=== esi_cosim_frame_splitter_flat ===
**esi_cosim_frame_splitter_flat: gate-type map**

Drawn at 3 px/µm.
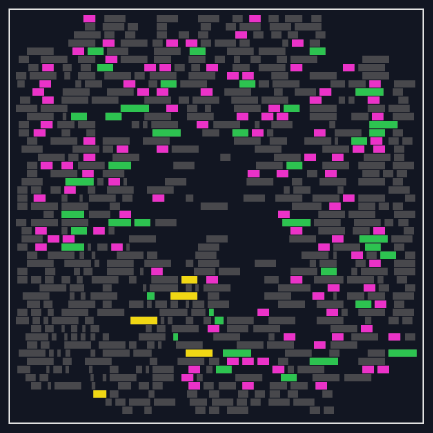

## config.mk

```make
export PLATFORM = sky130hd
export DESIGN_NAME = esi_cosim_frame_splitter_flat
export DESIGN_NICKNAME = d
export VERILOG_FILES = /design/src/rtl/esi_cosim_frame_pkg.sv /design/src/rtl/esi_cosim_frame_splitter_if.sv /design/src/rtl/esi_cosim_frame_splitter.sv /design/src/flat_wrapper.sv
export SDC_FILE = /design/constraint.sdc
export NUM_CORES = 1
export LEC_CHECK = 0
export ABC_AREA = 0
export CAP_MARGIN = 10
export CELL_PAD_IN_SITES_DETAIL_PLACEMENT = 1
export CELL_PAD_IN_SITES_GLOBAL_PLACEMENT = 2
export CORE_MARGIN = 1.5
export CORE_UTILIZATION = 30
export DETAILED_ROUTE_END_ITERATION = 10
export PLACE_DENSITY = 0.83
export SYNTH_ARGS = -nofsm -noshare
export SYNTH_HDL_FRONTEND = slang
export SYNTH_SLANG_ARGS = --single-unit
```

## constraint.sdc

```tcl
create_clock -name clk -period 2.04 [get_ports clk]
set_input_delay 0.306 -clock clk [delete_from_list [all_inputs] [get_ports clk]]
set_output_delay 0.306 -clock clk [all_outputs]
set_load 0.05 [all_outputs]
```

## src/rtl/esi_cosim_frame_pkg.sv

```systemverilog
// Shared definitions for the cosim frame splitter and the future to-host frame joiner.
// Frame counts, index widths and the two-state splitter FSM encoding.
package esi_cosim_frame_pkg;

    typedef enum logic {
        IDLE = 1'b0,
        SEND = 1'b1
    } frame_split_state_e;

    // Ceiling division; a zero frame width is rejected at elaboration by the user.
    function automatic int num_frames(input int msg_bits, input int frame_bits);
        if (frame_bits < 1) return 1;
        return (msg_bits + frame_bits - 1) / frame_bits;
    endfunction

    function automatic int frame_idx_bits(input int n);
        return (n <= 1) ? 1 : $clog2(n);
    endfunction

endpackage

```

## src/rtl/esi_cosim_frame_splitter_if.sv

```systemverilog
// Message-in / frame-out handshake bundle of the cosim frame splitter.
// master = splitter side, slave = surrounding environment.
interface esi_cosim_frame_splitter_if #(
    parameter int MSG_BITS   = 100,
    parameter int FRAME_BITS = 32
);
    import esi_cosim_frame_pkg::*;

    localparam int NUM_FRAMES = num_frames(MSG_BITS, FRAME_BITS);
    localparam int IDX_BITS   = frame_idx_bits(NUM_FRAMES);

    logic                  MsgValid;
    logic                  MsgReady;
    logic [MSG_BITS-1:0]   Msg;
    logic                  FrameValid;
    logic                  FrameReady;
    logic [FRAME_BITS-1:0] Frame;
    logic [IDX_BITS-1:0]   FrameIdx;
    logic                  FrameLast;

    modport master (
        input  MsgValid, Msg, FrameReady,
        output MsgReady, FrameValid, Frame, FrameIdx, FrameLast
    );

    modport slave (
        output MsgValid, Msg, FrameReady,
        input  MsgReady, FrameValid, Frame, FrameIdx, FrameLast
    );

endinterface

```

## src/rtl/esi_cosim_frame_splitter.sv

```systemverilog
// Splits one wide host message into NUM_FRAMES narrow frames, least-significant first,
// accepting the next message on the last frame's handshake so messages run back-to-back.
module esi_cosim_frame_splitter
    import esi_cosim_frame_pkg::*;
#(
    parameter int MSG_BITS   = 100,
    parameter int FRAME_BITS = 32
) (
    input  logic                       clk,
    input  logic                       rst,
    esi_cosim_frame_splitter_if.master io,
    output logic [15:0]                MsgsSent
);

    localparam int NUM_FRAMES = num_frames(MSG_BITS, FRAME_BITS);
    localparam int IDX_BITS   = frame_idx_bits(NUM_FRAMES);
    localparam int HOLD_BITS  = NUM_FRAMES * FRAME_BITS;
    localparam logic [IDX_BITS-1:0] LAST_IDX = IDX_BITS'(NUM_FRAMES - 1);

    generate
        if (MSG_BITS < 1 || FRAME_BITS < 1) begin : g_bad_params
            $error("esi_cosim_frame_splitter: MSG_BITS and FRAME_BITS must both be >= 1");
        end
    endgenerate

    frame_split_state_e    state_q, state_d;
    logic [IDX_BITS-1:0]   idx_q, idx_d;
    logic [HOLD_BITS-1:0]  hold_q, hold_d;
    logic [15:0]           sent_q, sent_d;
    logic [FRAME_BITS-1:0] frame_mux;
    logic                  last;
    logic                  frame_hs;
    logic                  msg_hs;

    assign last     = (idx_q == LAST_IDX);
    assign frame_hs = io.FrameValid && io.FrameReady;
    // Combinational FrameReady -> MsgReady path lets the next message load on the last frame's edge.
    assign msg_hs   = io.MsgValid && io.MsgReady;

    assign io.FrameValid = (state_q == SEND);
    assign io.MsgReady   = (state_q == IDLE) || (frame_hs && last);
    assign io.FrameIdx   = idx_q;
    assign io.FrameLast  = last;
    assign io.Frame      = frame_mux;
    assign MsgsSent      = sent_q;

    always_comb begin
        frame_mux = '0;
        for (int i = 0; i < NUM_FRAMES; i++) begin
            if (idx_q == IDX_BITS'(i)) frame_mux = hold_q[i*FRAME_BITS +: FRAME_BITS];
        end
    end

    always_comb begin
        state_d = state_q;
        idx_d   = idx_q;
        hold_d  = hold_q;
        sent_d  = sent_q;

        if (frame_hs) begin
            if (last) begin
                sent_d  = sent_q + 16'd1;
                state_d = IDLE;
                idx_d   = '0;
            end else begin
                idx_d = idx_q + IDX_BITS'(1);
            end
        end

        // A new message overrides the return to IDLE; unused upper bits stay zero as padding.
        if (msg_hs) begin
            hold_d                 = '0;
            hold_d[MSG_BITS-1:0]   = io.Msg;
            idx_d                  = '0;
            state_d                = SEND;
        end
    end

    always_ff @(posedge clk or negedge rst) begin
        if (!rst) begin
            state_q <= IDLE;
            idx_q   <= '0;
            hold_q  <= '0;
            sent_q  <= '0;
        end else begin
            state_q <= state_d;
            idx_q   <= idx_d;
            hold_q  <= hold_d;
            sent_q  <= sent_d;
        end
    end

endmodule

```

## src/flat_wrapper.sv

```systemverilog
// flat-port wrapper written by rule: the top's interface ports become plain ports
module esi_cosim_frame_splitter_flat import esi_cosim_frame_pkg::*;
#(
    parameter int MSG_BITS   = 100,
    parameter int FRAME_BITS = 32
)
  (clk, rst, MsgsSent, io_MsgValid, io_Msg, io_FrameReady, io_MsgReady, io_FrameValid, io_Frame, io_FrameIdx, io_FrameLast);
  esi_cosim_frame_splitter_if #(.MSG_BITS(MSG_BITS), .FRAME_BITS(FRAME_BITS)) io_i ();
  input  logic clk;
  input  logic rst;
  output logic [15:0] MsgsSent;
  input wire logic [$bits(io_i.MsgValid)-1:0] io_MsgValid;
  input wire logic [$bits(io_i.Msg)-1:0] io_Msg;
  input wire logic [$bits(io_i.FrameReady)-1:0] io_FrameReady;
  output wire logic [$bits(io_i.MsgReady)-1:0] io_MsgReady;
  output wire logic [$bits(io_i.FrameValid)-1:0] io_FrameValid;
  output wire logic [$bits(io_i.Frame)-1:0] io_Frame;
  output wire logic [$bits(io_i.FrameIdx)-1:0] io_FrameIdx;
  output wire logic [$bits(io_i.FrameLast)-1:0] io_FrameLast;
  assign io_i.MsgValid = io_MsgValid;
  assign io_i.Msg = io_Msg;
  assign io_i.FrameReady = io_FrameReady;
  assign io_MsgReady = io_i.MsgReady;
  assign io_FrameValid = io_i.FrameValid;
  assign io_Frame = io_i.Frame;
  assign io_FrameIdx = io_i.FrameIdx;
  assign io_FrameLast = io_i.FrameLast;
  esi_cosim_frame_splitter #(.MSG_BITS(MSG_BITS), .FRAME_BITS(FRAME_BITS)) u_core (.clk(clk), .rst(rst), .io(io_i), .MsgsSent(MsgsSent));
endmodule
```

=== vga_timing_pipe ===
**src/rtl/vga_timing_pipe.sv**
```systemverilog
// Parametrised VGA raster engine: counters, framebuffer pixel requests, 2-stage sync-aligned RGB/HS/VS.
// Optional build macro VGA_TESTPAT_EN replaces framebuffer colour with an internal 8-bar pattern.
module vga_timing_pipe #(
    parameter int unsigned H_VIS   = 800,
    parameter int unsigned H_FP    = 56,
    parameter int unsigned H_SYNC  = 120,
    parameter int unsigned H_BP    = 64,
    parameter int unsigned V_VIS   = 600,
    parameter int unsigned V_FP    = 37,
    parameter int unsigned V_SYNC  = 6,
    parameter int unsigned V_BP    = 23,
    parameter bit          HS_POL  = 1'b1,
    parameter bit          VS_POL  = 1'b1,
    parameter int unsigned COLOR_W = 4,
    localparam int unsigned H_TOT  = H_VIS + H_FP + H_SYNC + H_BP,
    localparam int unsigned V_TOT  = V_VIS + V_FP + V_SYNC + V_BP,
    localparam int unsigned HCW    = $clog2(H_TOT),
    localparam int unsigned VCW    = $clog2(V_TOT)
) (
    input  logic                   MAX10_CLK1_50,
    input  logic                   rst_n,
    output logic                   pix_req,
    output logic [HCW-1:0]         pix_x,
    output logic [VCW-1:0]         pix_y,
    input  logic [3*COLOR_W-1:0]   pix_rgb,
    output logic                   frame_start,
    output logic                   line_start,
    output logic [COLOR_W-1:0]     VGA_R,
    output logic [COLOR_W-1:0]     VGA_G,
    output logic [COLOR_W-1:0]     VGA_B,
    output logic                   VGA_HS,
    output logic                   VGA_VS
);

    if (H_VIS == 0 || H_FP == 0 || H_SYNC == 0 || H_BP == 0 ||
        V_VIS == 0 || V_FP == 0 || V_SYNC == 0 || V_BP == 0) begin : g_param_check
        $error("vga_timing_pipe: every porch/sync/visible region must be non-zero");
    end

    localparam logic [HCW-1:0] H_VIS_C  = HCW'(H_VIS);
    localparam logic [HCW-1:0] H_SB_C   = HCW'(H_VIS + H_FP);
    localparam logic [HCW-1:0] H_SE_C   = HCW'(H_VIS + H_FP + H_SYNC);
    localparam logic [HCW-1:0] H_LAST_C = HCW'(H_TOT - 1);
    localparam logic [VCW-1:0] V_VIS_C  = VCW'(V_VIS);
    localparam logic [VCW-1:0] V_SB_C   = VCW'(V_VIS + V_FP);
    localparam logic [VCW-1:0] V_SE_C   = VCW'(V_VIS + V_FP + V_SYNC);
    localparam logic [VCW-1:0] V_LAST_C = VCW'(V_TOT - 1);

    logic [HCW-1:0]       h;
    logic [VCW-1:0]       v;
    logic                 h_vis;
    logic                 v_vis;
    logic                 hs_raw;
    logic                 vs_raw;
    logic                 hs_s1;
    logic                 vs_s1;
    logic                 de_s1;
    logic [3*COLOR_W-1:0] rgb_s1;

    always_ff @(posedge MAX10_CLK1_50 or negedge rst_n) begin
        if (!rst_n) begin
            h <= '0;
            v <= '0;
        end else if (h == H_LAST_C) begin
            h <= '0;
            v <= (v == V_LAST_C) ? '0 : v + VCW'(1);
        end else begin
            h <= h + HCW'(1);
        end
    end

    // Stage 0 outputs are gated by rst_n so they read inactive while reset is held,
    // even though the counters already sit at (0,0).
    always_comb begin
        h_vis       = (h < H_VIS_C);
        v_vis       = (v < V_VIS_C);
        hs_raw      = (h >= H_SB_C) && (h < H_SE_C);
        vs_raw      = (v >= V_SB_C) && (v < V_SE_C);
        pix_req     = rst_n && h_vis && v_vis;
        pix_x       = pix_req ? h : '0;
        pix_y       = pix_req ? v : '0;
        line_start  = rst_n && (h == '0);
        frame_start = rst_n && (h == '0) && (v == '0);
    end

    always_ff @(posedge MAX10_CLK1_50 or negedge rst_n) begin
        if (!rst_n) begin
            hs_s1 <= 1'b0;
            vs_s1 <= 1'b0;
            de_s1 <= 1'b0;
        end else begin
            hs_s1 <= hs_raw;
            vs_s1 <= vs_raw;
            de_s1 <= h_vis && v_vis;
        end
    end

`ifdef VGA_TESTPAT_EN
    localparam int unsigned    XW      = HCW + 3;
    localparam logic [XW-1:0]  H_VIS_X = XW'(H_VIS);

    logic [HCW-1:0] x_s1;
    logic [XW-1:0]  bar_num;
    logic [2:0]     bar;

    // x is delayed one stage so the pattern lines up exactly like framebuffer data.
    always_ff @(posedge MAX10_CLK1_50 or negedge rst_n) begin
        if (!rst_n) begin
            x_s1 <= '0;
        end else begin
            x_s1 <= pix_x;
        end
    end

    always_comb begin
        bar_num = {x_s1, 3'b000} / H_VIS_X;
        bar     = bar_num[2:0];
        rgb_s1  = {{COLOR_W{bar[2]}}, {COLOR_W{bar[1]}}, {COLOR_W{bar[0]}}};
    end
`else
    always_comb begin
        rgb_s1 = pix_rgb;
    end
`endif

    always_ff @(posedge MAX10_CLK1_50 or negedge rst_n) begin
        if (!rst_n) begin
            VGA_R  <= '0;
            VGA_G  <= '0;
            VGA_B  <= '0;
            VGA_HS <= ~HS_POL;
            VGA_VS <= ~VS_POL;
        end else begin
            VGA_R  <= de_s1 ? rgb_s1[3*COLOR_W-1:2*COLOR_W] : '0;
            VGA_G  <= de_s1 ? rgb_s1[2*COLOR_W-1:COLOR_W]   : '0;
            VGA_B  <= de_s1 ? rgb_s1[COLOR_W-1:0]           : '0;
            VGA_HS <= HS_POL ~^ hs_s1;
            VGA_VS <= VS_POL ~^ vs_s1;
        end
    end

endmodule

```
**config.mk**
```make
export PLATFORM = sky130hd
export DESIGN_NAME = vga_timing_pipe
export DESIGN_NICKNAME = d
export VERILOG_FILES = /design/src/rtl/vga_timing_pipe.sv
export SDC_FILE = /design/constraint.sdc
export NUM_CORES = 1
export LEC_CHECK = 0
export CAP_MARGIN = 25
export CORE_UTILIZATION = 50
export DETAILED_ROUTE_END_ITERATION = 10
export DONT_BUFFER_PORTS = 1
export GPL_ROUTABILITY_DRIVEN = 0
export PLACE_DENSITY = 0.63
export SYNTH_ARGS = -nofsm -noshare
export SYNTH_HDL_FRONTEND = slang
export SYNTH_SLANG_ARGS = --single-unit
```
**constraint.sdc**
```tcl
create_clock -name MAX10_CLK1_50 -period 2.5 [get_ports MAX10_CLK1_50]
set_clock_uncertainty 0.2 [all_clocks]
set_input_delay 0.375 -clock MAX10_CLK1_50 [delete_from_list [all_inputs] [get_ports MAX10_CLK1_50]]
set_output_delay 0.375 -clock MAX10_CLK1_50 [all_outputs]
set_load 0.05 [all_outputs]
```
=== ieee754_normalize_pipe ===
===== config.mk =====
export PLATFORM = sky130hd
export DESIGN_NAME = ieee754_normalize_pipe
export DESIGN_NICKNAME = d
export VERILOG_FILES = /design/src/rtl/ieee754_normalize_pipe.sv
export SDC_FILE = /design/constraint.sdc
export NUM_CORES = 1
export LEC_CHECK = 0
export CORE_ASPECT_RATIO = 0.5
export CORE_MARGIN = 4
export CORE_UTILIZATION = 56
export CTS_BUF_LIST = sky130_fd_sc_hd__clkbuf_8
export DETAILED_ROUTE_END_ITERATION = 7
export GPL_TIMING_DRIVEN = 0
export PLACE_DENSITY = 0.83
export SLEW_MARGIN = 25
export SYNTH_ARGS = -nofsm -noshare
export SYNTH_HDL_FRONTEND = slang
export SYNTH_SLANG_ARGS = --single-unit
export TNS_END_PERCENT = 100

===== constraint.sdc =====
create_clock -name clk -period 3.65 [get_ports clk]
set_clock_uncertainty 0.2 [all_clocks]
set_input_delay 0.5475 -clock clk [delete_from_list [all_inputs] [get_ports clk]]
set_output_delay 0.5475 -clock clk [all_outputs]
set_load 0.05 [all_outputs]

===== src/rtl/ieee754_normalize_pipe.sv =====
// ieee754_normalize_pipe
//
// Purpose: pipelined leading-zero normaliser for a floating-point significand.
// A SHIFT_W-layer logarithmic left shifter (largest shift first) is spread over
// STAGES register stages. The final stage strips the leading one, adjusts the
// exponent and raises the zero / underflow / sticky flags. An opaque tag rides
// along with every beat.
//
// Optional feature: define IEEE754_NORMALIZE_STICKY_EN to drive out_sticky with
// the bit discarded when the hidden one is removed. When the macro is undefined,
// out_sticky is tied low and no sticky logic exists.
//
// Ports:
//   clk, reset             clock, asynchronous active-high reset
//   in_valid / in_ready    input handshake
//   in_src  [WIDTH]        unnormalised significand (bit WIDTH-1 = carry position)
//   in_exp  [EXP_W]        exponent of in_src
//   in_tag  [TAG_W]        sideband tag, returned unchanged
//   out_valid / out_ready  output handshake
//   out_result [WIDTH-2]   normalised fraction, hidden one removed
//   out_shift  [SHIFT_W]   left-shift amount applied (leading-zero count)
//   out_exp    [EXP_W]     adjusted exponent
//   out_zero, out_uflow, out_sticky   result flags
//   out_tag    [TAG_W]     tag of the beat
//
// Handshake: a beat transfers on a rising edge where valid and ready are both
// high. A producer holding valid keeps its payload stable until it transfers;
// ready may depend combinationally on the downstream ready (in_ready does).
module ieee754_normalize_pipe #(
    parameter int WIDTH   = 25,
    parameter int SHIFT_W = $clog2(WIDTH),
    parameter int EXP_W   = 8,
    parameter int STAGES  = 2,
    parameter int TAG_W   = 4
) (
    input  logic               clk,
    input  logic               reset,
    input  logic               in_valid,
    output logic               in_ready,
    input  logic [WIDTH-1:0]   in_src,
    input  logic [EXP_W-1:0]   in_exp,
    input  logic [TAG_W-1:0]   in_tag,
    output logic               out_valid,
    input  logic               out_ready,
    output logic [WIDTH-3:0]   out_result,
    output logic [SHIFT_W-1:0] out_shift,
    output logic [EXP_W-1:0]   out_exp,
    output logic               out_zero,
    output logic               out_uflow,
    output logic               out_sticky,
    output logic [TAG_W-1:0]   out_tag
);

    localparam int LAYERS_PER_STAGE = (SHIFT_W + STAGES - 1) / STAGES;
    // Wide enough that in_exp + 1 never wraps and can be compared with the shift.
    localparam int EW = ((EXP_W > SHIFT_W) ? EXP_W : SHIFT_W) + 2;
    localparam logic [SHIFT_W-1:0] ZERO_SHIFT = SHIFT_W'(WIDTH - 1);

    // w_en[s]: stage s may load this cycle (empty, or its content moves on).
    // w_en[STAGES] is the downstream consumer.
    logic               w_en       [STAGES+1];
    // Inputs seen by stage s: the module inputs for stage 0, else stage s-1 regs.
    logic               w_in_vld   [STAGES];
    logic [WIDTH-1:0]   w_in_word  [STAGES];
    logic [SHIFT_W-1:0] w_in_shift [STAGES];
    logic [EXP_W-1:0]   w_in_exp   [STAGES];
    logic [TAG_W-1:0]   w_in_tag   [STAGES];

    // Final-stage output registers.
    logic [WIDTH-3:0]   r_result;
    logic [SHIFT_W-1:0] r_shift;
    logic [EXP_W-1:0]   r_exp;
    logic               r_zero;
    logic               r_uflow;
    logic [TAG_W-1:0]   r_tag;
`ifdef IEEE754_NORMALIZE_STICKY_EN
    logic               r_sticky;
`endif

    assign w_en[STAGES]  = out_ready;
    assign in_ready      = w_en[0];

    assign w_in_vld[0]   = in_valid;
    assign w_in_word[0]  = in_src;
    assign w_in_shift[0] = '0;
    assign w_in_exp[0]   = in_exp;
    assign w_in_tag[0]   = in_tag;

    for (genvar s = 0; s < STAGES; s++) begin : g_stage
        // Layer range [LO, HI) handled by this stage; the last stage may get fewer.
        localparam int LO = s * LAYERS_PER_STAGE;
        localparam int HI = ((s + 1) * LAYERS_PER_STAGE < SHIFT_W) ?
                            (s + 1) * LAYERS_PER_STAGE : SHIFT_W;

        logic               r_vld;
        logic [WIDTH-1:0]   w_word;
        logic [SHIFT_W-1:0] w_shift;

        assign w_en[s] = !r_vld || w_en[s+1];

        // Layer k shifts by 2^(SHIFT_W-1-k) when that many top bits are zero.
        always_comb begin
            w_word  = w_in_word[s];
            w_shift = w_in_shift[s];
            for (int k = LO; k < HI; k++) begin
                if ((w_word & ~({WIDTH{1'b1}} >> (1 << (SHIFT_W - 1 - k)))) == '0) begin
                    w_word  = w_word << (1 << (SHIFT_W - 1 - k));
                    w_shift = w_shift | SHIFT_W'(1 << (SHIFT_W - 1 - k));
                end
            end
        end

        if (s < STAGES - 1) begin : g_mid
            logic [WIDTH-1:0]   r_word;
            logic [SHIFT_W-1:0] r_shift_acc;
            logic [EXP_W-1:0]   r_exp_in;
            logic [TAG_W-1:0]   r_tag_in;

            always_ff @(posedge clk or posedge reset) begin
                if (reset) begin
                    r_vld       <= 1'b0;
                    r_word      <= '0;
                    r_shift_acc <= '0;
                    r_exp_in    <= '0;
                    r_tag_in    <= '0;
                end else if (w_en[s]) begin
                    r_vld <= w_in_vld[s];
                    if (w_in_vld[s]) begin
                        r_word      <= w_word;
                        r_shift_acc <= w_shift;
                        r_exp_in    <= w_in_exp[s];
                        r_tag_in    <= w_in_tag[s];
                    end
                end
            end

            assign w_in_vld[s+1]   = r_vld;
            assign w_in_word[s+1]  = r_word;
            assign w_in_shift[s+1] = r_shift_acc;
            assign w_in_exp[s+1]   = r_exp_in;
            assign w_in_tag[s+1]   = r_tag_in;
        end else begin : g_last
            logic               w_zero;
            logic               w_uflow;
            logic [WIDTH-3:0]   w_result;
            logic [SHIFT_W-1:0] w_fshift;
            logic [EXP_W-1:0]   w_fexp;

            always_comb begin
                w_zero   = (w_word == '0);
                w_uflow  = 1'b0;
                w_fshift = w_shift;
                // Low EXP_W bits of in_exp + 1 - shift; wrap-around is intended.
                w_fexp   = w_in_exp[s] + EXP_W'(1) - EXP_W'(w_shift);
                if (w_word[WIDTH-1]) begin
                    w_result = w_word[WIDTH-2:1];
                end else begin
                    w_result = w_word[WIDTH-3:0];
                end
                if (w_zero) begin
                    // The shifter saturates at all ones; a zero input reports WIDTH-1.
                    w_result = '0;
                    w_fshift = ZERO_SHIFT;
                    w_fexp   = '0;
                end else if (EW'(w_in_exp[s]) + EW'(1) <= EW'(w_shift)) begin
                    // Exponent would be zero or negative.
                    w_uflow = 1'b1;
                    w_fexp  = '0;
                end
            end

`ifdef IEEE754_NORMALIZE_STICKY_EN
            // Bit dropped when the result is taken from word[WIDTH-2:1].
            logic w_sticky;
            assign w_sticky = w_word[WIDTH-1] & w_word[0];
`endif

            always_ff @(posedge clk or posedge reset) begin
                if (reset) begin
                    r_vld    <= 1'b0;
                    r_result <= '0;
                    r_shift  <= '0;
                    r_exp    <= '0;
                    r_zero   <= 1'b0;
                    r_uflow  <= 1'b0;
                    r_tag    <= '0;
`ifdef IEEE754_NORMALIZE_STICKY_EN
                    r_sticky <= 1'b0;
`endif
                end else if (w_en[s]) begin
                    r_vld <= w_in_vld[s];
                    if (w_in_vld[s]) begin
                        r_result <= w_result;
                        r_shift  <= w_fshift;
                        r_exp    <= w_fexp;
                        r_zero   <= w_zero;
                        r_uflow  <= w_uflow;
                        r_tag    <= w_in_tag[s];
`ifdef IEEE754_NORMALIZE_STICKY_EN
                        r_sticky <= w_sticky;
`endif
                    end
                end
            end

            assign out_valid = r_vld;
        end
    end

    assign out_result = r_result;
    assign out_shift  = r_shift;
    assign out_exp    = r_exp;
    assign out_zero   = r_zero;
    assign out_uflow  = r_uflow;
    assign out_tag    = r_tag;
`ifdef IEEE754_NORMALIZE_STICKY_EN
    assign out_sticky = r_sticky;
`else
    assign out_sticky = 1'b0;
`endif

endmodule


=== see_cone_campaign ===
`config.mk`:
```
export PLATFORM = sky130hd
export DESIGN_NAME = see_cone_campaign
export DESIGN_NICKNAME = d
export VERILOG_FILES = /design/src/rtl/see_cone_campaign.sv
export SDC_FILE = /design/constraint.sdc
export NUM_CORES = 1
export LEC_CHECK = 0
export ABC_AREA = 1
export ABC_CLOCK_PERIOD_IN_PS = 1900
export CORE_MARGIN = 2
export CORE_UTILIZATION = 37
export CTS_CLUSTER_DIAMETER = 200
export CTS_CLUSTER_SIZE = 16
export DETAILED_ROUTE_END_ITERATION = 10
export GPL_TIMING_DRIVEN = 0
export PLACE_DENSITY_LB_ADDON = 0.12
export SLEW_MARGIN = 40
export SYNTH_ARGS = -nofsm -noshare
export SYNTH_HDL_FRONTEND = slang
export SYNTH_SLANG_ARGS = --single-unit
```
`constraint.sdc`:
```
create_clock -name clk -period 1.9 [get_ports clk]
set_clock_uncertainty 0.2 [all_clocks]
set_input_delay 0.19 -clock clk [delete_from_list [all_inputs] [get_ports clk]]
set_output_delay 0.19 -clock clk [all_outputs]
set_load 0.05 [all_outputs]
```
`src/rtl/see_cone_campaign.sv`:
```
// Fault-injection campaign controller for one extracted logic cone: drives LFSR
// vectors to a golden/faulty cone pair, walks the injection sites and counts mismatches.
module see_cone_campaign #(
  parameter int N_IN   = 5,
  parameter int N_NODE = 5,
  parameter int SEL_W  = (N_NODE > 1) ? $clog2(N_NODE) : 1,
  parameter int VEC_W  = 16,
  parameter int CNT_W  = 16,
  parameter int LAT    = 0
) (
  input  logic             clk,
  input  logic             rst_n,
  input  logic             start,
  input  logic             abort,
  input  logic [N_IN-1:0]  seed,
  input  logic [VEC_W-1:0] num_vec,
  output logic [N_IN-1:0]  vec_o,
  output logic             inj_en,
  output logic [SEL_W-1:0] inj_sel,
  input  logic             golden_i,
  input  logic             faulty_i,
  output logic             busy,
  output logic             node_valid,
  output logic [SEL_W-1:0] node_idx,
  output logic [CNT_W-1:0] node_err,
  output logic [CNT_W-1:0] total_err,
  output logic             done
);

  typedef enum logic [2:0] {
    S_IDLE, S_LOAD, S_APPLY, S_WAIT, S_COMPARE, S_REPORT, S_DONE
  } state_t;

  // Maximal-length tap sets; bit k-1 set for polynomial term x^k.
  function automatic logic [15:0] tap_mask(input int n);
    case (n)
      2:       tap_mask = 16'h0003;
      3:       tap_mask = 16'h0006;
      4:       tap_mask = 16'h000C;
      5:       tap_mask = 16'h0014;
      6:       tap_mask = 16'h0030;
      7:       tap_mask = 16'h0060;
      8:       tap_mask = 16'h00B8;
      9:       tap_mask = 16'h0110;
      10:      tap_mask = 16'h0240;
      11:      tap_mask = 16'h0500;
      12:      tap_mask = 16'h0829;
      13:      tap_mask = 16'h100D;
      14:      tap_mask = 16'h2015;
      15:      tap_mask = 16'h6000;
      16:      tap_mask = 16'hD008;
      default: tap_mask = 16'h0003;
    endcase
  endfunction

  localparam logic [15:0]      TAP_ALL   = tap_mask(N_IN);
  localparam logic [N_IN-1:0]  TAPS      = TAP_ALL[N_IN-1:0];
  localparam int               LAT_W     = (LAT > 1) ? $clog2(LAT) : 1;
  localparam logic [LAT_W-1:0] LAT_LAST  = LAT_W'((LAT > 0) ? LAT - 1 : 0);
  localparam logic [SEL_W-1:0] LAST_NODE = SEL_W'(N_NODE - 1);

  state_t             state_q, state_d;
  logic [N_IN-1:0]    lfsr_q, lfsr_d;
  logic [VEC_W-1:0]   num_vec_q, num_vec_d;
  logic [VEC_W-1:0]   vec_cnt_q, vec_cnt_d;
  logic [SEL_W-1:0]   node_q, node_d;
  logic [CNT_W-1:0]   node_cnt_q, node_cnt_d;
  logic [CNT_W-1:0]   tot_q, tot_d;
  logic [LAT_W-1:0]   wait_q, wait_d;
  logic [N_IN-1:0]    seed_fix;

  // An all-zero seed would lock the LFSR, so it is replaced by all-ones.
  assign seed_fix = (seed == '0) ? '1 : seed;

  always_ff @(posedge clk) begin
    if (!rst_n) begin
      state_q    <= S_IDLE;
      lfsr_q     <= '0;
      num_vec_q  <= '0;
      vec_cnt_q  <= '0;
      node_q     <= '0;
      node_cnt_q <= '0;
      tot_q      <= '0;
      wait_q     <= '0;
    end else begin
      state_q    <= state_d;
      lfsr_q     <= lfsr_d;
      num_vec_q  <= num_vec_d;
      vec_cnt_q  <= vec_cnt_d;
      node_q     <= node_d;
      node_cnt_q <= node_cnt_d;
      tot_q      <= tot_d;
      wait_q     <= wait_d;
    end
  end

  always_comb begin
    state_d    = state_q;
    lfsr_d     = lfsr_q;
    num_vec_d  = num_vec_q;
    vec_cnt_d  = vec_cnt_q;
    node_d     = node_q;
    node_cnt_d = node_cnt_q;
    tot_d      = tot_q;
    wait_d     = wait_q;
    case (state_q)
      S_IDLE: if (start) state_d = S_LOAD;
      S_LOAD: begin
        num_vec_d  = num_vec;
        node_d     = '0;
        lfsr_d     = seed_fix;
        node_cnt_d = '0;
        tot_d      = '0;
        vec_cnt_d  = '0;
        state_d    = (num_vec == '0) ? S_REPORT : S_APPLY;
      end
      S_APPLY: begin
        wait_d  = '0;
        state_d = (LAT > 0) ? S_WAIT : S_COMPARE;
      end
      S_WAIT: begin
        if (wait_q == LAT_LAST) state_d = S_COMPARE;
        else                    wait_d  = wait_q + LAT_W'(1);
      end
      S_COMPARE: begin
        if (golden_i ^ faulty_i) begin
          if (node_cnt_q != '1) node_cnt_d = node_cnt_q + CNT_W'(1);
          if (tot_q != '1)      tot_d      = tot_q + CNT_W'(1);
        end
        lfsr_d    = {lfsr_q[N_IN-2:0], ^(lfsr_q & TAPS)};
        vec_cnt_d = vec_cnt_q + VEC_W'(1);
        state_d   = (vec_cnt_d == num_vec_q) ? S_REPORT : S_APPLY;
      end
      S_REPORT: begin
        lfsr_d     = seed_fix;
        node_cnt_d = '0;
        vec_cnt_d  = '0;
        if (node_q == LAST_NODE) begin
          state_d = S_DONE;
        end else begin
          node_d  = node_q + SEL_W'(1);
          state_d = (num_vec_q == '0) ? S_REPORT : S_APPLY;
        end
      end
      S_DONE:  state_d = S_IDLE;
      default: state_d = S_IDLE;
    endcase
    if (abort) state_d = S_IDLE;
  end

  assign busy       = (state_q != S_IDLE);
  assign inj_en     = (state_q == S_APPLY) || (state_q == S_WAIT) || (state_q == S_COMPARE);
  assign vec_o      = inj_en ? lfsr_q : '0;
  assign inj_sel    = node_q;
  assign node_valid = (state_q == S_REPORT);
  assign node_idx   = node_valid ? node_q : '0;
  assign node_err   = node_valid ? node_cnt_q : '0;
  assign total_err  = tot_q;
  assign done       = (state_q == S_DONE);

endmodule

```

## Gallery

Port wiring.
shot_01.png
Drawn at 3 px/µm.
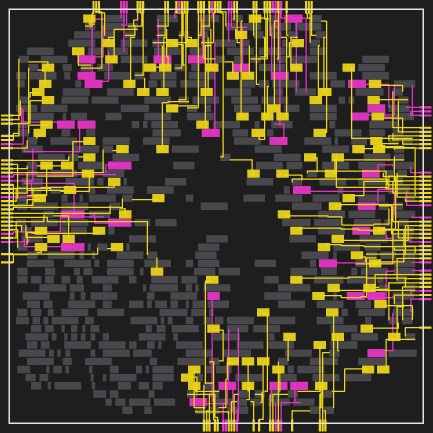
shot_02.png
Drawn at 4 px/µm.
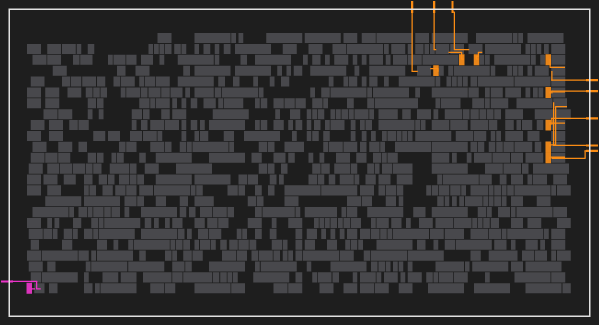
shot_03.png
Drawn at 4 px/µm.
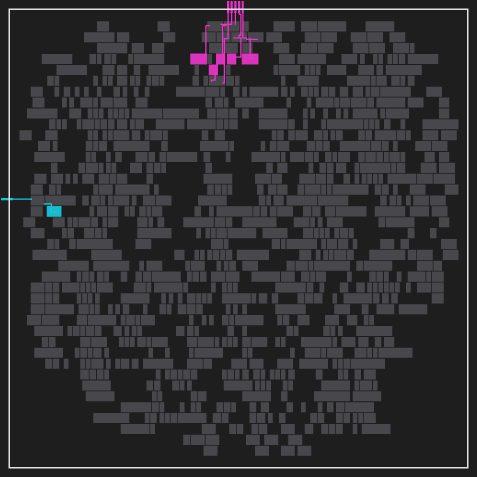
shot_04.png
Drawn at 8 px/µm.
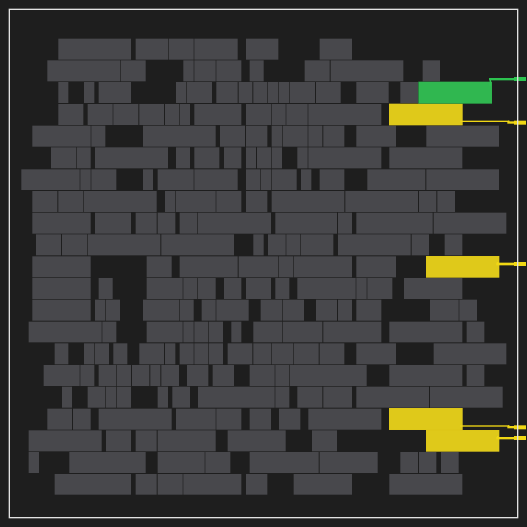
shot_04.png -> vga_timing_pipe
shot_02.png -> ieee754_normalize_pipe
shot_01.png -> esi_cosim_frame_splitter_flat
shot_03.png -> see_cone_campaign
Of these, smallest die: shot_04.png
Of these, fewest cells: shot_04.png

**esi_cosim_frame_splitter_flat: where the registers sit**

Drawn at 2 px/µm.
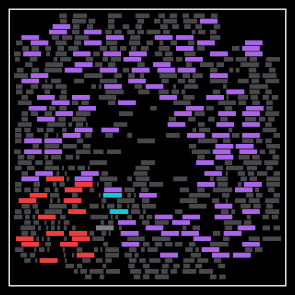
`u_core.MsgsSent`: marked red, flops 16, where bottom left. `u_core.hold_q`: marked purple, flops 100, where all over the die. `u_core.io.FrameIdx`: marked cyan, flops 2.
Another 1 sequential cells are not coloured.

**esi_cosim_frame_splitter_flat: clock nets**

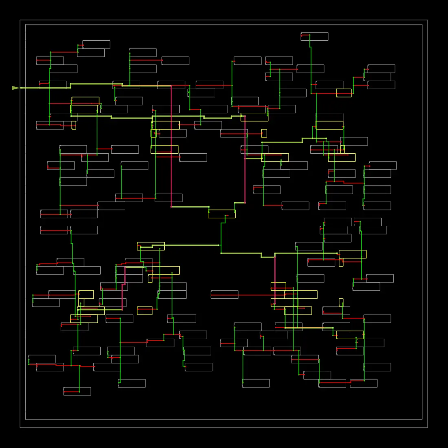
CTS buffer count: 17
clk_buf instances: 26
Final Skew: 0.00824 ns
clock-net power: 2770 µW
CTS Sinks: 119

## Picture notes: 'gate-type map' of esi_cosim_frame_splitter_flat
multiplexers: marked magenta, cells 100, most used mux2_2, where all over the die. inverting AOI/OAI gates: marked green, cells 39, most used a221oi_2, where all over the die. adder and majority cells: marked yellow, cells 5, most used ha_4, where bottom middle.
most frequent logic cell in the layout: dfrtp_1
logic share of the area: 32.9%

==> impl_metrics.env, esi_cosim_frame_splitter_flat <==
# physical design summary
export IMPL_outcome="finished with violations"
export IMPL_violations="setup timing"
export IMPL_finalSetupTns_ns=-7.08
export IMPL_setup_viol=32
export IMPL_drive_gt1_share_pct=45.4
export IMPL_cts_htree_levels=4
export IMPL_diodes=0
export IMPL_warnings=32
export IMPL_buffer_area_share_pct=25.3
export IMPL_syn2layout_area_growth_pct=68.4
export IMPL_path_max_fanout=7
export IMPL_grt_max_degree=44
export IMPL_flops=119
export IMPL_via_count=4079
export IMPL_comb_area_um2=3010
export IMPL_finalHoldViolCount=0
export IMPL_worstSetupEndpointType="output pin"
export IMPL_postSynthAreaPerCell_um2=13.0
export IMPL_timing_final_ws_setup_ns=-0.278
export IMPL_use_met3_pct=6.03
export IMPL_max_stage_delay_ns=0.43
export IMPL_top_layer_used="met4"
export IMPL_yosysUniqueCellTypes=27
export IMPL_synth_xor_area_share_pct=2.42
-- esi_cosim_frame_splitter_flat: power by group --
| group | switching (µW) | internal [µW] |
|---|---|---|
| combinational | 5550 | 5360 |
| clock | 983 | 1780 |
| sequential | 835 | 3440 |
| total | 7370 | 10600 |
-- esi_cosim_frame_splitter_flat: stage by stage --
step	hold WS [ns]	area, µm²	cells
global placement	0.238	8080	791
floorplan	0.0104	5910	418
CTS	0.339	9030	829
finish	0.352	9140	830
global route	0.346	9140	830
detailed placement	0.242	8080	791
-- esi_cosim_frame_splitter_flat: how the worst max path moves through the flow --
stage	from	end
after global placement	u_core.io.FrameIdx[0]	u_core.MsgsSent[15]
after global routing	u_core.io.FrameIdx[0]	io_Frame[2]
after floorplan	u_core.io.FrameIdx[1]	io_Frame[2]
after detailed placement	u_core.io.FrameIdx[1]	io_Frame[15]
after CTS	u_core.io.FrameIdx[0]	io_Frame[26]
final	u_core.io.FrameIdx[0]	io_Frame[26]
-- esi_cosim_frame_splitter_flat: sequential cells by signal, indices dropped and copies added (netlist names) --
signal	flops
u_core.hold_q	100
u_core.MsgsSent	16
u_core.io.FrameIdx	2
u_core.io.FrameValid	1
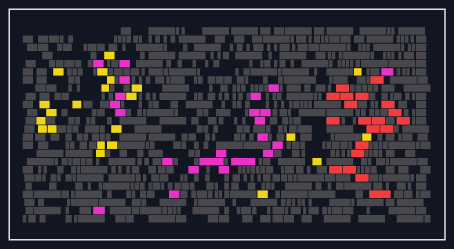
**Above:** ieee754_normalize_pipe (gate-type map).
Drawn at 3 px/µm.
AND-OR and OR-AND gates: marked yellow, cells 22, most used a221o_1. multiplexers: marked magenta, cells 23, most used mux2i_1, where middle. adder and majority cells: marked red, cells 20, most used ha_1, where right middle.
most frequent logic cell in the layout: nand2_1
Finished Layout Cells: 836
logic share of the area: 44.4%

**ieee754_normalize_pipe: routed metal, one colour a layer**

Drawn at 3 px/µm.
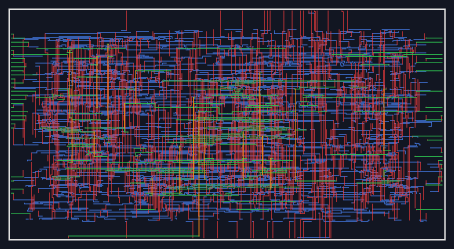
met4: marked orange, wire length 350 µm. met3: marked green, wire length 1620 µm. met1: marked blue, wire length 7190 µm. met2: marked red, wire length 7460 µm.
Post-Route WL: 16600 µm
WL per Instance: 19.9 µm
Vias: 5436
all-layer global routing usage: 30.5%

==> impl_metrics.env, ieee754_normalize_pipe <==
# physical design summary
export IMPL_outcome="completed"
export IMPL_max_stage_delay_ns=0.40
export IMPL_power_density_nw_per_um2=553
export IMPL_grt_ovfl_total=0
export IMPL_ios=86
export IMPL_maxSlewViolCount=0
export IMPL_hp_class="reg -> reg"
export IMPL_row_count=24
export IMPL_yosysUniqueCellTypes=61
export IMPL_rrSetupSlack_ns=0.16
export IMPL_insertion_delay_ns=0.37
export IMPL_use_met3_pct=7.34
export IMPL_grt_max_degree=54
export IMPL_timing_final_ws_setup_ns=0.163
export IMPL_post_synth_top_count_cell="nand2_1"
export IMPL_first_iter_violations=495
export IMPL_compound_area_share_pct=20.4
export IMPL_crit_reg2reg_capture="out_exp[7]"
export IMPL_fp_dieArea_um2=11100
export IMPL_cts_buffers=9
export IMPL_cts_htree_levels=3
export IMPL_edf_count=0
export IMPL_post_cts_resized=4
export IMPL_p_comb_share_pct=45.2
export IMPL_yosys_stat_area_um2=5240
export IMPL_path_max_fanout=10
export IMPL_synthCells=615
export IMPL_intPower_uw=2010
export IMPL_fillers=720
export IMPL_finalHoldViolCount=0
export IMPL_syn_area_um2=5240
export IMPL_p_switching_uw=1580
export IMPL_ir_worst_vdd_mv=0.268
export IMPL_period_used_pct=95.5
[ieee754_normalize_pipe: worst max-delay path, delay by kind of cell, from the launching register on]
| family | cells | cell delay, ns |
|---|---|---|
| XOR/XNOR | 1 | 0.13 |
| buffers and inverters | 5 | 0.89 |
| AND/OR/NAND/NOR | 3 | 0.44 |
| AND-OR/OR-AND | 3 | 0.50 |
| adder cells (fa/ha/maj) | 3 | 0.85 |
| flip-flops | 1 | 0.36 |
[ieee754_normalize_pipe: power by group through the flow]
stage	clock [µW]	sequential [µW]	combinational, µW
floorplan	0	1720	614
global placement	0	1290	1560
detailed placement	0	1300	1590
CTS	672	1280	1600
global route	720	1310	1730
finish	677	1290	1620
[ieee754_normalize_pipe: cell type report]
| type | instances | area, µm² | share of cell area (%) |
|---|---|---|---|
| repair buffers | 89 | 891 | 13.7 |
| inverters | 19 | 73.8 | 1.14 |
| clock inverters | 7 | 68.8 | 1.06 |
| multi-input cells | 469 | 2880 | 44.4 |
| flip-flops and latches | 84 | 2100 | 32.4 |
| well taps | 117 | 146 | 2.26 |
| plain buffers | 42 | 196 | 3.03 |
| clock buffers | 9 | 124 | 1.91 |
**see_cone_campaign: clock nets**

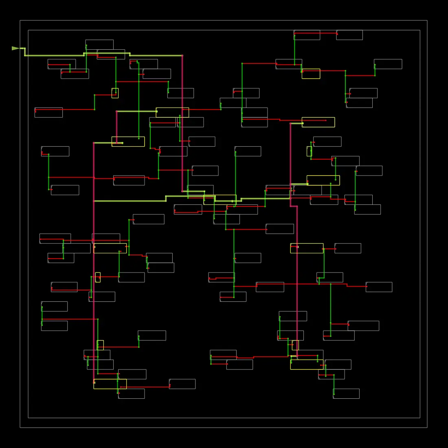
worst skew pair latency: 0.35 ns
CTS Sinks: 75
clock-net power: 1590 µW

==> impl_metrics.env, see_cone_campaign <==
# physical design summary
export IMPL_synth_xor_area_share_pct=4.78
export IMPL_cts_buffers=9
export IMPL_post_synth_top_count_cell="nand2_1"
export IMPL_setup_viol=34
export IMPL_largest_cell_class="logic gates"
export IMPL_antenna_left=0
export IMPL_p_comb_share_pct=12.0
export IMPL_outcome="finished with violations"
export IMPL_timing_final_ws_setup_ns=-0.179
export IMPL_via_count=4941
export IMPL_violations="setup timing"
export IMPL_fin_crit_ns=2.08
export IMPL_top_layer_used="met4"
export IMPL_worstSetupEndpointType="output pin"
export IMPL_critPathTopFamily="buffers and inverters"
export IMPL_nNetsFinal=850
export IMPL_mux_share_pct=0
export IMPL_critPathKind="reg -> out"
export IMPL_io_buffers=73
export IMPL_top_cells_by_count="nand2_1, nor2_1, dfxtp_1, inv_1, a21oi_1"
export IMPL_flops=75
## see_cone_campaign: what timing repair did
action | 4_1_cts | 5_1_grt
pin swaps | 20 | 21
setup buffers | 25 | 14
gates resized | 256 | 55
endpoints found under the setup margin | 93 | 81
cloned | 4 | 0
## see_cone_campaign: how the worst max path moves through the flow
stage | startpoint | end | slack, ns | cells past startpoint
finish | state_q[0] | node_err[11] | -0.18 | 9
global route | state_q[0] | node_err[11] | -0.26 | 9
CTS | state_q[0] | node_err[13] | -0.18 | 9
detailed placement | state_q[0] | node_err[10] | -0.66 | 9
global placement | state_q[0] | node_err[10] | -0.65 | 9
floorplan | state_q[0] | node_err[10] | -0.15 | 8
## see_cone_campaign: power by group through the flow
| stage | Sequential [µW] | Clock (µW) | Combinational (µW) |
|---|---|---|---|
| floorplan | 1670 | 0 | 228 |
| global placement | 1670 | 0 | 374 |
| detailed placement | 1670 | 0 | 379 |
| CTS | 1630 | 1610 | 423 |
| global route | 1630 | 1680 | 481 |
| finish | 1630 | 1590 | 441 |
## see_cone_campaign: state kept, by name (all words and copies together) (netlist names)
register    cells
inj_sel         3
lfsr_q          5
node_cnt_q     16
num_vec_q      16
state_q         3
total_err      16
vec_cnt_q      16
**vga_timing_pipe: gate-type map**

Drawn at 6 px/µm.
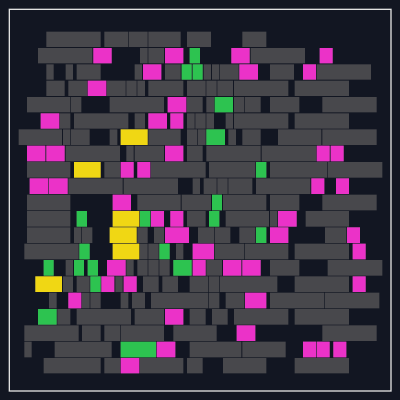
inverting AOI/OAI gates: marked green, cells 20. adder and majority cells: marked yellow, cells 6, most used ha_1. AND and OR gates: marked magenta, cells 48, most used and2_4, where all over the die.

**vga_timing_pipe: clock nets**

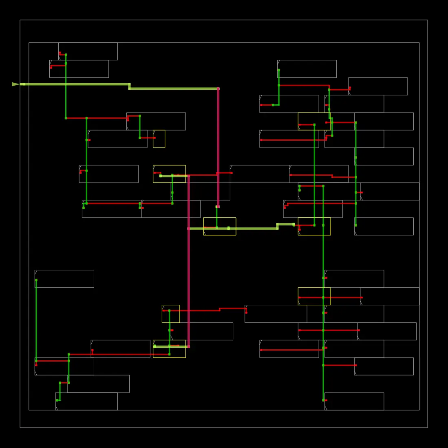
worst skew pair latency: 0.29 ns
CTS Sinks: 38
CTS buffer count: 5
clock-net power: 433 µW

==> impl_metrics.env, vga_timing_pipe <==
# physical design summary
export IMPL_setup_viol=14
export IMPL_ios=52
export IMPL_drt_pass1_iterations=4
export IMPL_critPathSlowestCell="dfrtp_2"
export IMPL_cts_tree="built"
export IMPL_yosys_warnings=0
export IMPL_core_area_um2=3470
export IMPL_hp_class="in -> reg"
export IMPL_clkPwrFrac_pct=37.1
export IMPL_power_density_nw_per_um2=438
export IMPL_compound_area_share_pct=6.11
export IMPL_outcome="finished with violations"
export IMPL_critPathTopFamily="simple AND/OR/NAND/NOR gates"
export IMPL_fp_dieArea_um2=4020
export IMPL_finalNonFillerCells=276
export IMPL_timing_final_ws_setup_ns=-0.0499
export IMPL_post_synth_top_count_cell="dfrtp_1"
export IMPL_grt_first_pass_wirelength_um=7530
export IMPL_met1_usage_pct=31.0
export IMPL_worstSetupEndpointType="output pin"
export IMPL_violations="setup timing"
export IMPL_intPower_uw=875
export IMPL_whs_ns=0.0178
export IMPL_clock_fmax_mhz=392
export IMPL_finalSetupTns_ns=-0.388
-- vga_timing_pipe: flip-flops by register name, summed over array words and instances (netlist names), 4 cells and up --
register  cells
VGA_R         4
VGA_B         4
v            10
h            11
VGA_G         4
-- vga_timing_pipe: area by class of cell --
type / instances / area, µm²
sequential: 38 / 957
multi-input combinational: 134 / 972
clock buffer: 6 / 82.6
tap: 46 / 57.6
timing repair buffer: 40 / 546
clock inverter: 2 / 12.5
inverter: 10 / 37.5
fill: 230 / 803
-- vga_timing_pipe: layout by cell type (no fill, tap or decap), types with 8 or more instances in the layout --
cell type,synthesis,final
and2_4,0,20
nand2_1,10,10
and2_1,34,14
buf_4,1,15
xor2_1,8,8
dfrtp_1,38,33
inv_1,10,10
nand3_1,13,13
buf_12,0,17
-- vga_timing_pipe: path summary, 6_finish.rpt --
path	start	endpoint	slack, ns	cells past startpoint
min in group asynchronous	rst_n	h[8]	0.37	2
setup reg to reg	h[0]	v[5]	0.29	6
setup / recovery	v[8]	pix_y[2]	-0.05	7
hold / removal	pix_rgb[8]	VGA_R[0]	0.02	1
max in group asynchronous	rst_n	v[8]	1.53	2
hold reg to reg	vs_s1	VGA_VS	0.15	0

=== bc_horner_seq ===
**bc_horner_seq: cell sizes after repair**

Drawn at 10 px/µm.
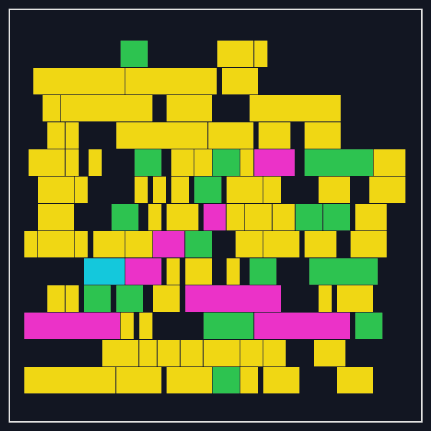

$ cat config.mk
export PLATFORM = sky130hd
export DESIGN_NAME = bc_horner_seq
export DESIGN_NICKNAME = d
export VERILOG_FILES = /design/src/rtl/bc_horner_seq.sv
export SDC_FILE = /design/constraint.sdc
export NUM_CORES = 1
export LEC_CHECK = 0
export CAP_MARGIN = 10
export CORE_UTILIZATION = 40
export CTS_CLUSTER_DIAMETER = 50
export DETAILED_ROUTE_END_ITERATION = 12
export PLACE_DENSITY = 0.83
export SYNTH_ARGS = -nofsm -noshare
export SYNTH_HDL_FRONTEND = slang
export SYNTH_SLANG_ARGS = --single-unit
$ cat constraint.sdc
create_clock -name clk -period 2 [get_ports clk]
set_clock_uncertainty 0.05 [all_clocks]
set_input_delay 0.3 -clock clk [delete_from_list [all_inputs] [get_ports clk]]
set_output_delay 0.3 -clock clk [all_outputs]
set_load 0.005 [all_outputs]
$ cat src/rtl/bc_horner_seq.sv
// bc_horner_seq: Horner-rule sequencer for the shared X/H/S datapath (rev 1.0).
// Optional macro BC_ABORT_EN adds an ABORT input that cancels a running evaluation.
`default_nettype none

module bc_horner_seq #(
  parameter int MAX_DEGREE = 7,
  parameter int DEG_W      = 4,
  parameter int IDX_W      = 3
) (
  input  logic             clk,
  input  logic             RST,
  input  logic             START,
  input  logic [DEG_W-1:0] DEG,
`ifdef BC_ABORT_EN
  input  logic             ABORT,
`endif
  output logic             LX,
  output logic             LH,
  output logic             LS,
  output logic             SEL_ULA,
  output logic [1:0]       M0,
  output logic [1:0]       M1,
  output logic [1:0]       M2,
  output logic [IDX_W-1:0] COEF_IDX,
  output logic             busy,
  output logic             finished
);

  typedef enum logic [2:0] {
    S_IDLE  = 3'd0,
    S_LOADX = 3'd1,
    S_INIT  = 3'd2,
    S_MUL   = 3'd3,
    S_ADD   = 3'd4,
    S_DONE  = 3'd5
  } state_t;

  localparam logic [DEG_W-1:0] MAX_DEG_D = DEG_W'(MAX_DEGREE);
  localparam logic [IDX_W-1:0] ONE_IDX   = IDX_W'(1);

  state_t           state_q, state_d;
  logic [IDX_W-1:0] deg_q, deg_d;
  logic [IDX_W-1:0] k_q, k_d;
  logic [DEG_W-1:0] deg_clamped;
  logic             abort_req;

`ifdef BC_ABORT_EN
  assign abort_req = ABORT;
`else
  assign abort_req = 1'b0;
`endif

  assign deg_clamped = (DEG > MAX_DEG_D) ? MAX_DEG_D : DEG;

  always_ff @(posedge clk or negedge RST) begin
    if (!RST) begin
      state_q <= S_IDLE;
      deg_q   <= '0;
      k_q     <= '0;
    end else begin
      state_q <= state_d;
      deg_q   <= deg_d;
      k_q     <= k_d;
    end
  end

  always_comb begin
    state_d  = state_q;
    deg_d    = deg_q;
    k_d      = k_q;
    LX       = 1'b0;
    LH       = 1'b0;
    LS       = 1'b0;
    SEL_ULA  = 1'b0;
    M0       = 2'b00;
    M1       = 2'b00;
    M2       = 2'b00;
    COEF_IDX = '0;
    busy     = 1'b0;
    finished = 1'b0;

    case (state_q)
      S_IDLE: begin
        if (START) begin
          state_d = S_LOADX;
          deg_d   = IDX_W'(deg_clamped);
        end
      end
      S_LOADX: begin
        LX      = 1'b1;
        M2      = 2'b01;
        busy    = 1'b1;
        state_d = S_INIT;
      end
      S_INIT: begin
        LS       = 1'b1;
        M2       = 2'b10;
        COEF_IDX = deg_q;
        busy     = 1'b1;
        if (deg_q == '0) begin
          state_d = S_DONE;
        end else begin
          state_d = S_MUL;
          k_d     = deg_q - ONE_IDX;
        end
      end
      S_MUL: begin
        LH      = 1'b1;
        SEL_ULA = 1'b1;
        busy    = 1'b1;
        state_d = S_ADD;
      end
      S_ADD: begin
        LS       = 1'b1;
        M0       = 2'b10;
        M1       = 2'b10;
        COEF_IDX = k_q;
        busy     = 1'b1;
        // k==0 exits before the decrement, so k never wraps
        if (k_q == '0) begin
          state_d = S_DONE;
        end else begin
          state_d = S_MUL;
          k_d     = k_q - ONE_IDX;
        end
      end
      S_DONE: begin
        finished = 1'b1;
        if (!START) state_d = S_IDLE;
      end
      default: state_d = S_IDLE;
    endcase

    if (abort_req && busy) begin
      state_d = S_IDLE;
      deg_d   = '0;
      k_d     = '0;
    end
  end

endmodule

`default_nettype wire

=== ball_engine ===
==> config.mk <==
export PLATFORM = sky130hd
export DESIGN_NAME = ball_engine
export DESIGN_NICKNAME = d
export VERILOG_FILES = /design/src/rtl/ball_engine.sv
export SDC_FILE = /design/constraint.sdc
export NUM_CORES = 1
export LEC_CHECK = 0
export CORE_MARGIN = 5
export CORE_UTILIZATION = 46
export DETAILED_ROUTE_END_ITERATION = 10
export DONT_BUFFER_PORTS = 1
export PLACE_DENSITY = 0.57
export SLEW_MARGIN = 10
export SYNTH_ARGS = -nofsm -noshare
export SYNTH_HDL_FRONTEND = slang
export SYNTH_SLANG_ARGS = --single-unit
==> constraint.sdc <==
create_clock -name CLOCK_50 -period 3.5 [get_ports CLOCK_50]
set_input_delay 0.7 -clock CLOCK_50 [delete_from_list [all_inputs] [get_ports CLOCK_50]]
set_output_delay 0.7 -clock CLOCK_50 [all_outputs]
set_load 0.01 [all_outputs]
==> src/rtl/ball_engine.sv <==
// Breakout ball engine: position, velocity, pixel-sampled collisions,
// serve/launch, lives and game-over. Motion advances once per frame tick.
module ball_engine #(
    parameter int BALL_SIZE = 8,
    parameter int STEP      = 2,
    parameter int LIVES     = 3,
    parameter int FRAME_ROW = 500,
    parameter int MISS_ROW  = 470,
    parameter int SERVE_Y   = 432,
    parameter int SERVE_DX  = 28
) (
    input  logic       CLOCK_50,
    input  logic       reset_n,
    input  logic [8:0] row,
    input  logic [9:0] col,
    input  logic [9:0] paddle_left,
    input  logic       wall_px,
    input  logic       paddle_px,
    input  logic [4:0] brick_id,
    input  logic       launch,
    output logic       ball_px,
    output logic [9:0] ball_x,
    output logic [8:0] ball_y,
    output logic       brick_hit,
    output logic [4:0] brick_hit_id,
    output logic [1:0] lives,
    output logic       game_over
);

    typedef enum logic [1:0] {SERVE, PLAY, OVER} state_t;

    localparam logic [9:0]         RESET_X = 10'd261;
    localparam logic [8:0]         SERVE_Y9 = 9'(SERVE_Y);
    localparam logic [9:0]         SERVE_DX10 = 10'(SERVE_DX);
    localparam logic [10:0]        SIZE11 = 11'(BALL_SIZE);
    localparam logic [10:0]        HALF11 = 11'(BALL_SIZE / 2);
    localparam logic signed [11:0] STEP12 = 12'(STEP);
    localparam logic signed [11:0] X_LO = 12'sd40;
    localparam logic signed [11:0] X_HI = 12'sd582;
    localparam logic signed [11:0] Y_LO = 12'sd30;
    localparam logic signed [11:0] Y_HI = 12'(511 - BALL_SIZE);

    state_t      state, state_next;
    logic [8:0]  row_d;
    logic        tick;
    logic        dx_neg, dy_neg, dx_neg_new, dy_neg_new;
    logic        hit_t, hit_b, hit_l, hit_r;
    logic        brick_pending;
    logic [4:0]  pending_id;
    logic        launch_latch;
    logic        visible;
    logic        miss;
    logic [9:0]  serve_x;

    logic [10:0] col_e, row_e, bx_e, by_e;
    logic        at_top, at_bot, at_left, at_right, at_probe;
    logic        obstacle, brick_here;

    logic signed [11:0] x_sum, y_sum, x_clamp, y_clamp;

    assign tick = (row == 9'(FRAME_ROW)) && (row_d != 9'(FRAME_ROW));

    // Coordinates are widened so that a probe at -1 cannot alias a real pixel.
    assign col_e = {1'b0, col};
    assign row_e = {2'b00, row};
    assign bx_e  = {1'b0, ball_x};
    assign by_e  = {2'b00, ball_y};

    assign at_top   = (col_e == bx_e + HALF11) && (row_e == by_e - 11'd1);
    assign at_bot   = (col_e == bx_e + HALF11) && (row_e == by_e + SIZE11);
    assign at_left  = (col_e == bx_e - 11'd1)  && (row_e == by_e + HALF11);
    assign at_right = (col_e == bx_e + SIZE11) && (row_e == by_e + HALF11);
    assign at_probe = at_top | at_bot | at_left | at_right;

    assign brick_here = (brick_id != 5'd0);
    assign obstacle   = wall_px | paddle_px | brick_here;

    assign serve_x = paddle_left + SERVE_DX10;
    assign miss    = (ball_y >= 9'(MISS_ROW));

    assign ball_px = visible
                   && (col_e >= bx_e) && (col_e < bx_e + SIZE11)
                   && (row_e >= by_e) && (row_e < by_e + SIZE11);

    always_ff @(posedge CLOCK_50) begin
        if (!reset_n) row_d <= 9'd0;
        else          row_d <= row;
    end

    // Sticky probe flags and the first brick seen; samples on the tick cycle are dropped.
    always_ff @(posedge CLOCK_50) begin
        if (!reset_n || tick) begin
            hit_t         <= 1'b0;
            hit_b         <= 1'b0;
            hit_l         <= 1'b0;
            hit_r         <= 1'b0;
            brick_pending <= 1'b0;
            pending_id    <= 5'd0;
        end else begin
            if (at_top   && obstacle) hit_t <= 1'b1;
            if (at_bot   && obstacle) hit_b <= 1'b1;
            if (at_left  && obstacle) hit_l <= 1'b1;
            if (at_right && obstacle) hit_r <= 1'b1;
            if (at_probe && brick_here && !brick_pending) begin
                brick_pending <= 1'b1;
                pending_id    <= brick_id;
            end
        end
    end

    always_ff @(posedge CLOCK_50) begin
        if (!reset_n || tick) launch_latch <= 1'b0;
        else if (launch)      launch_latch <= 1'b1;
    end

    // Flags are tested against the old direction so opposing hits cannot double-flip.
    always_comb begin
        dy_neg_new = dy_neg;
        if (hit_t && dy_neg)       dy_neg_new = 1'b0;
        else if (hit_b && !dy_neg) dy_neg_new = 1'b1;
        dx_neg_new = dx_neg;
        if (hit_l && dx_neg)       dx_neg_new = 1'b0;
        else if (hit_r && !dx_neg) dx_neg_new = 1'b1;

        x_sum = dx_neg_new ? ($signed({2'b00, ball_x}) - STEP12)
                           : ($signed({2'b00, ball_x}) + STEP12);
        y_sum = dy_neg_new ? ($signed({3'b000, ball_y}) - STEP12)
                           : ($signed({3'b000, ball_y}) + STEP12);

        x_clamp = x_sum;
        if (x_sum < X_LO)      x_clamp = X_LO;
        else if (x_sum > X_HI) x_clamp = X_HI;
        y_clamp = y_sum;
        if (y_sum < Y_LO)      y_clamp = Y_LO;
        else if (y_sum > Y_HI) y_clamp = Y_HI;
    end

    always_ff @(posedge CLOCK_50) begin
        if (!reset_n) state <= SERVE;
        else          state <= state_next;
    end

    always_comb begin
        state_next = state;
        case (state)
            SERVE: if (tick && launch_latch) state_next = PLAY;
            PLAY:  if (tick && miss)         state_next = (lives <= 2'd1) ? OVER : SERVE;
            OVER:  state_next = OVER;
            default: state_next = SERVE;
        endcase
    end

    always_comb begin
        game_over = (state == OVER);
        visible   = (state != OVER);
    end

    always_ff @(posedge CLOCK_50) begin
        if (!reset_n) begin
            ball_x       <= RESET_X;
            ball_y       <= SERVE_Y9;
            dx_neg       <= 1'b0;
            dy_neg       <= 1'b1;
            lives        <= 2'(LIVES);
            brick_hit    <= 1'b0;
            brick_hit_id <= 5'd0;
        end else begin
            brick_hit <= 1'b0;
            if (tick) begin
                case (state)
                    SERVE: begin
                        ball_x <= serve_x;
                        ball_y <= SERVE_Y9;
                        if (launch_latch) begin
                            dx_neg <= 1'b0;
                            dy_neg <= 1'b1;
                        end
                    end
                    PLAY: begin
                        if (miss) begin
                            if (lives != 2'd0) lives <= lives - 2'd1;
                            if (lives > 2'd1) begin
                                ball_x <= serve_x;
                                ball_y <= SERVE_Y9;
                            end
                        end else begin
                            dx_neg <= dx_neg_new;
                            dy_neg <= dy_neg_new;
                            ball_x <= 10'(x_clamp);
                            ball_y <= 9'(y_clamp);
                            if (brick_pending) begin
                                brick_hit    <= 1'b1;
                                brick_hit_id <= pending_id;
                            end
                        end
                    end
                    default: ;
                endcase
            end
        end
    end

endmodule

=== keypad_scanner ===
File: config.mk
export PLATFORM = sky130hd
export DESIGN_NAME = keypad_scanner
export DESIGN_NICKNAME = d
export VERILOG_FILES = /design/src/rtl/keypad_pkg.sv /design/src/rtl/keypad_sync2.sv /design/src/rtl/keypad_scanner.sv
export SDC_FILE = /design/constraint.sdc
export NUM_CORES = 1
export LEC_CHECK = 0
export CORE_MARGIN = 5
export CORE_UTILIZATION = 55
export CTS_CLUSTER_SIZE = 20
export DETAILED_ROUTE_END_ITERATION = 10
export GPL_TIMING_DRIVEN = 0
export PLACE_DENSITY_LB_ADDON = 0.05
export SLEW_MARGIN = 20
export SYNTH_ARGS = -nofsm -noshare
export SYNTH_HDL_FRONTEND = slang
export SYNTH_SLANG_ARGS = --single-unit
File: constraint.sdc
create_clock -name clk -period 4.3 [get_ports clk]
set_clock_uncertainty 0.15 [all_clocks]
set_input_delay 1.29 -clock clk [delete_from_list [all_inputs] [get_ports clk]]
set_output_delay 1.29 -clock clk [all_outputs]
set_load 0.05 [all_outputs]
File: src/rtl/keypad_pkg.sv
// Shared types, column constants and key-map decode for the 4x4 keypad scanner.
package keypad_pkg;

    typedef enum logic [1:0] {
        SCAN,
        PRESS_DEB,
        HELD,
        REL_DEB
    } kp_state_t;

    localparam logic [3:0] COL0 = 4'b1110;
    localparam logic [3:0] COL1 = 4'b1101;
    localparam logic [3:0] COL2 = 4'b1011;
    localparam logic [3:0] COL3 = 4'b0111;

    function automatic logic [3:0] kp_decode(input logic [1:0] r, input logic [1:0] c);
        logic [3:0] code;
        unique case ({r, c})
            4'h0: code = 4'h1;
            4'h1: code = 4'h2;
            4'h2: code = 4'h3;
            4'h3: code = 4'hA;
            4'h4: code = 4'h4;
            4'h5: code = 4'h5;
            4'h6: code = 4'h6;
            4'h7: code = 4'hB;
            4'h8: code = 4'h7;
            4'h9: code = 4'h8;
            4'hA: code = 4'h9;
            4'hB: code = 4'hC;
            4'hC: code = 4'hE;
            4'hD: code = 4'hF;
            4'hE: code = 4'hD;
            default: code = 4'h0;
        endcase
        return code;
    endfunction

    function automatic logic [1:0] kp_col_idx(input logic [3:0] col);
        logic [1:0] c;
        unique case (col)
            COL1: c = 2'd1;
            COL2: c = 2'd2;
            COL3: c = 2'd3;
            default: c = 2'd0;
        endcase
        return c;
    endfunction

    // Lowest-numbered active row wins when several rows are low.
    function automatic logic [1:0] kp_row_idx(input logic [3:0] fil);
        logic [1:0] r;
        if (!fil[3]) r = 2'd0;
        else if (!fil[2]) r = 2'd1;
        else if (!fil[1]) r = 2'd2;
        else r = 2'd3;
        return r;
    endfunction

endpackage

File: src/rtl/keypad_sync2.sv
// Two-flop synchronizer for the 4 active-low row lines; idles at 4'b1111.
module keypad_sync2 (
    input  logic       clk,
    input  logic       rst,
    input  logic [3:0] din,
    output logic [3:0] dout
);

    logic [3:0] meta;

    always_ff @(posedge clk) begin
        if (rst) begin
            meta <= 4'b1111;
            dout <= 4'b1111;
        end else begin
            meta <= din;
            dout <= meta;
        end
    end

endmodule

File: src/rtl/keypad_scanner.sv
// 4x4 matrix keypad scanner with press/release debounce and one pulse per key.
// Define KEYPAD_SYNC_EN to pass the row lines through a 2-flop synchronizer.
module keypad_scanner
    import keypad_pkg::*;
#(
    parameter int SCAN_DIV   = 16,
    parameter int DEB_CYCLES = 1000
) (
    input  logic       clk,
    input  logic       rst,
    input  logic [3:0] fil,
    output logic [3:0] col,
    output logic [3:0] key_code,
    output logic       key_valid,
    output logic       key_held
);

    localparam int DW  = $clog2(SCAN_DIV);
    localparam int DBW = $clog2(DEB_CYCLES + 1);
    localparam logic [DW-1:0]  DWELL_LAST = DW'(SCAN_DIV - 1);
    localparam logic [DBW-1:0] DEB_LAST   = DBW'(DEB_CYCLES - 1);

    logic [3:0] samp;

`ifdef KEYPAD_SYNC_EN
    keypad_sync2 u_sync (
        .clk  (clk),
        .rst  (rst),
        .din  (fil),
        .dout (samp)
    );
`else
    assign samp = fil;
`endif

    kp_state_t      state, state_d;
    logic [DW-1:0]  dwell, dwell_d;
    logic [DBW-1:0] deb, deb_d;
    logic [3:0]     pat, pat_d;
    logic [1:0]     row, row_d;
    logic [3:0]     col_d, code_d;
    logic           valid_d, held_d;
    logic [3:0]     col_next;

    assign col_next = {col[2:0], col[3]};

    always_ff @(posedge clk) begin
        if (rst) begin
            state     <= SCAN;
            dwell     <= '0;
            deb       <= '0;
            pat       <= 4'b1111;
            row       <= 2'd0;
            col       <= COL0;
            key_code  <= 4'h0;
            key_valid <= 1'b0;
            key_held  <= 1'b0;
        end else begin
            state     <= state_d;
            dwell     <= dwell_d;
            deb       <= deb_d;
            pat       <= pat_d;
            row       <= row_d;
            col       <= col_d;
            key_code  <= code_d;
            key_valid <= valid_d;
            key_held  <= held_d;
        end
    end

    always_comb begin
        state_d = state;
        dwell_d = dwell;
        deb_d   = deb;
        pat_d   = pat;
        row_d   = row;
        col_d   = col;
        code_d  = key_code;
        valid_d = 1'b0;
        held_d  = key_held;
        unique case (state)
            SCAN: begin
                if (dwell == DWELL_LAST) begin
                    dwell_d = '0;
                    if (samp != 4'b1111) begin
                        pat_d   = samp;
                        row_d   = kp_row_idx(samp);
                        deb_d   = '0;
                        state_d = PRESS_DEB;
                    end else begin
                        col_d = col_next;
                    end
                end else begin
                    dwell_d = dwell + 1'b1;
                end
            end
            PRESS_DEB: begin
                if (samp != pat) begin
                    dwell_d = '0;
                    state_d = SCAN;
                end else if (deb == DEB_LAST) begin
                    code_d  = kp_decode(row, kp_col_idx(col));
                    valid_d = 1'b1;
                    held_d  = 1'b1;
                    state_d = HELD;
                end else begin
                    deb_d = deb + 1'b1;
                end
            end
            HELD: begin
                if (samp == 4'b1111) begin
                    deb_d   = '0;
                    state_d = REL_DEB;
                end
            end
            REL_DEB: begin
                if (samp != 4'b1111) begin
                    state_d = HELD;
                end else if (deb == DEB_LAST) begin
                    held_d  = 1'b0;
                    col_d   = col_next;
                    dwell_d = '0;
                    state_d = SCAN;
                end else begin
                    deb_d = deb + 1'b1;
                end
            end
            default: state_d = SCAN;
        endcase
    end

endmodule

=== mod_div4_seq_flat ===
### src/rtl/mod_div4_seq_pkg.sv
// Shared constants and types for the sequential restoring divider.
package mod_div4_seq_pkg;

    localparam int DIV_WIDTH = 4;
    localparam int CNT_W     = $clog2(DIV_WIDTH);

    // Wide enough for any supported WIDTH; truncate at the use site.
    localparam logic [31:0] DBZ_QUOT = '1;

    typedef enum logic [1:0] {
        ST_IDLE = 2'd0,
        ST_RUN  = 2'd1,
        ST_DONE = 2'd2
    } state_t;

    function automatic int cnt_width(input int w);
        return (w > 2) ? $clog2(w) : 1;
    endfunction

endpackage

### src/rtl/mod_div4_seq_if.sv
// Operand/result handshake bundle between the divider and its neighbours.
interface mod_div4_seq_if
    import mod_div4_seq_pkg::*;
#(
    parameter int WIDTH = DIV_WIDTH
);
    logic             i_valid;
    logic             o_ready;
    logic [WIDTH-1:0] i_dividend;
    logic [WIDTH-1:0] i_divisor;
    logic             o_valid;
    logic             i_ready;
    logic [WIDTH-1:0] o_quot;
    logic [WIDTH-1:0] o_rem;
    logic             o_dbz;

    modport slave (
        input  i_valid, i_dividend, i_divisor, i_ready,
        output o_ready, o_valid, o_quot, o_rem, o_dbz
    );

    modport master (
        output i_valid, i_dividend, i_divisor, i_ready,
        input  o_ready, o_valid, o_quot, o_rem, o_dbz
    );
endinterface

### src/rtl/mod_div4_seq_step.sv
// One restoring-division step: ripple trial subtract of the divisor from
// {R, next dividend bit}, then keep the difference or restore.
module mod_sub_cell (
    input  logic a,
    input  logic b,
    input  logic bin,
    output logic diff,
    output logic bout
);
    assign diff = a ^ b ^ bin;
    assign bout = (~a & b) | (~(a ^ b) & bin);
endmodule

module mod_div_step #(
    parameter int WIDTH = 4
) (
    input  logic [WIDTH-1:0] rem,
    input  logic             bit_in,
    input  logic [WIDTH-1:0] divisor,
    output logic [WIDTH-1:0] rem_next,
    output logic             qbit
);
    logic [WIDTH:0]   s;
    logic [WIDTH-1:0] t;
    logic [WIDTH:0]   bw;
    logic             borrow;

    assign s     = {rem, bit_in};
    assign bw[0] = 1'b0;

    for (genvar i = 0; i < WIDTH; i++) begin : g_cell
        mod_sub_cell u_cell (
            .a    (s[i]),
            .b    (divisor[i]),
            .bin  (bw[i]),
            .diff (t[i]),
            .bout (bw[i+1])
        );
    end

    // Top subtrahend bit is zero, so the MSB cell reduces to its borrow term.
    assign borrow   = ~s[WIDTH] & bw[WIDTH];
    assign qbit     = ~borrow;
    assign rem_next = borrow ? s[WIDTH-1:0] : t;
endmodule

### src/rtl/mod_div4_seq.sv
// Sequential restoring unsigned divider, one quotient bit per clock, MSB first.
// Optional DIV_FASTPATH_EN: dividend<divisor or divisor==1 finish on the accept edge.
module mod_div4_seq
    import mod_div4_seq_pkg::*;
#(
    parameter int WIDTH = DIV_WIDTH
) (
    input  logic            i_clk,
    input  logic            i_rst_n,
    mod_div4_seq_if.slave   bus
);
    localparam int CW = cnt_width(WIDTH);

    state_t           state, state_nx;
    logic [WIDTH-1:0] dvs_q, sh_q, rem_q, quot_q, remo_q;
    logic             dbz_q;
    logic [CW-1:0]    cnt_q;

    logic             accept, dbz_hit, fast_hit;
    logic [WIDTH-1:0] fast_quot, fast_rem;
    logic [WIDTH-1:0] rem_nx;
    logic             qbit;

    assign accept  = bus.i_valid & bus.o_ready;
    assign dbz_hit = (bus.i_divisor == '0);

`ifdef DIV_FASTPATH_EN
    logic small;
    assign small     = (bus.i_dividend < bus.i_divisor);
    assign fast_hit  = ~dbz_hit & (small | (bus.i_divisor == WIDTH'(1)));
    assign fast_quot = small ? '0 : bus.i_dividend;
    assign fast_rem  = small ? bus.i_dividend : '0;
`else
    assign fast_hit  = 1'b0;
    assign fast_quot = '0;
    assign fast_rem  = '0;
`endif

    mod_div_step #(.WIDTH(WIDTH)) u_step (
        .rem      (rem_q),
        .bit_in   (sh_q[WIDTH-1]),
        .divisor  (dvs_q),
        .rem_next (rem_nx),
        .qbit     (qbit)
    );

    always_ff @(posedge i_clk or negedge i_rst_n) begin
        if (!i_rst_n) state <= ST_IDLE;
        else          state <= state_nx;
    end

    always_comb begin
        state_nx = state;
        case (state)
            ST_IDLE: if (accept) state_nx = (dbz_hit || fast_hit) ? ST_DONE : ST_RUN;
            ST_RUN:  if (cnt_q == '0) state_nx = ST_DONE;
            ST_DONE: if (bus.i_ready) state_nx = ST_IDLE;
            default: state_nx = ST_IDLE;
        endcase
    end

    always_comb begin
        bus.o_ready = (state == ST_IDLE);
        bus.o_valid = (state == ST_DONE);
    end

    assign bus.o_quot = quot_q;
    assign bus.o_rem  = remo_q;
    assign bus.o_dbz  = dbz_q;

    // Shift register starts as the dividend and fills with quotient bits at the LSB.
    always_ff @(posedge i_clk or negedge i_rst_n) begin
        if (!i_rst_n) begin
            dvs_q  <= '0;
            sh_q   <= '0;
            rem_q  <= '0;
            cnt_q  <= '0;
            quot_q <= '0;
            remo_q <= '0;
            dbz_q  <= 1'b0;
        end else begin
            case (state)
                ST_IDLE: if (accept) begin
                    dvs_q <= bus.i_divisor;
                    sh_q  <= bus.i_dividend;
                    rem_q <= '0;
                    cnt_q <= CW'(WIDTH - 1);
                    if (dbz_hit) begin
                        quot_q <= WIDTH'(DBZ_QUOT);
                        remo_q <= bus.i_dividend;
                        dbz_q  <= 1'b1;
                    end else if (fast_hit) begin
                        quot_q <= fast_quot;
                        remo_q <= fast_rem;
                        dbz_q  <= 1'b0;
                    end
                end
                ST_RUN: begin
                    sh_q  <= {sh_q[WIDTH-2:0], qbit};
                    rem_q <= rem_nx;
                    cnt_q <= cnt_q - 1'b1;
                    if (cnt_q == '0) begin
                        quot_q <= {sh_q[WIDTH-2:0], qbit};
                        remo_q <= rem_nx;
                        dbz_q  <= 1'b0;
                    end
                end
                default: ;
            endcase
        end
    end
endmodule

### src/flat_wrapper.sv
// flat-port wrapper written by rule: the top's interface ports become plain ports
module mod_div4_seq_flat import mod_div4_seq_pkg::*;
#(
    parameter int WIDTH = DIV_WIDTH
)
  (i_clk, i_rst_n, bus_i_valid, bus_i_dividend, bus_i_divisor, bus_i_ready, bus_o_ready, bus_o_valid, bus_o_quot, bus_o_rem, bus_o_dbz);
  mod_div4_seq_if #(.WIDTH(WIDTH)) bus_i ();
  input  logic i_clk;
  input  logic i_rst_n;
  input wire logic [$bits(bus_i.i_valid)-1:0] bus_i_valid;
  input wire logic [$bits(bus_i.i_dividend)-1:0] bus_i_dividend;
  input wire logic [$bits(bus_i.i_divisor)-1:0] bus_i_divisor;
  input wire logic [$bits(bus_i.i_ready)-1:0] bus_i_ready;
  output wire logic [$bits(bus_i.o_ready)-1:0] bus_o_ready;
  output wire logic [$bits(bus_i.o_valid)-1:0] bus_o_valid;
  output wire logic [$bits(bus_i.o_quot)-1:0] bus_o_quot;
  output wire logic [$bits(bus_i.o_rem)-1:0] bus_o_rem;
  output wire logic [$bits(bus_i.o_dbz)-1:0] bus_o_dbz;
  assign bus_i.i_valid = bus_i_valid;
  assign bus_i.i_dividend = bus_i_dividend;
  assign bus_i.i_divisor = bus_i_divisor;
  assign bus_i.i_ready = bus_i_ready;
  assign bus_o_ready = bus_i.o_ready;
  assign bus_o_valid = bus_i.o_valid;
  assign bus_o_quot = bus_i.o_quot;
  assign bus_o_rem = bus_i.o_rem;
  assign bus_o_dbz = bus_i.o_dbz;
  mod_div4_seq #(.WIDTH(WIDTH)) u_core (.i_clk(i_clk), .i_rst_n(i_rst_n), .bus(bus_i));
endmodule
### config.mk
export PLATFORM = sky130hd
export DESIGN_NAME = mod_div4_seq_flat
export DESIGN_NICKNAME = d
export VERILOG_FILES = /design/src/rtl/mod_div4_seq_pkg.sv /design/src/rtl/mod_div4_seq_if.sv /design/src/rtl/mod_div4_seq_step.sv /design/src/rtl/mod_div4_seq.sv /design/src/flat_wrapper.sv
export SDC_FILE = /design/constraint.sdc
export NUM_CORES = 1
export LEC_CHECK = 0
export CORE_ASPECT_RATIO = 1.1
export CORE_MARGIN = 2
export CORE_UTILIZATION = 30
export DETAILED_ROUTE_END_ITERATION = 12
export GPL_ROUTABILITY_DRIVEN = 0
export GPL_TIMING_DRIVEN = 1
export PLACE_DENSITY_LB_ADDON = 0.3
export SLEW_MARGIN = 20
export SYNTH_ARGS = -nofsm -noshare
export SYNTH_HDL_FRONTEND = slang
export SYNTH_SLANG_ARGS = --single-unit
### constraint.sdc
create_clock -name i_clk -period 2.92 [get_ports i_clk]
set_input_delay 0.292 -clock i_clk [delete_from_list [all_inputs] [get_ports i_clk]]
set_output_delay 0.292 -clock i_clk [all_outputs]
set_load 0.03 [all_outputs]
**mod_div4_seq_flat: cell sizes after repair**

Drawn at 4 px/µm.
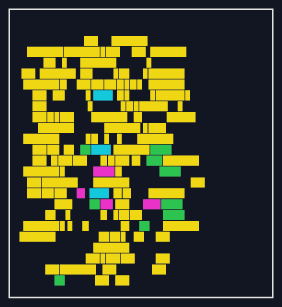
drive 1 or less: marked yellow, cells 119, most used dfrtp_1. drive 2: marked magenta, cells 4. drive 6 and up: marked cyan, cells 3, most used clkbuf_8. drive 3 to 4: marked green, cells 9, most used mux2_4.
final non-filler cell area: 1570 µm²
Plain + repair buffers: 25
setup ws final: 0.411 ns

==> impl_metrics.env, mod_div4_seq_flat <==
# physical design summary
export IMPL_grtUsageTotal_pct=12.8
export IMPL_wl_per_cell_um=14.2
export IMPL_dp_cells=183
export IMPL_antenna_found_initial=0
export IMPL_top_cell_area_share_pct=50.1
export IMPL_path_common_cell="fa_1"
export IMPL_post_synth_top_count_cell="dfrtp_1"
export IMPL_met3_wirelength_um=88
export IMPL_antenna_left=0
export IMPL_top_area_cell="dfrtp_1"
export IMPL_ir_worst_vdd_mv=0.453
export IMPL_maxSlewViolCount=0
export IMPL_top_layer_used="met4"
export IMPL_diodes=0
export IMPL_cts_tree="built"
export IMPL_outcome="completed"
export IMPL_via_count=910
export IMPL_io_buffers=22
export IMPL_async_flop_share_pct=100
export IMPL_ys_cells=111
export IMPL_yosys_stat_area_um2=1250
export IMPL_nNetsFinal=153
export IMPL_cp_arrival_ns=2.70
export IMPL_grt_max_degree=26
export IMPL_edf_count=0
export IMPL_comb_power_uw=1000
export IMPL_hp_class="in -> async"
export IMPL_setup_viol=0
export IMPL_top_cells_by_count="dfrtp_1, nand2_1, inv_1, o21ai_0, mux2i_1"
export IMPL_core_area_um2=3990
export IMPL_yosys_warnings=0
export IMPL_cp_cell_sequence="inv_1 > ha_1 > fa_1 > fa_1 > fa_1 > nand2b_1 > nand2b_1 > a21oi_1 > nor3_1"
export IMPL_worstSetupEndpointType="flop"
export IMPL_first_iter_violations=22
export IMPL_yosysUniqueCellTypes=36
export IMPL_p_comb_share_pct=54.1
mod_div4_seq_flat: worst min-delay path by stage:
stage          cells after the start                    to
3_3_place_gp                       1       u_core.rem_q[3]
2_1_floorplan                      0      u_core.bus.o_dbz
3_5_place_dp                       1  u_core.bus.o_quot[3]
4_1_cts                            2  u_core.bus.o_quot[2]
6_report                           2  u_core.bus.o_quot[2]
5_1_grt                            2  u_core.bus.o_quot[2]
mod_div4_seq_flat: layout make-up:
| cell class | instances | area [µm²] |
|---|---|---|
| fill | 392 | 2420 |
| clock inverter | 1 | 7.51 |
| sequential | 25 | 626 |
| clock buffer | 3 | 41.3 |
| multi-input combinational | 72 | 554 |
| tap | 52 | 65.1 |
| timing repair buffer | 25 | 243 |
| inverter | 9 | 33.8 |
mod_div4_seq_flat: cell families (layout without fill, tap and decap cells):
logic type                 after synthesis  count (layout)  synth area share [%]
and+or+nand+nor                         30              30                  13.3
AOI/OAI and AO/OA                       27              27                  14.7
DFF                                     25              25                  50.1
buffers and inverters                   14              38                  5.51
muxes                                    9               9                  8.82
adders and majority gates                5               5                  6.81
xor gates and xnor gates                 1               1                 0.702
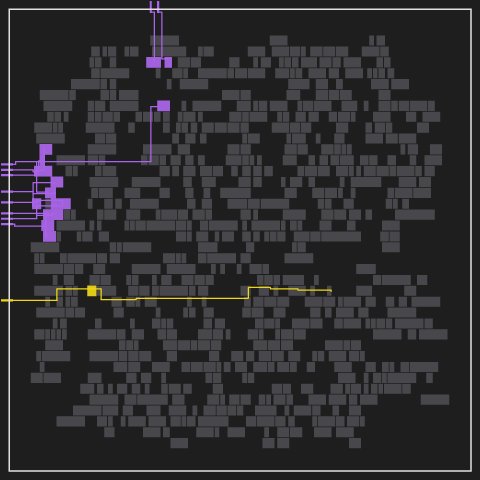
**Above:** ball_engine (port wiring).
Drawn at 4 px/µm.
`game_over`: marked yellow, direction output, edge left, end cells 1, buffers 0, wire 89.5 µm. `paddle_left`: marked purple, direction input, edge 8 left, 2 top, end cells 17, buffers 0, wire 199 µm.
IO Count: 68
Port Buf Inserts: 0

==> impl_metrics.env, ball_engine <==
# physical design summary
export IMPL_final_area_um2=5490
export IMPL_period_used_pct=95.0
export IMPL_max_stage_delay_ns=0.41
export IMPL_comb_area_um2=3780
export IMPL_clkPwrFrac_pct=34.9
export IMPL_drive_gt1_share_pct=10.6
export IMPL_finalSetupTns_ns=0
export IMPL_tightest_slew_ns=0.753
export IMPL_outcome="completed"
export IMPL_crit_reg2reg_capture="ball_x[8]"
export IMPL_mappedNetlistNets=736
export IMPL_hpwl_um=12200
export IMPL_comb_power_uw=121
export IMPL_antenna_found_initial=0
export IMPL_inverters=43
export IMPL_fp_util_pct=46.9
export IMPL_comb_share_pct=68.8
export IMPL_cap_violations=0
export IMPL_synth_seq_share_pct=20.1
export IMPL_ys_ff=51
export IMPL_comb_cells=517
export IMPL_worstSetupEndpointType="output pin"
export IMPL_yosys_warnings=0
export IMPL_lay_top_count="ha_1"
export IMPL_p_switching_uw=296
export IMPL_yosys_stat_area_um2=5080
export IMPL_async_flop_share_pct=0
export IMPL_clkbuf_count=5
export IMPL_swShare_pct=27.2
export IMPL_power_density_nw_per_um2=198
export IMPL_root_buffer="clkbuf_8"
export IMPL_diodes=0
export IMPL_route_detailed_drc=0
export IMPL_ir_worst_vdd_mv=0.222
export IMPL_start_kind="flop"
export IMPL_buffer_area_share_pct=4.51
export IMPL_final_cell_mix="ha_1, xnor2_1, dfxtp_1"
export IMPL_yosysUniqueCellTypes=84
export IMPL_critPathTopFamily="simple AND/OR/NAND/NOR gates"
export IMPL_postSynthAreaPerCell_um2=7.94
export IMPL_flops=51
export IMPL_crit_start="ball_y[3]"
## ball_engine: metal layers
| layer | share of wire, % | up-vias | global-route usage, % |
|---|---|---|---|
| li1 | - | 2355 | - |
| met1 | 47 | 2313 | 32.2 |
| met2 | 45 | 114 | 36.0 |
| met3 | 7.0 | 7 | 4.74 |
| met4 | 0.81 | 0 | 4.85 |
| met5 | 0 | - | 0 |
## ball_engine: cells by family (layout without fill, tap and decap cells)
family                     after synthesis  after routing  synth area share (%)
AOI/OAI and AO/OA                      166            166                  23.9
xor gates and xnor gates                61             61                  10.9
adders and majority gates               57             57                  14.0
buffers and inverters                   72             84                  5.69
muxes                                    6              6                  1.21
and+or+nand+nor                        227            227                  24.2
DFF                                     51             51                  20.1
## ball_engine: timing repair
item                       CTS  global route
pin swaps                    0             1
gates resized                2             6
setup endpoints to repair    1             2
setup buffers                0             3
## ball_engine: worst register-to-register path: cells and delay by family (launching register included)
family	cells	cell delay, ns
DFF	1	0.42
buffers and inverters	2	0.32
adders and majority gates	1	0.20
and+or+nand+nor	1	0.29
xor gates and xnor gates	1	0.18
AOI/OAI and AO/OA	6	1.79
**keypad_scanner: where the registers sit**

Drawn at 4 px/µm.
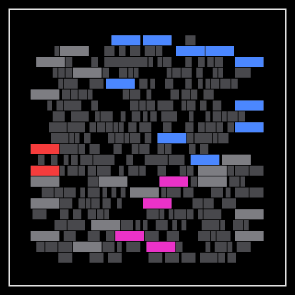
`col`: marked magenta, flops 4, where bottom middle. `state`: marked red, flops 2. `deb`: marked blue, flops 10.

**keypad_scanner: port wiring**

Drawn at 6 px/µm.
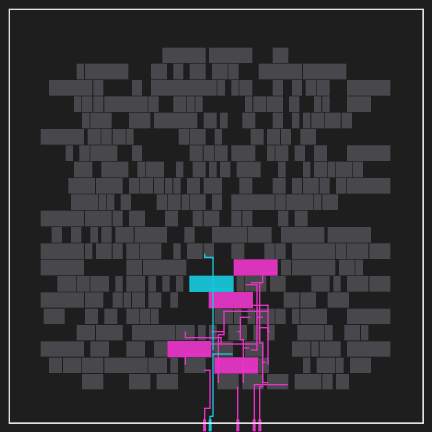
`col`: marked magenta, direction output, edge bottom, end cells 4, buffers 4, wire 149 µm. `key_held`: marked cyan, direction output, edge bottom, end cells 1, buffers 1, wire 35.3 µm.

==> impl_metrics.env, keypad_scanner <==
# physical design summary
export IMPL_outcome="completed"
export IMPL_ys_cells=232
export IMPL_antenna_left=0
export IMPL_clkPwrFrac_pct=36.5
export IMPL_worstSetupEndpointType="flop"
export IMPL_fin_crit_ns=3.23
export IMPL_clock_fmax_mhz=309
export IMPL_compound_area_share_pct=21.8
export IMPL_post_synth_top_count_cell="dfxtp_1"
export IMPL_power_density_nw_per_um2=286
export IMPL_ys_ff=32
export IMPL_cp_depth=7
export IMPL_cts_buffers=5
export IMPL_clockBufferDepth=2
export IMPL_synthTopCellsByArea="dfxtp_1, ha_1, nor2_1, a21oi_1, nand4_1"
export IMPL_max_flop_register="deb"
export IMPL_hpwl_um=2910
export IMPL_post_cts_resized=0
export IMPL_synth_seq_share_pct=33.8
export IMPL_syn_area_um2=1900
export IMPL_gp_congestion=0.874
export IMPL_ir_worst_vdd_mv=0.227
export IMPL_hp_start="key_code[0]"
export IMPL_setup_viol=0
export IMPL_max_slew_margin_pct=50.5
export IMPL_mux_share_pct=2.11
export IMPL_fin_total_pwr_uw=624
export IMPL_grtUsageTotal_pct=19.9
export IMPL_intPower_uw=456
export IMPL_core_area_um2=3340
==> keypad_scanner: cells in the final DEF (no fill, tap or decap), types with 7 or more instances in the layout <==
cell type and instances:
a211o_1 7, a21oi_1 23, clkbuf_1 8, clkdlybuf4s50_1 15, dfxtp_1 32, ha_1 10
inv_1 10, nand3_1 9, nand4_1 11, nor2_1 31, nor3_1 7, o21ai_0 8
o31ai_1 8
==> keypad_scanner: power groups by stage <==
stage	logic, µW	clock network, µW	registers, µW
after floorplan	61.1	0	316
after global placement	86.1	0	315
after detailed placement	86.3	0	316
after CTS	86.8	233	309
after global routing	99.3	247	310
final	87.6	228	309
==> keypad_scanner: worst reg2reg max path, stage by stage, from the launching register on <==
cell	delay (ns)
dfxtp_1	0.38
inv_1	0.09
ha_1	0.26
inv_1	0.26
nand2_1	0.26
or4b_2	0.69
a21oi_1	0.13
==> keypad_scanner: layer usage <==
| layer | up-vias | wire length [µm] | global-route usage, % |
|---|---|---|---|
| li1 | 909 | - | - |
| met1 | 793 | 1980 | 26.9 |
| met2 | 39 | 1820 | 30.4 |
| met3 | 5 | 207 | 5.83 |
| met4 | 0 | 58 | 6.33 |
| met5 | - | 0 | 0 |
**bc_horner_seq: routed metal, one colour a layer**

Drawn at 10 px/µm.
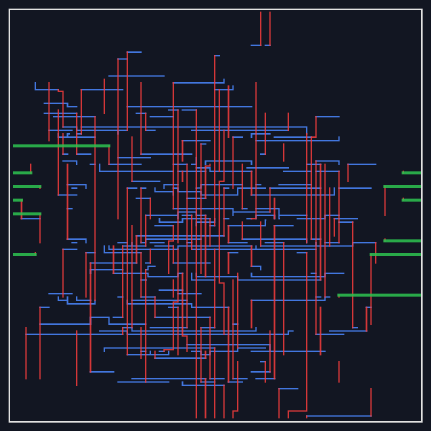
met2: marked red, wire length 702 µm. met3: marked green, wire length 41.9 µm. met1: marked blue, wire length 624 µm.

**bc_horner_seq: gate-type map**

Drawn at 10 px/µm.
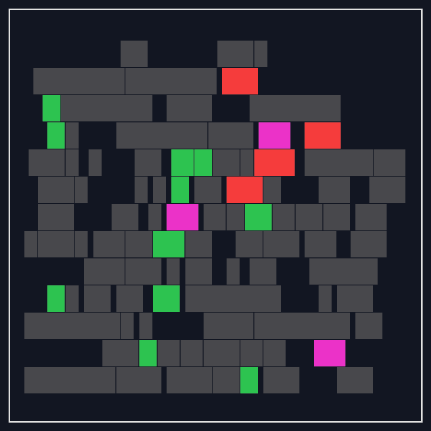
multiplexers: marked red, cells 4, most used mux2i_1. inverting AOI/OAI gates: marked green, cells 11, most used a21oi_1. XOR/XNOR gates: marked magenta, cells 3, most used xnor2_1.

About 'cell sizes after repair' of bc_horner_seq:
drive 1 or less: marked yellow, cells 71, most used clkdlybuf4s50_1. drive 3 to 4: marked green, cells 16, most used buf_4. drive 6 and up: marked cyan, cells 1, most used buf_6. drive 2: marked magenta, cells 7, most used dfrtp_2.
Plain + repair buffers: 29
final non-filler cell area: 908 µm²
Layout area overhead: 48.5%

==> impl_metrics.env, bc_horner_seq <==
# physical design summary
export IMPL_max_stage_delay_ns=0.54
export IMPL_r2r_cells=6
export IMPL_grt_first_pass_wirelength_um=2160
export IMPL_grtUsageTotal_pct=19.3
export IMPL_outcome="completed"
export IMPL_cp_arrival_ns=1.58
export IMPL_critPathSlowestCell="clkdlybuf4s50_1"
export IMPL_clock_fmax_mhz=518
export IMPL_setup_viol=0
export IMPL_antenna_left=0
export IMPL_mux_share_pct=6.75
export IMPL_post_synth_top_count_cell="nor2_1"
export IMPL_fin_crit_ns=1.93
export IMPL_cts_htree_levels=1
export IMPL_hpwl_um=992
==> bc_horner_seq: metal layers <==
| layer | up-vias | share of wire [%] |
|---|---|---|
| li1 | 281 | - |
| met1 | 263 | 46 |
| met2 | 12 | 51 |
| met3 | 0 | 3.0 |
| met4 | 0 | 0 |
| met5 | - | 0 |
==> bc_horner_seq: power groups by stage <==
stage               clock (µW)  sequential, µW  combinational [µW]
floorplan                    0             354                 534
global placement             0             422                 822
detailed placement           0             437                 843
CTS                        143             432                 909
global route               148             450                1040
finish                     141             440                 942
==> bc_horner_seq: layout make-up <==
class / count / area (µm²)
Tap cell: 15 / 18.8
Fill cell: 122 / 458
Clock buffer: 4 / 26.3
Multi-Input combinational cell: 53 / 363
Sequential cell: 9 / 229
Timing Repair Buffer: 29 / 272
==> bc_horner_seq: worst register-to-register path, delay by kind of cell, from the launching register on <==
| kind | cells | cell delay, ns |
|---|---|---|
| DFF | 1 | 0.50 |
| muxes | 2 | 0.44 |
| and+or+nand+nor | 1 | 0.27 |
| buffers and inverters | 1 | 0.19 |
| adders and majority gates | 1 | 0.18 |
| xor gates and xnor gates | 1 | 0.06 |

==> screenshots <==
Clock nets.
panel A
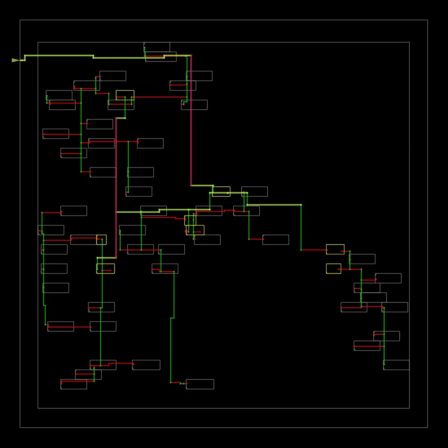
panel B
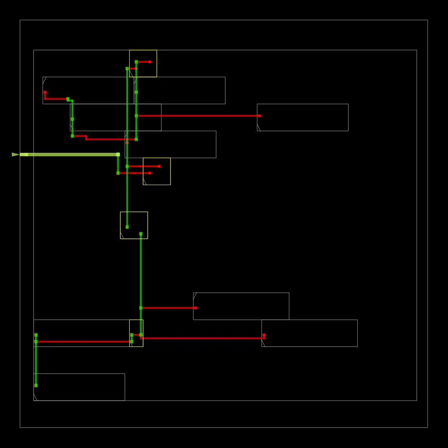
panel C
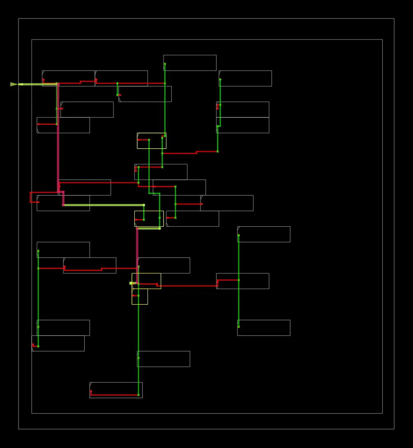
- panel C = mod_div4_seq_flat
- panel B = bc_horner_seq
- panel A = ball_engine
Of these, fewest sequential cells: panel B


=== cfg_loader_flat ===
**cfg_loader_flat: port wiring**

Drawn at 3 px/µm.
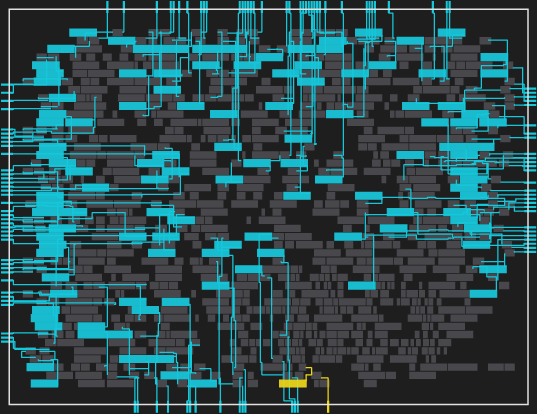

**config.mk**
```make
export PLATFORM = sky130hd
export DESIGN_NAME = cfg_loader_flat
export DESIGN_NICKNAME = d
export VERILOG_FILES = /design/src/rtl/cfg_loader_if.sv /design/src/rtl/cfg_loader.sv /design/src/flat_wrapper.sv
export SDC_FILE = /design/constraint.sdc
export NUM_CORES = 1
export LEC_CHECK = 0
export ABC_CLOCK_PERIOD_IN_PS = 2400
export CORE_ASPECT_RATIO = 0.75
export CORE_MARGIN = 4
export CORE_UTILIZATION = 50
export CTS_CLUSTER_SIZE = 14
export DETAILED_ROUTE_END_ITERATION = 10
export GPL_TIMING_DRIVEN = 0
export PLACE_DENSITY_LB_ADDON = 0.1
export SYNTH_ARGS = -nofsm -noshare
export SYNTH_HDL_FRONTEND = slang
export SYNTH_SLANG_ARGS = --single-unit
```
**constraint.sdc**
```tcl
create_clock -name clk -period 2.4 [get_ports clk]
set_clock_uncertainty 0.2 [all_clocks]
set_input_delay 0.48 -clock clk [delete_from_list [all_inputs] [get_ports clk]]
set_output_delay 0.48 -clock clk [all_outputs]
set_load 0.005 [all_outputs]
```
**src/rtl/cfg_loader_if.sv**
```systemverilog
// Serial config stream in, committed bitstream and status out.
// The loader takes the slave side; whoever feeds the stream takes the master side.
interface cfg_loader_if #(
  parameter int BITS = 116
);
  logic            cfg_din;
  logic            cfg_valid;
  logic            cfg_abort;
  logic [BITS-1:0] bitstream;
  logic            cfg_busy;
  logic            cfg_done;
  logic            cfg_err;
  logic            fabric_rst_n;

  modport slave (
    input  cfg_din, cfg_valid, cfg_abort,
    output bitstream, cfg_busy, cfg_done, cfg_err, fabric_rst_n
  );

  modport master (
    output cfg_din, cfg_valid, cfg_abort,
    input  bitstream, cfg_busy, cfg_done, cfg_err, fabric_rst_n
  );
endinterface

```
**src/rtl/cfg_loader.sv**
```systemverilog
// Serial config loader: sync hunt, payload shift, XOR-fold checksum, atomic commit
// of the payload to the fabric bitstream, with the fabric held while unconfigured.
module cfg_loader #(
  parameter int          BITS = 116,
  parameter logic [7:0]  SYNC = 8'hA5
) (
  input  logic      clk,
  input  logic      reset,
  cfg_loader_if.slave cfg
);
  localparam int CW = $clog2(BITS);

  typedef enum logic [1:0] {IDLE, LOAD, CHECK, COMMIT} state_t;

  state_t          state;
  logic [7:0]      shreg;
  logic [7:0]      chk;
  logic [BITS-1:0] shadow;
  logic [BITS-1:0] bs;
  logic [CW-1:0]   cnt;
  logic            mism;
  logic            loaded;
  logic            done;
  logic            err;
  logic            frst;

  logic [7:0]      sh_n;
  logic            mis_n;

  assign sh_n  = {shreg[6:0], cfg.cfg_din};
  // Mismatch including the bit being accepted now, so the 8th bit counts.
  assign mis_n = mism | (cfg.cfg_din ^ chk[cnt[2:0]]);

  always_ff @(posedge clk or negedge reset) begin
    if (!reset) begin
      state  <= IDLE;
      shreg  <= '0;
      chk    <= '0;
      shadow <= '0;
      bs     <= '0;
      cnt    <= '0;
      mism   <= 1'b0;
      loaded <= 1'b0;
      done   <= 1'b0;
      err    <= 1'b0;
      frst   <= 1'b0;
    end else begin
      done <= 1'b0;
      frst <= (state == IDLE) && loaded;
      unique case (state)
        IDLE: begin
          if (cfg.cfg_valid) begin
            shreg <= sh_n;
            if (sh_n == SYNC) begin
              state  <= LOAD;
              err    <= 1'b0;
              chk    <= '0;
              cnt    <= '0;
              shadow <= '0;
              mism   <= 1'b0;
            end
          end
        end
        LOAD: begin
          if (cfg.cfg_abort) begin
            state <= IDLE;
            shreg <= '0;
          end else if (cfg.cfg_valid) begin
            shadow            <= {shadow[BITS-2:0], cfg.cfg_din};
            chk[cnt[2:0]]     <= chk[cnt[2:0]] ^ cfg.cfg_din;
            if (cnt == CW'(BITS-1)) begin
              state <= CHECK;
              cnt   <= '0;
            end else begin
              cnt <= cnt + CW'(1);
            end
          end
        end
        CHECK: begin
          if (cfg.cfg_abort) begin
            state <= IDLE;
            shreg <= '0;
          end else if (cfg.cfg_valid) begin
            mism <= mis_n;
            if (cnt[2:0] == 3'd7) begin
              cnt <= '0;
              if (mis_n) begin
                err   <= 1'b1;
                state <= IDLE;
                shreg <= '0;
              end else begin
                state <= COMMIT;
              end
            end else begin
              cnt <= cnt + CW'(1);
            end
          end
        end
        COMMIT: begin
          bs     <= shadow;
          loaded <= 1'b1;
          done   <= 1'b1;
          state  <= IDLE;
          shreg  <= '0;
        end
        default: state <= IDLE;
      endcase
    end
  end

  assign cfg.bitstream    = bs;
  assign cfg.cfg_busy     = (state == LOAD) || (state == CHECK) || (state == COMMIT);
  assign cfg.cfg_done     = done;
  assign cfg.cfg_err      = err;
  assign cfg.fabric_rst_n = frst;
endmodule

```
**src/flat_wrapper.sv**
```systemverilog
// flat-port wrapper written by rule: the top's interface ports become plain ports
module cfg_loader_flat 
#(
  parameter int          BITS = 116,
  parameter logic [7:0]  SYNC = 8'hA5
)
  (clk, reset, cfg_cfg_din, cfg_cfg_valid, cfg_cfg_abort, cfg_bitstream, cfg_cfg_busy, cfg_cfg_done, cfg_cfg_err, cfg_fabric_rst_n);
  cfg_loader_if #(.BITS(BITS)) cfg_i ();
  input  logic clk;
  input  logic reset;
  input wire logic [$bits(cfg_i.cfg_din)-1:0] cfg_cfg_din;
  input wire logic [$bits(cfg_i.cfg_valid)-1:0] cfg_cfg_valid;
  input wire logic [$bits(cfg_i.cfg_abort)-1:0] cfg_cfg_abort;
  output wire logic [$bits(cfg_i.bitstream)-1:0] cfg_bitstream;
  output wire logic [$bits(cfg_i.cfg_busy)-1:0] cfg_cfg_busy;
  output wire logic [$bits(cfg_i.cfg_done)-1:0] cfg_cfg_done;
  output wire logic [$bits(cfg_i.cfg_err)-1:0] cfg_cfg_err;
  output wire logic [$bits(cfg_i.fabric_rst_n)-1:0] cfg_fabric_rst_n;
  assign cfg_i.cfg_din = cfg_cfg_din;
  assign cfg_i.cfg_valid = cfg_cfg_valid;
  assign cfg_i.cfg_abort = cfg_cfg_abort;
  assign cfg_bitstream = cfg_i.bitstream;
  assign cfg_cfg_busy = cfg_i.cfg_busy;
  assign cfg_cfg_done = cfg_i.cfg_done;
  assign cfg_cfg_err = cfg_i.cfg_err;
  assign cfg_fabric_rst_n = cfg_i.fabric_rst_n;
  cfg_loader #(.BITS(BITS), .SYNC(SYNC)) u_core (.clk(clk), .reset(reset), .cfg(cfg_i));
endmodule
```
=== microcode_sequencer ===
File: config.mk
export PLATFORM = sky130hd
export DESIGN_NAME = microcode_sequencer
export DESIGN_NICKNAME = d
export VERILOG_FILES = /design/src/rtl/microcode_sequencer.sv
export SDC_FILE = /design/constraint.sdc
export NUM_CORES = 1
export LEC_CHECK = 0
export CORE_MARGIN = 5
export CORE_UTILIZATION = 45
export CTS_CLUSTER_SIZE = 20
export DETAILED_ROUTE_END_ITERATION = 10
export PLACE_DENSITY = 0.8
export SLEW_MARGIN = 10
export SYNTH_ARGS = -nofsm -noshare
export SYNTH_HDL_FRONTEND = slang
export SYNTH_SLANG_ARGS = --single-unit
File: constraint.sdc
create_clock -name clk -period 2.2 [get_ports clk]
set_input_delay 0.44 -clock clk [delete_from_list [all_inputs] [get_ports clk]]
set_output_delay 0.44 -clock clk [all_outputs]
set_load 0.05 [all_outputs]
File: src/rtl/microcode_sequencer.sv
// Microcode sequencer with built-in control-store loader.
// After reset the EPROM is copied into control-store RAM, then the
// microprogram runs from address 0 with conditional jumps, a call/return
// stack, halt detection and stack-fault detection.
module microcode_sequencer #(
    parameter int                    ADDR_WIDTH  = 8,
    parameter int                    WORD_WIDTH  = 64,
    parameter int                    STACK_DEPTH = 4,
    parameter int                    NUM_COND    = 4,
    parameter logic [ADDR_WIDTH-1:0] HALT_ADDR   = ADDR_WIDTH'((1 << ADDR_WIDTH) - 2),
    localparam int                   SEL_W       = $clog2(NUM_COND),
    localparam int                   LVL_W       = $clog2(STACK_DEPTH + 1)
) (
    input  logic                  clk,
    input  logic                  reset,
    input  logic [2:0]            cmd,
    input  logic [SEL_W-1:0]      cond_sel,
    input  logic [NUM_COND-1:0]   cond,
    input  logic [ADDR_WIDTH-1:0] jump_addr,
    output logic [ADDR_WIDTH-1:0] rom_addr,
    input  logic [WORD_WIDTH-1:0] rom_data,
    output logic [ADDR_WIDTH-1:0] cs_addr,
    output logic                  cs_we,
    output logic [WORD_WIDTH-1:0] cs_wdata,
    output logic                  ready,
    output logic                  halted,
    output logic                  fault,
    output logic [LVL_W-1:0]      stack_level
);

    typedef enum logic [1:0] {
        ST_LOAD,
        ST_RUN,
        ST_HALT,
        ST_FAULT
    } state_e;

    typedef enum logic [2:0] {
        CMD_NEXT     = 3'd0,
        CMD_JUMP     = 3'd1,
        CMD_JUMP_IF  = 3'd2,
        CMD_JUMP_IFN = 3'd3,
        CMD_CALL     = 3'd4,
        CMD_RET      = 3'd5,
        CMD_HOLD     = 3'd6,
        CMD_NEXT_ALT = 3'd7
    } cmd_e;

    state_e                  state_q, state_d;
    logic [ADDR_WIDTH-1:0]   rom_addr_q, rom_addr_d;
    logic [ADDR_WIDTH-1:0]   cs_addr_q, cs_addr_d;   // doubles as upc outside LOAD
    logic                    cs_we_q, cs_we_d;
    logic [WORD_WIDTH-1:0]   cs_wdata_q, cs_wdata_d;
    logic                    ready_q, ready_d;
    logic                    halted_q, halted_d;
    logic                    fault_q, fault_d;
    logic [LVL_W-1:0]        level_q, level_d;
    logic [ADDR_WIDTH-1:0]   stack_q [STACK_DEPTH];
    logic [ADDR_WIDTH-1:0]   stack_d [STACK_DEPTH];

    logic                    flag;
    logic [ADDR_WIDTH-1:0]   upc_inc;
    logic [ADDR_WIDTH-1:0]   stack_top;
    logic                    stack_full;
    logic                    stack_empty;
    logic                    at_halt;
    logic                    load_done;
    logic                    push;
    logic                    pop;
    logic                    overflow;
    logic                    underflow;

    // State register: every flop loads its _d value, reset clears everything.
    always_ff @(posedge clk) begin
        // NOTE: non-blocking assignments so every flop samples pre-edge values.
        if (reset) begin
            state_q    <= ST_LOAD;
            rom_addr_q <= '0;
            cs_addr_q  <= '0;
            cs_we_q    <= 1'b0;
            cs_wdata_q <= '0;
            ready_q    <= 1'b0;
            halted_q   <= 1'b0;
            fault_q    <= 1'b0;
            level_q    <= '0;
            // NOTE: the return stack is small flop storage, so it is cleared
            // on reset; a RAM-based store would be left uninitialised.
            for (int i = 0; i < STACK_DEPTH; i++) begin
                stack_q[i] <= '0;
            end
        end else begin
            state_q    <= state_d;
            rom_addr_q <= rom_addr_d;
            cs_addr_q  <= cs_addr_d;
            cs_we_q    <= cs_we_d;
            cs_wdata_q <= cs_wdata_d;
            ready_q    <= ready_d;
            halted_q   <= halted_d;
            fault_q    <= fault_d;
            level_q    <= level_d;
            for (int i = 0; i < STACK_DEPTH; i++) begin
                stack_q[i] <= stack_d[i];
            end
        end
    end

    // Command decode: flag select, stack status and push/pop/fault requests.
    always_comb begin
        // NOTE: every comb output gets a default first so no latch is inferred.
        flag      = 1'b0;
        stack_top = '0;
        push      = 1'b0;
        pop       = 1'b0;
        overflow  = 1'b0;
        underflow = 1'b0;

        // Selects beyond NUM_COND-1 never match and read as 0.
        for (int i = 0; i < NUM_COND; i++) begin
            if (int'(cond_sel) == i) flag = cond[i];
        end

        for (int i = 0; i < STACK_DEPTH; i++) begin
            if (LVL_W'(i + 1) == level_q) stack_top = stack_q[i];
        end

        upc_inc     = cs_addr_q + ADDR_WIDTH'(1);
        stack_full  = (level_q == LVL_W'(STACK_DEPTH));
        stack_empty = (level_q == '0);
        at_halt     = (cs_addr_q == HALT_ADDR);
        load_done   = cs_we_q && (cs_addr_q == '1);

        if (state_q == ST_RUN && !at_halt) begin
            if (cmd_e'(cmd) == CMD_CALL) begin
                if (stack_full) overflow = 1'b1;
                else            push     = 1'b1;
            end else if (cmd_e'(cmd) == CMD_RET) begin
                if (stack_empty) underflow = 1'b1;
                else             pop       = 1'b1;
            end
        end
    end

    // Next-state logic: LOAD -> RUN -> HALT or FAULT, terminal until reset.
    always_comb begin
        state_d = state_q;
        case (state_q)
            ST_LOAD: if (load_done) state_d = ST_RUN;
            ST_RUN: begin
                if (at_halt)                     state_d = ST_HALT;
                else if (overflow || underflow)  state_d = ST_FAULT;
            end
            default: state_d = state_q;
        endcase
    end

    // Output/datapath logic: loader copy, upc sequencing and stack updates.
    always_comb begin
        rom_addr_d = rom_addr_q;
        cs_addr_d  = cs_addr_q;
        cs_we_d    = 1'b0;
        cs_wdata_d = cs_wdata_q;
        level_d    = level_q;
        for (int i = 0; i < STACK_DEPTH; i++) begin
            stack_d[i] = stack_q[i];
        end

        case (state_q)
            ST_LOAD: begin
                if (load_done) begin
                    cs_addr_d  = '0;
                    rom_addr_d = '0;
                end else begin
                    rom_addr_d = rom_addr_q + ADDR_WIDTH'(1);
                    cs_addr_d  = rom_addr_q;
                    cs_wdata_d = rom_data;
                    cs_we_d    = 1'b1;
                end
            end
            ST_RUN: begin
                if (!at_halt) begin
                    case (cmd_e'(cmd))
                        CMD_JUMP:     cs_addr_d = jump_addr;
                        CMD_JUMP_IF:  cs_addr_d = flag ? jump_addr : upc_inc;
                        CMD_JUMP_IFN: cs_addr_d = flag ? upc_inc : jump_addr;
                        CMD_CALL:     if (push) cs_addr_d = jump_addr;
                        CMD_RET:      if (pop) cs_addr_d = stack_top;
                        CMD_HOLD:     cs_addr_d = cs_addr_q;
                        default:      cs_addr_d = upc_inc;
                    endcase
                end
                if (push) begin
                    for (int i = 0; i < STACK_DEPTH; i++) begin
                        if (LVL_W'(i) == level_q) stack_d[i] = upc_inc;
                    end
                    level_d = level_q + LVL_W'(1);
                end else if (pop) begin
                    level_d = level_q - LVL_W'(1);
                end
            end
            default: ;
        endcase

        ready_d  = (state_d != ST_LOAD);
        halted_d = (state_d == ST_HALT);
        fault_d  = (state_d == ST_FAULT);
    end

    assign rom_addr    = rom_addr_q;
    assign cs_addr     = cs_addr_q;
    assign cs_we       = cs_we_q;
    assign cs_wdata    = cs_wdata_q;
    assign ready       = ready_q;
    assign halted      = halted_q;
    assign fault       = fault_q;
    assign stack_level = level_q;

endmodule

**cfg_loader_flat: gate-type map**

Drawn at 2 px/µm.
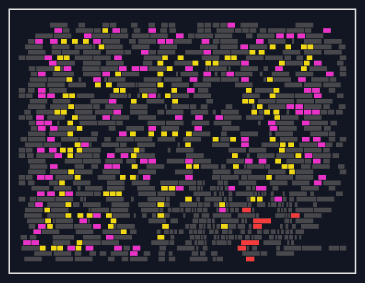
adder and majority cells: marked red, cells 7, most used ha_1. AND-OR and OR-AND gates: marked yellow, cells 126, most used a22o_1, where all over the die. multiplexers: marked magenta, cells 120, most used mux2_2, where all over the die.
most frequent logic cell in the layout: dfrtp_1
Finished Layout Cells: 1134

About 'port wiring' of cfg_loader_flat:
`cfg_cfg_err`: marked yellow, direction output, edge bottom, end cells 1, buffers 1, wire 18.7 µm. `cfg_bitstream`: marked cyan, direction output, edge 38 left, 37 top, 27 right, 14 bottom, end cells 116, buffers 116, wire 4460 µm.
IO Count: 125
Port Buf Inserts: 123

==> impl_metrics.env, cfg_loader_flat <==
# physical design summary
export IMPL_yosysUniqueCellTypes=53
export IMPL_final_util_pct=65.1
export IMPL_first_iter_violations=463
export IMPL_ys_cells=703
export IMPL_critPathKind="in -> reg"
export IMPL_grtUsageTotal_pct=19.3
export IMPL_compound_area_share_pct=14.7
export IMPL_via_count=6464
export IMPL_maxSlewViolCount=0
export IMPL_num_tap_cells=253
export IMPL_yosys_stat_area_um2=10100
export IMPL_nNetsFinal=875
export IMPL_comb_cells=380
export IMPL_fp_dieArea_um2=22600
export IMPL_outcome="completed"
export IMPL_fin_crit_ns=2.31
export IMPL_wl_per_cell_um=19.0
export IMPL_whs_ns=0.162
export IMPL_syn_area_um2=10100
export IMPL_start_kind="input pin"
export IMPL_vias_per_cell=5.70
export IMPL_final_area_um2=12800
export IMPL_syn2layout_area_growth_pct=26.3
export IMPL_fillers=1428
export IMPL_p_switching_uw=3380
export IMPL_pg_seq_uw=4650
export IMPL_buffer_area_share_pct=12.7
export IMPL_antenna_found_initial=0
export IMPL_synth_seq_share_pct=64.5
export IMPL_flops=261
export IMPL_post_cts_resized=29
export IMPL_powerClk_uw=4060
export IMPL_root_buffer="clkbuf_16"
==> cfg_loader_flat: routing by layer <==
layer	global-route usage [%]	vias up	wire [µm]	share of wire, %
met5	0	-	0	0
met3	4.92	33	1260	5.8
met2	29.5	163	9850	46
met1	28.0	3320	10100	47
li1	-	2948	-	-
met4	4.32	0	391	1.8
==> cfg_loader_flat: Yosys cell counts (6+ instances only) <==
master	count	area [µm²]
nand2b_1	11	68.8
o21ai_0	8	40.0
a21oi_1	11	55.1
mux2_2	117	1320
inv_1	11	41.3
nand3_1	7	35.0
ha_1	7	87.6
o31ai_1	6	45.0
a22o_1	116	1020
clkbuf_1	26	97.6
nor2_1	13	48.8
dfrtp_1	261	6530
buf_2	21	105
nor2b_1	7	43.8
o41ai_1	6	52.6
nand2_1	14	52.6
==> cfg_loader_flat: state kept, by name, indices dropped and copies added, names as in the netlist, 2 cells and up <==
| signal | flops |
|---|---|
| u_core.state | 2 |
| u_core.shreg | 7 |
| u_core.chk | 8 |
| u_core.cfg.bitstream | 116 |
| u_core.shadow | 116 |
| u_core.cnt | 7 |
**microcode_sequencer: routed metal, one colour a layer**

Drawn at 3 px/µm.
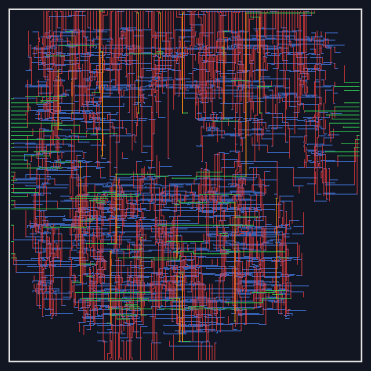
met3: marked green, wire length 999 µm. met1: marked blue, wire length 6220 µm. met2: marked red, wire length 8250 µm. met4: marked orange, wire length 544 µm.

==> impl_metrics.env, microcode_sequencer <==
# physical design summary
export IMPL_outcome="completed"
export IMPL_final_util_pct=68.0
export IMPL_top_area_cell="dfxtp_1"
export IMPL_root_buffer="clkbuf_16"
export IMPL_period_used_pct=97.1
export IMPL_hpwl_um=11800
export IMPL_cts_buffers=17
export IMPL_placed_area_um2=7120
export IMPL_dp_cells=938
export IMPL_finalNonFillerCells=965
export IMPL_crit_buf_inv=0
export IMPL_finalHoldViolCount=0
export IMPL_rrSetupSlack_ns=0.06
export IMPL_fp_util_pct=45.5
export IMPL_warnings=32
export IMPL_r2r_cells=8
export IMPL_syn2layout_area_growth_pct=49.6
export IMPL_comb_share_pct=33.2
export IMPL_yosys_stat_area_um2=5150
export IMPL_register_area_um2=2430
export IMPL_top_cell_area_share_pct=47.1
export IMPL_synth_main_ff_cell="dfxtp_1"
export IMPL_post_synth_top_count_cell="nand2_1"
export IMPL_grtUsageTotal_pct=23.0
export IMPL_clk_pin_slew_ns=0.05
export IMPL_hold_buffers=0
export IMPL_ys_cells=641
-- microcode_sequencer: layout by cell type (no fill, tap or decap), types with 3 or more instances in the layout --
master,n
ha_2,3
o21ai_0,26
dlymetal6s2s_1,4
buf_4,30
nand2_1,156
o211a_1,3
clkbuf_16,17
a211oi_1,30
dfxtp_1,117
buf_12,4
clkbuf_8,5
mux2i_1,6
o21ai_1,6
nor2_1,53
nand4_1,3
a221oi_1,6
nor4_1,4
nor2b_1,5
xor2_1,3
dfxtp_2,4
and2_1,4
a2bb2oi_1,4
xnor2_1,8
nand3_1,11
a21oi_1,77
ha_1,6
inv_1,8
a21o_1,3
and3_1,5
clkdlybuf4s50_1,163
-- microcode_sequencer: routing by layer --
layer	vias up	wire, µm	global-route usage, %
met4	0	544	12.2
met5	-	0	0
met2	204	8250	38.5
met1	2485	6220	27.4
met3	43	998	5.55
li1	2543	-	-
-- microcode_sequencer: power by group --
group	total, µW	switching, µW	internal [µW]
sequential	2320	48.4	2270
combinational	769	444	325
clock	2440	889	1550
total	5530	1380	4150

=== branch_resolve_unit ===
[src/rtl/branch_resolve_unit.sv]
// Execute-stage branch resolver: evaluates the condition, computes the target,
// issues a held redirect to fetch (valid/ready) plus flush, and keeps statistics.
//
// Ports:
//   clk, reset                       - clock, synchronous active-high reset
//   in_valid / in_ready              - branch + operands handshake
//   pc, rs1_data, rs2_data           - branch address and register operands
//   imm, branch_control              - signed B-type offset and decoded branch code
//   redirect_valid/ready, redirect_pc- taken-branch redirect to fetch
//   flush                            - squash younger instructions (redirect handshake)
//   misalign_err                     - taken target not word aligned (one-cycle pulse)
//   resolved_valid, resolved_taken   - one-cycle completion pulse and its outcome
//   branch_count, taken_count        - wrapping statistics counters

`ifndef BEQ
`define BEQ    3'b000
`endif
`ifndef BNE
`define BNE    3'b001
`endif
`ifndef BR_NOP
`define BR_NOP 3'b010
`endif
`ifndef BLT
`define BLT    3'b100
`endif
`ifndef BGE
`define BGE    3'b101
`endif
`ifndef BLTU
`define BLTU   3'b110
`endif
`ifndef BGEU
`define BGEU   3'b111
`endif

module branch_resolve_unit #(
  parameter int XLEN  = 32,
  parameter int CNT_W = 32
) (
  input  logic             clk,
  input  logic             reset,
  input  logic             in_valid,
  output logic             in_ready,
  input  logic [XLEN-1:0]  pc,
  input  logic [XLEN-1:0]  rs1_data,
  input  logic [XLEN-1:0]  rs2_data,
  input  logic [12:0]      imm,
  input  logic [2:0]       branch_control,
  output logic             redirect_valid,
  input  logic             redirect_ready,
  output logic [XLEN-1:0]  redirect_pc,
  output logic             flush,
  output logic             misalign_err,
  output logic             resolved_valid,
  output logic             resolved_taken,
  output logic [CNT_W-1:0] branch_count,
  output logic [CNT_W-1:0] taken_count
);

  typedef enum logic [1:0] {
    IDLE,
    EVAL,
    REDIRECT
  } state_t;

  state_t state;

  logic [XLEN-1:0] pc_q;
  logic [XLEN-1:0] a_q;
  logic [XLEN-1:0] b_q;
  logic [12:0]     imm_q;
  logic [2:0]      bc_q;

  logic            eq;
  logic            lt_s;
  logic            lt_u;
  logic            taken;
  logic [XLEN-1:0] imm_sx;
  logic [XLEN-1:0] target;
  logic            target_mis;

  assign in_ready = (state == IDLE);

  // Reset wins over a pending handshake, so no flush in a reset cycle.
  assign flush = redirect_valid && redirect_ready && !reset;

  assign eq   = (a_q == b_q);
  assign lt_s = ($signed(a_q) < $signed(b_q));
  assign lt_u = (a_q < b_q);

  always_comb begin
    taken = 1'b0;
    case (bc_q)
      `BEQ:    taken = eq;
      `BNE:    taken = !eq;
      `BLT:    taken = lt_s;
      `BGE:    taken = !lt_s;
      `BLTU:   taken = lt_u;
      `BGEU:   taken = !lt_u;
      default: taken = 1'b0;
    endcase
  end

  // Target wraps modulo 2^XLEN by construction.
  assign imm_sx     = {{(XLEN-13){imm_q[12]}}, imm_q};
  assign target     = pc_q + imm_sx;
  assign target_mis = (target[1:0] != 2'b00);

  always_ff @(posedge clk) begin
    if (reset) begin
      state          <= IDLE;
      pc_q           <= '0;
      a_q            <= '0;
      b_q            <= '0;
      imm_q          <= '0;
      bc_q           <= `BR_NOP;
      redirect_valid <= 1'b0;
      redirect_pc    <= '0;
      misalign_err   <= 1'b0;
      resolved_valid <= 1'b0;
      resolved_taken <= 1'b0;
      branch_count   <= '0;
      taken_count    <= '0;
    end else begin
      resolved_valid <= 1'b0;
      resolved_taken <= 1'b0;
      misalign_err   <= 1'b0;
      case (state)
        IDLE: begin
          if (in_valid) begin
            pc_q  <= pc;
            a_q   <= rs1_data;
            b_q   <= rs2_data;
            imm_q <= imm;
            bc_q  <= branch_control;
            state <= EVAL;
          end
        end
        EVAL: begin
          resolved_valid <= 1'b1;
          resolved_taken <= taken;
          branch_count   <= branch_count + CNT_W'(1);
          if (taken) begin
            taken_count <= taken_count + CNT_W'(1);
          end
          if (taken && target_mis) begin
            misalign_err <= 1'b1;
            state        <= IDLE;
          end else if (taken) begin
            redirect_pc    <= target;
            redirect_valid <= 1'b1;
            state          <= REDIRECT;
          end else begin
            state <= IDLE;
          end
        end
        REDIRECT: begin
          if (redirect_ready) begin
            redirect_valid <= 1'b0;
            state          <= IDLE;
          end
        end
        default: state <= IDLE;
      endcase
    end
  end

endmodule

[config.mk]
export PLATFORM = sky130hd
export DESIGN_NAME = branch_resolve_unit
export DESIGN_NICKNAME = d
export VERILOG_FILES = /design/src/rtl/branch_resolve_unit.sv
export SDC_FILE = /design/constraint.sdc
export NUM_CORES = 1
export LEC_CHECK = 0
export CORE_MARGIN = 8
export CORE_UTILIZATION = 25
export DETAILED_ROUTE_END_ITERATION = 7
export PLACE_DENSITY = 0.56
export REMOVE_ABC_BUFFERS = 1
export SKIP_CTS_REPAIR_TIMING = 1
export SLEW_MARGIN = 20
export SYNTH_ARGS = -nofsm -noshare
export SYNTH_HDL_FRONTEND = slang
export SYNTH_SLANG_ARGS = --single-unit
[constraint.sdc]
create_clock -name clk -period 4.5 [get_ports clk]
set_clock_uncertainty 0.1 [all_clocks]
set_input_delay 0.675 -clock clk [delete_from_list [all_inputs] [get_ports clk]]
set_output_delay 0.675 -clock clk [all_outputs]
set_load 0.02 [all_outputs]
**branch_resolve_unit: cell sizes after repair**

Drawn at 1.5 px/µm.
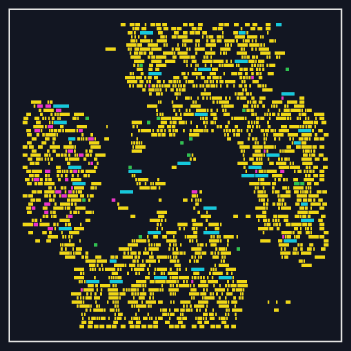
drive 3 to 4: marked green, cells 16, most used buf_4. drive 1 or less: marked yellow, cells 1457, most used nand2_1. drive 6 and up: marked cyan, cells 35, most used clkbuf_16. drive 2: marked magenta, cells 35, most used mux2_2.
setup ws final: 0.742 ns
final non-filler cell area: 14000 µm²
Plain + repair buffers: 230
Layout area overhead: 34.2%

==> impl_metrics.env <==
# physical design summary
export IMPL_outcome="completed"
export IMPL_crit_start="b_q[14]"
export IMPL_postSynthAreaPerCell_um2=7.87
export IMPL_yosys_warnings=0
export IMPL_clkCellAreaFrac_pct=6.15
export IMPL_mux_share_pct=1.48
export IMPL_sh_seq_area_pct=30.5
export IMPL_grt_ovfl_total=0
export IMPL_finalHoldViolCount=0
export IMPL_p_comb_share_pct=11.8
export IMPL_grt_first_pass_wirelength_um=49900
export IMPL_diodes=0
export IMPL_cp_arrival_ns=4.12
export IMPL_crit_path_end="taken_count[4]"
export IMPL_fa_ha_area_share_pct=7.97
export IMPL_row_count=75
export IMPL_drt_pass1_iterations=7
export IMPL_cap_violations=0
export IMPL_vias_per_cell=4.66
export IMPL_clkPwrFrac_pct=45.2
export IMPL_cts_htree_levels=1
export IMPL_pwr_share_seq_pct=43.0
worst register-to-register path: stages, from the launching register on:
cell and delay [ns]:
dfxtp_1 0.32, inv_1 0.04, ha_1 0.30, nand4_1 0.19, nor4_1 0.59, nand3_1 0.20, xor2_1 0.18, nor4_1 0.28
a21oi_1 0.20, and2_2 0.46, or4_2 0.68, a21oi_1 0.15
per-layer routing:
metal  vias to the layer above  GRT usage, %  part of all wire [%]
met5                         -             0                 0.041
met4                         2          3.47                   2.4
met3                        44          2.94                   5.8
met2                       212          21.1                    46
met1                      4496          16.0                    46
li1                       4957             -                     -
cells in the final DEF (no fill, tap or decap), types with 5 or more instances in the layout:
cell type and count:
o21a_1 9, or3_1 10, xnor2_1 24, and2_1 7, a211o_1 5, nand3b_1 5, inv_1 56, buf_4 13
clkbuf_16 27, nand2_1 316, nand2b_1 6, clkinv_2 8, xor2_1 32, clkbuf_8 5, ha_1 65, nor2b_1 18
and4_1 7, o21ai_0 25, mux2_2 12, a21o_1 7, nand4_1 25, clkdlybuf4s50_1 216, o31ai_1 10, a21oi_1 201
and3_1 12, dfxtp_1 214, nor3_1 15, nor2_1 80, nand3_1 31, or4_1 11, nor4_1 6


==> layout pictures side by side <==
Where the registers sit.
(a)
Drawn at 2 px/µm.
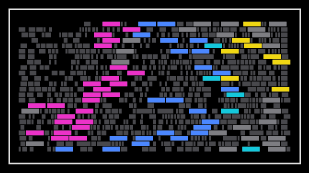
(b)
Drawn at 1.5 px/µm.
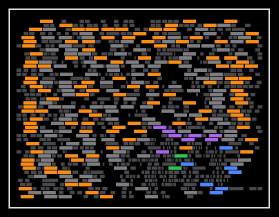
(c)
Drawn at 2 px/µm.
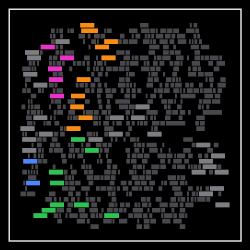
(d)
Drawn at 4 px/µm.
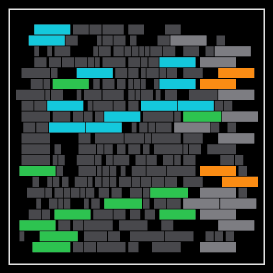
(e)
Drawn at 2 px/µm.
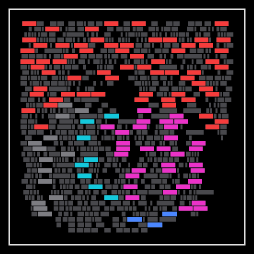
(f)
Drawn at 2 px/µm.
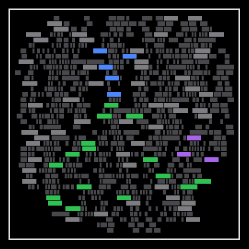
(c) is ball_engine.
(e) is microcode_sequencer.
(a) is ieee754_normalize_pipe.
(f) is see_cone_campaign.
(b) is cfg_loader_flat.
(d) is vga_timing_pipe.
- most cells: (b)
- largest die: (b)

Key to (c):
`pending_id`: marked magenta, flops 5, where top left. `ball_y`: marked green, flops 9, where bottom left. `lives`: marked blue, flops 2. `ball_x`: marked orange, flops 10.


==> layout pictures side by side <==
Clock nets.
Plate I
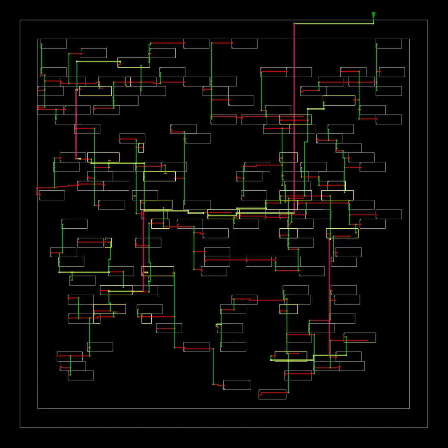
Plate II
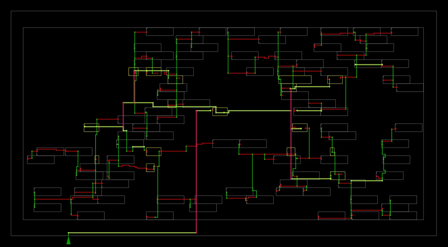
Plate III
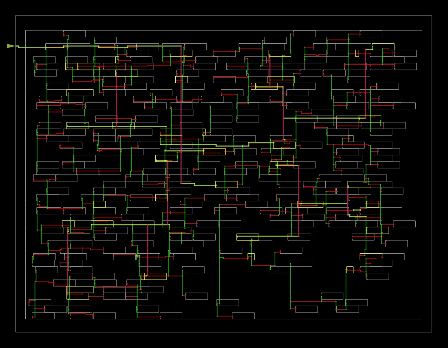
Plate IV
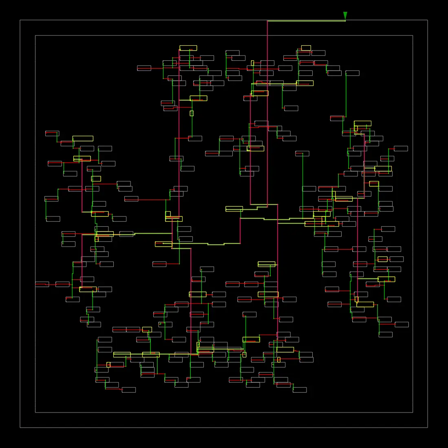
- fewest clock buffers: Plate II
- fewest sequential cells: Plate II
Plate IV -> branch_resolve_unit
Plate III -> cfg_loader_flat
Plate II -> ieee754_normalize_pipe
Plate I -> microcode_sequencer

Power figures rest on the tool's default switching activity, not on a simulated workload.
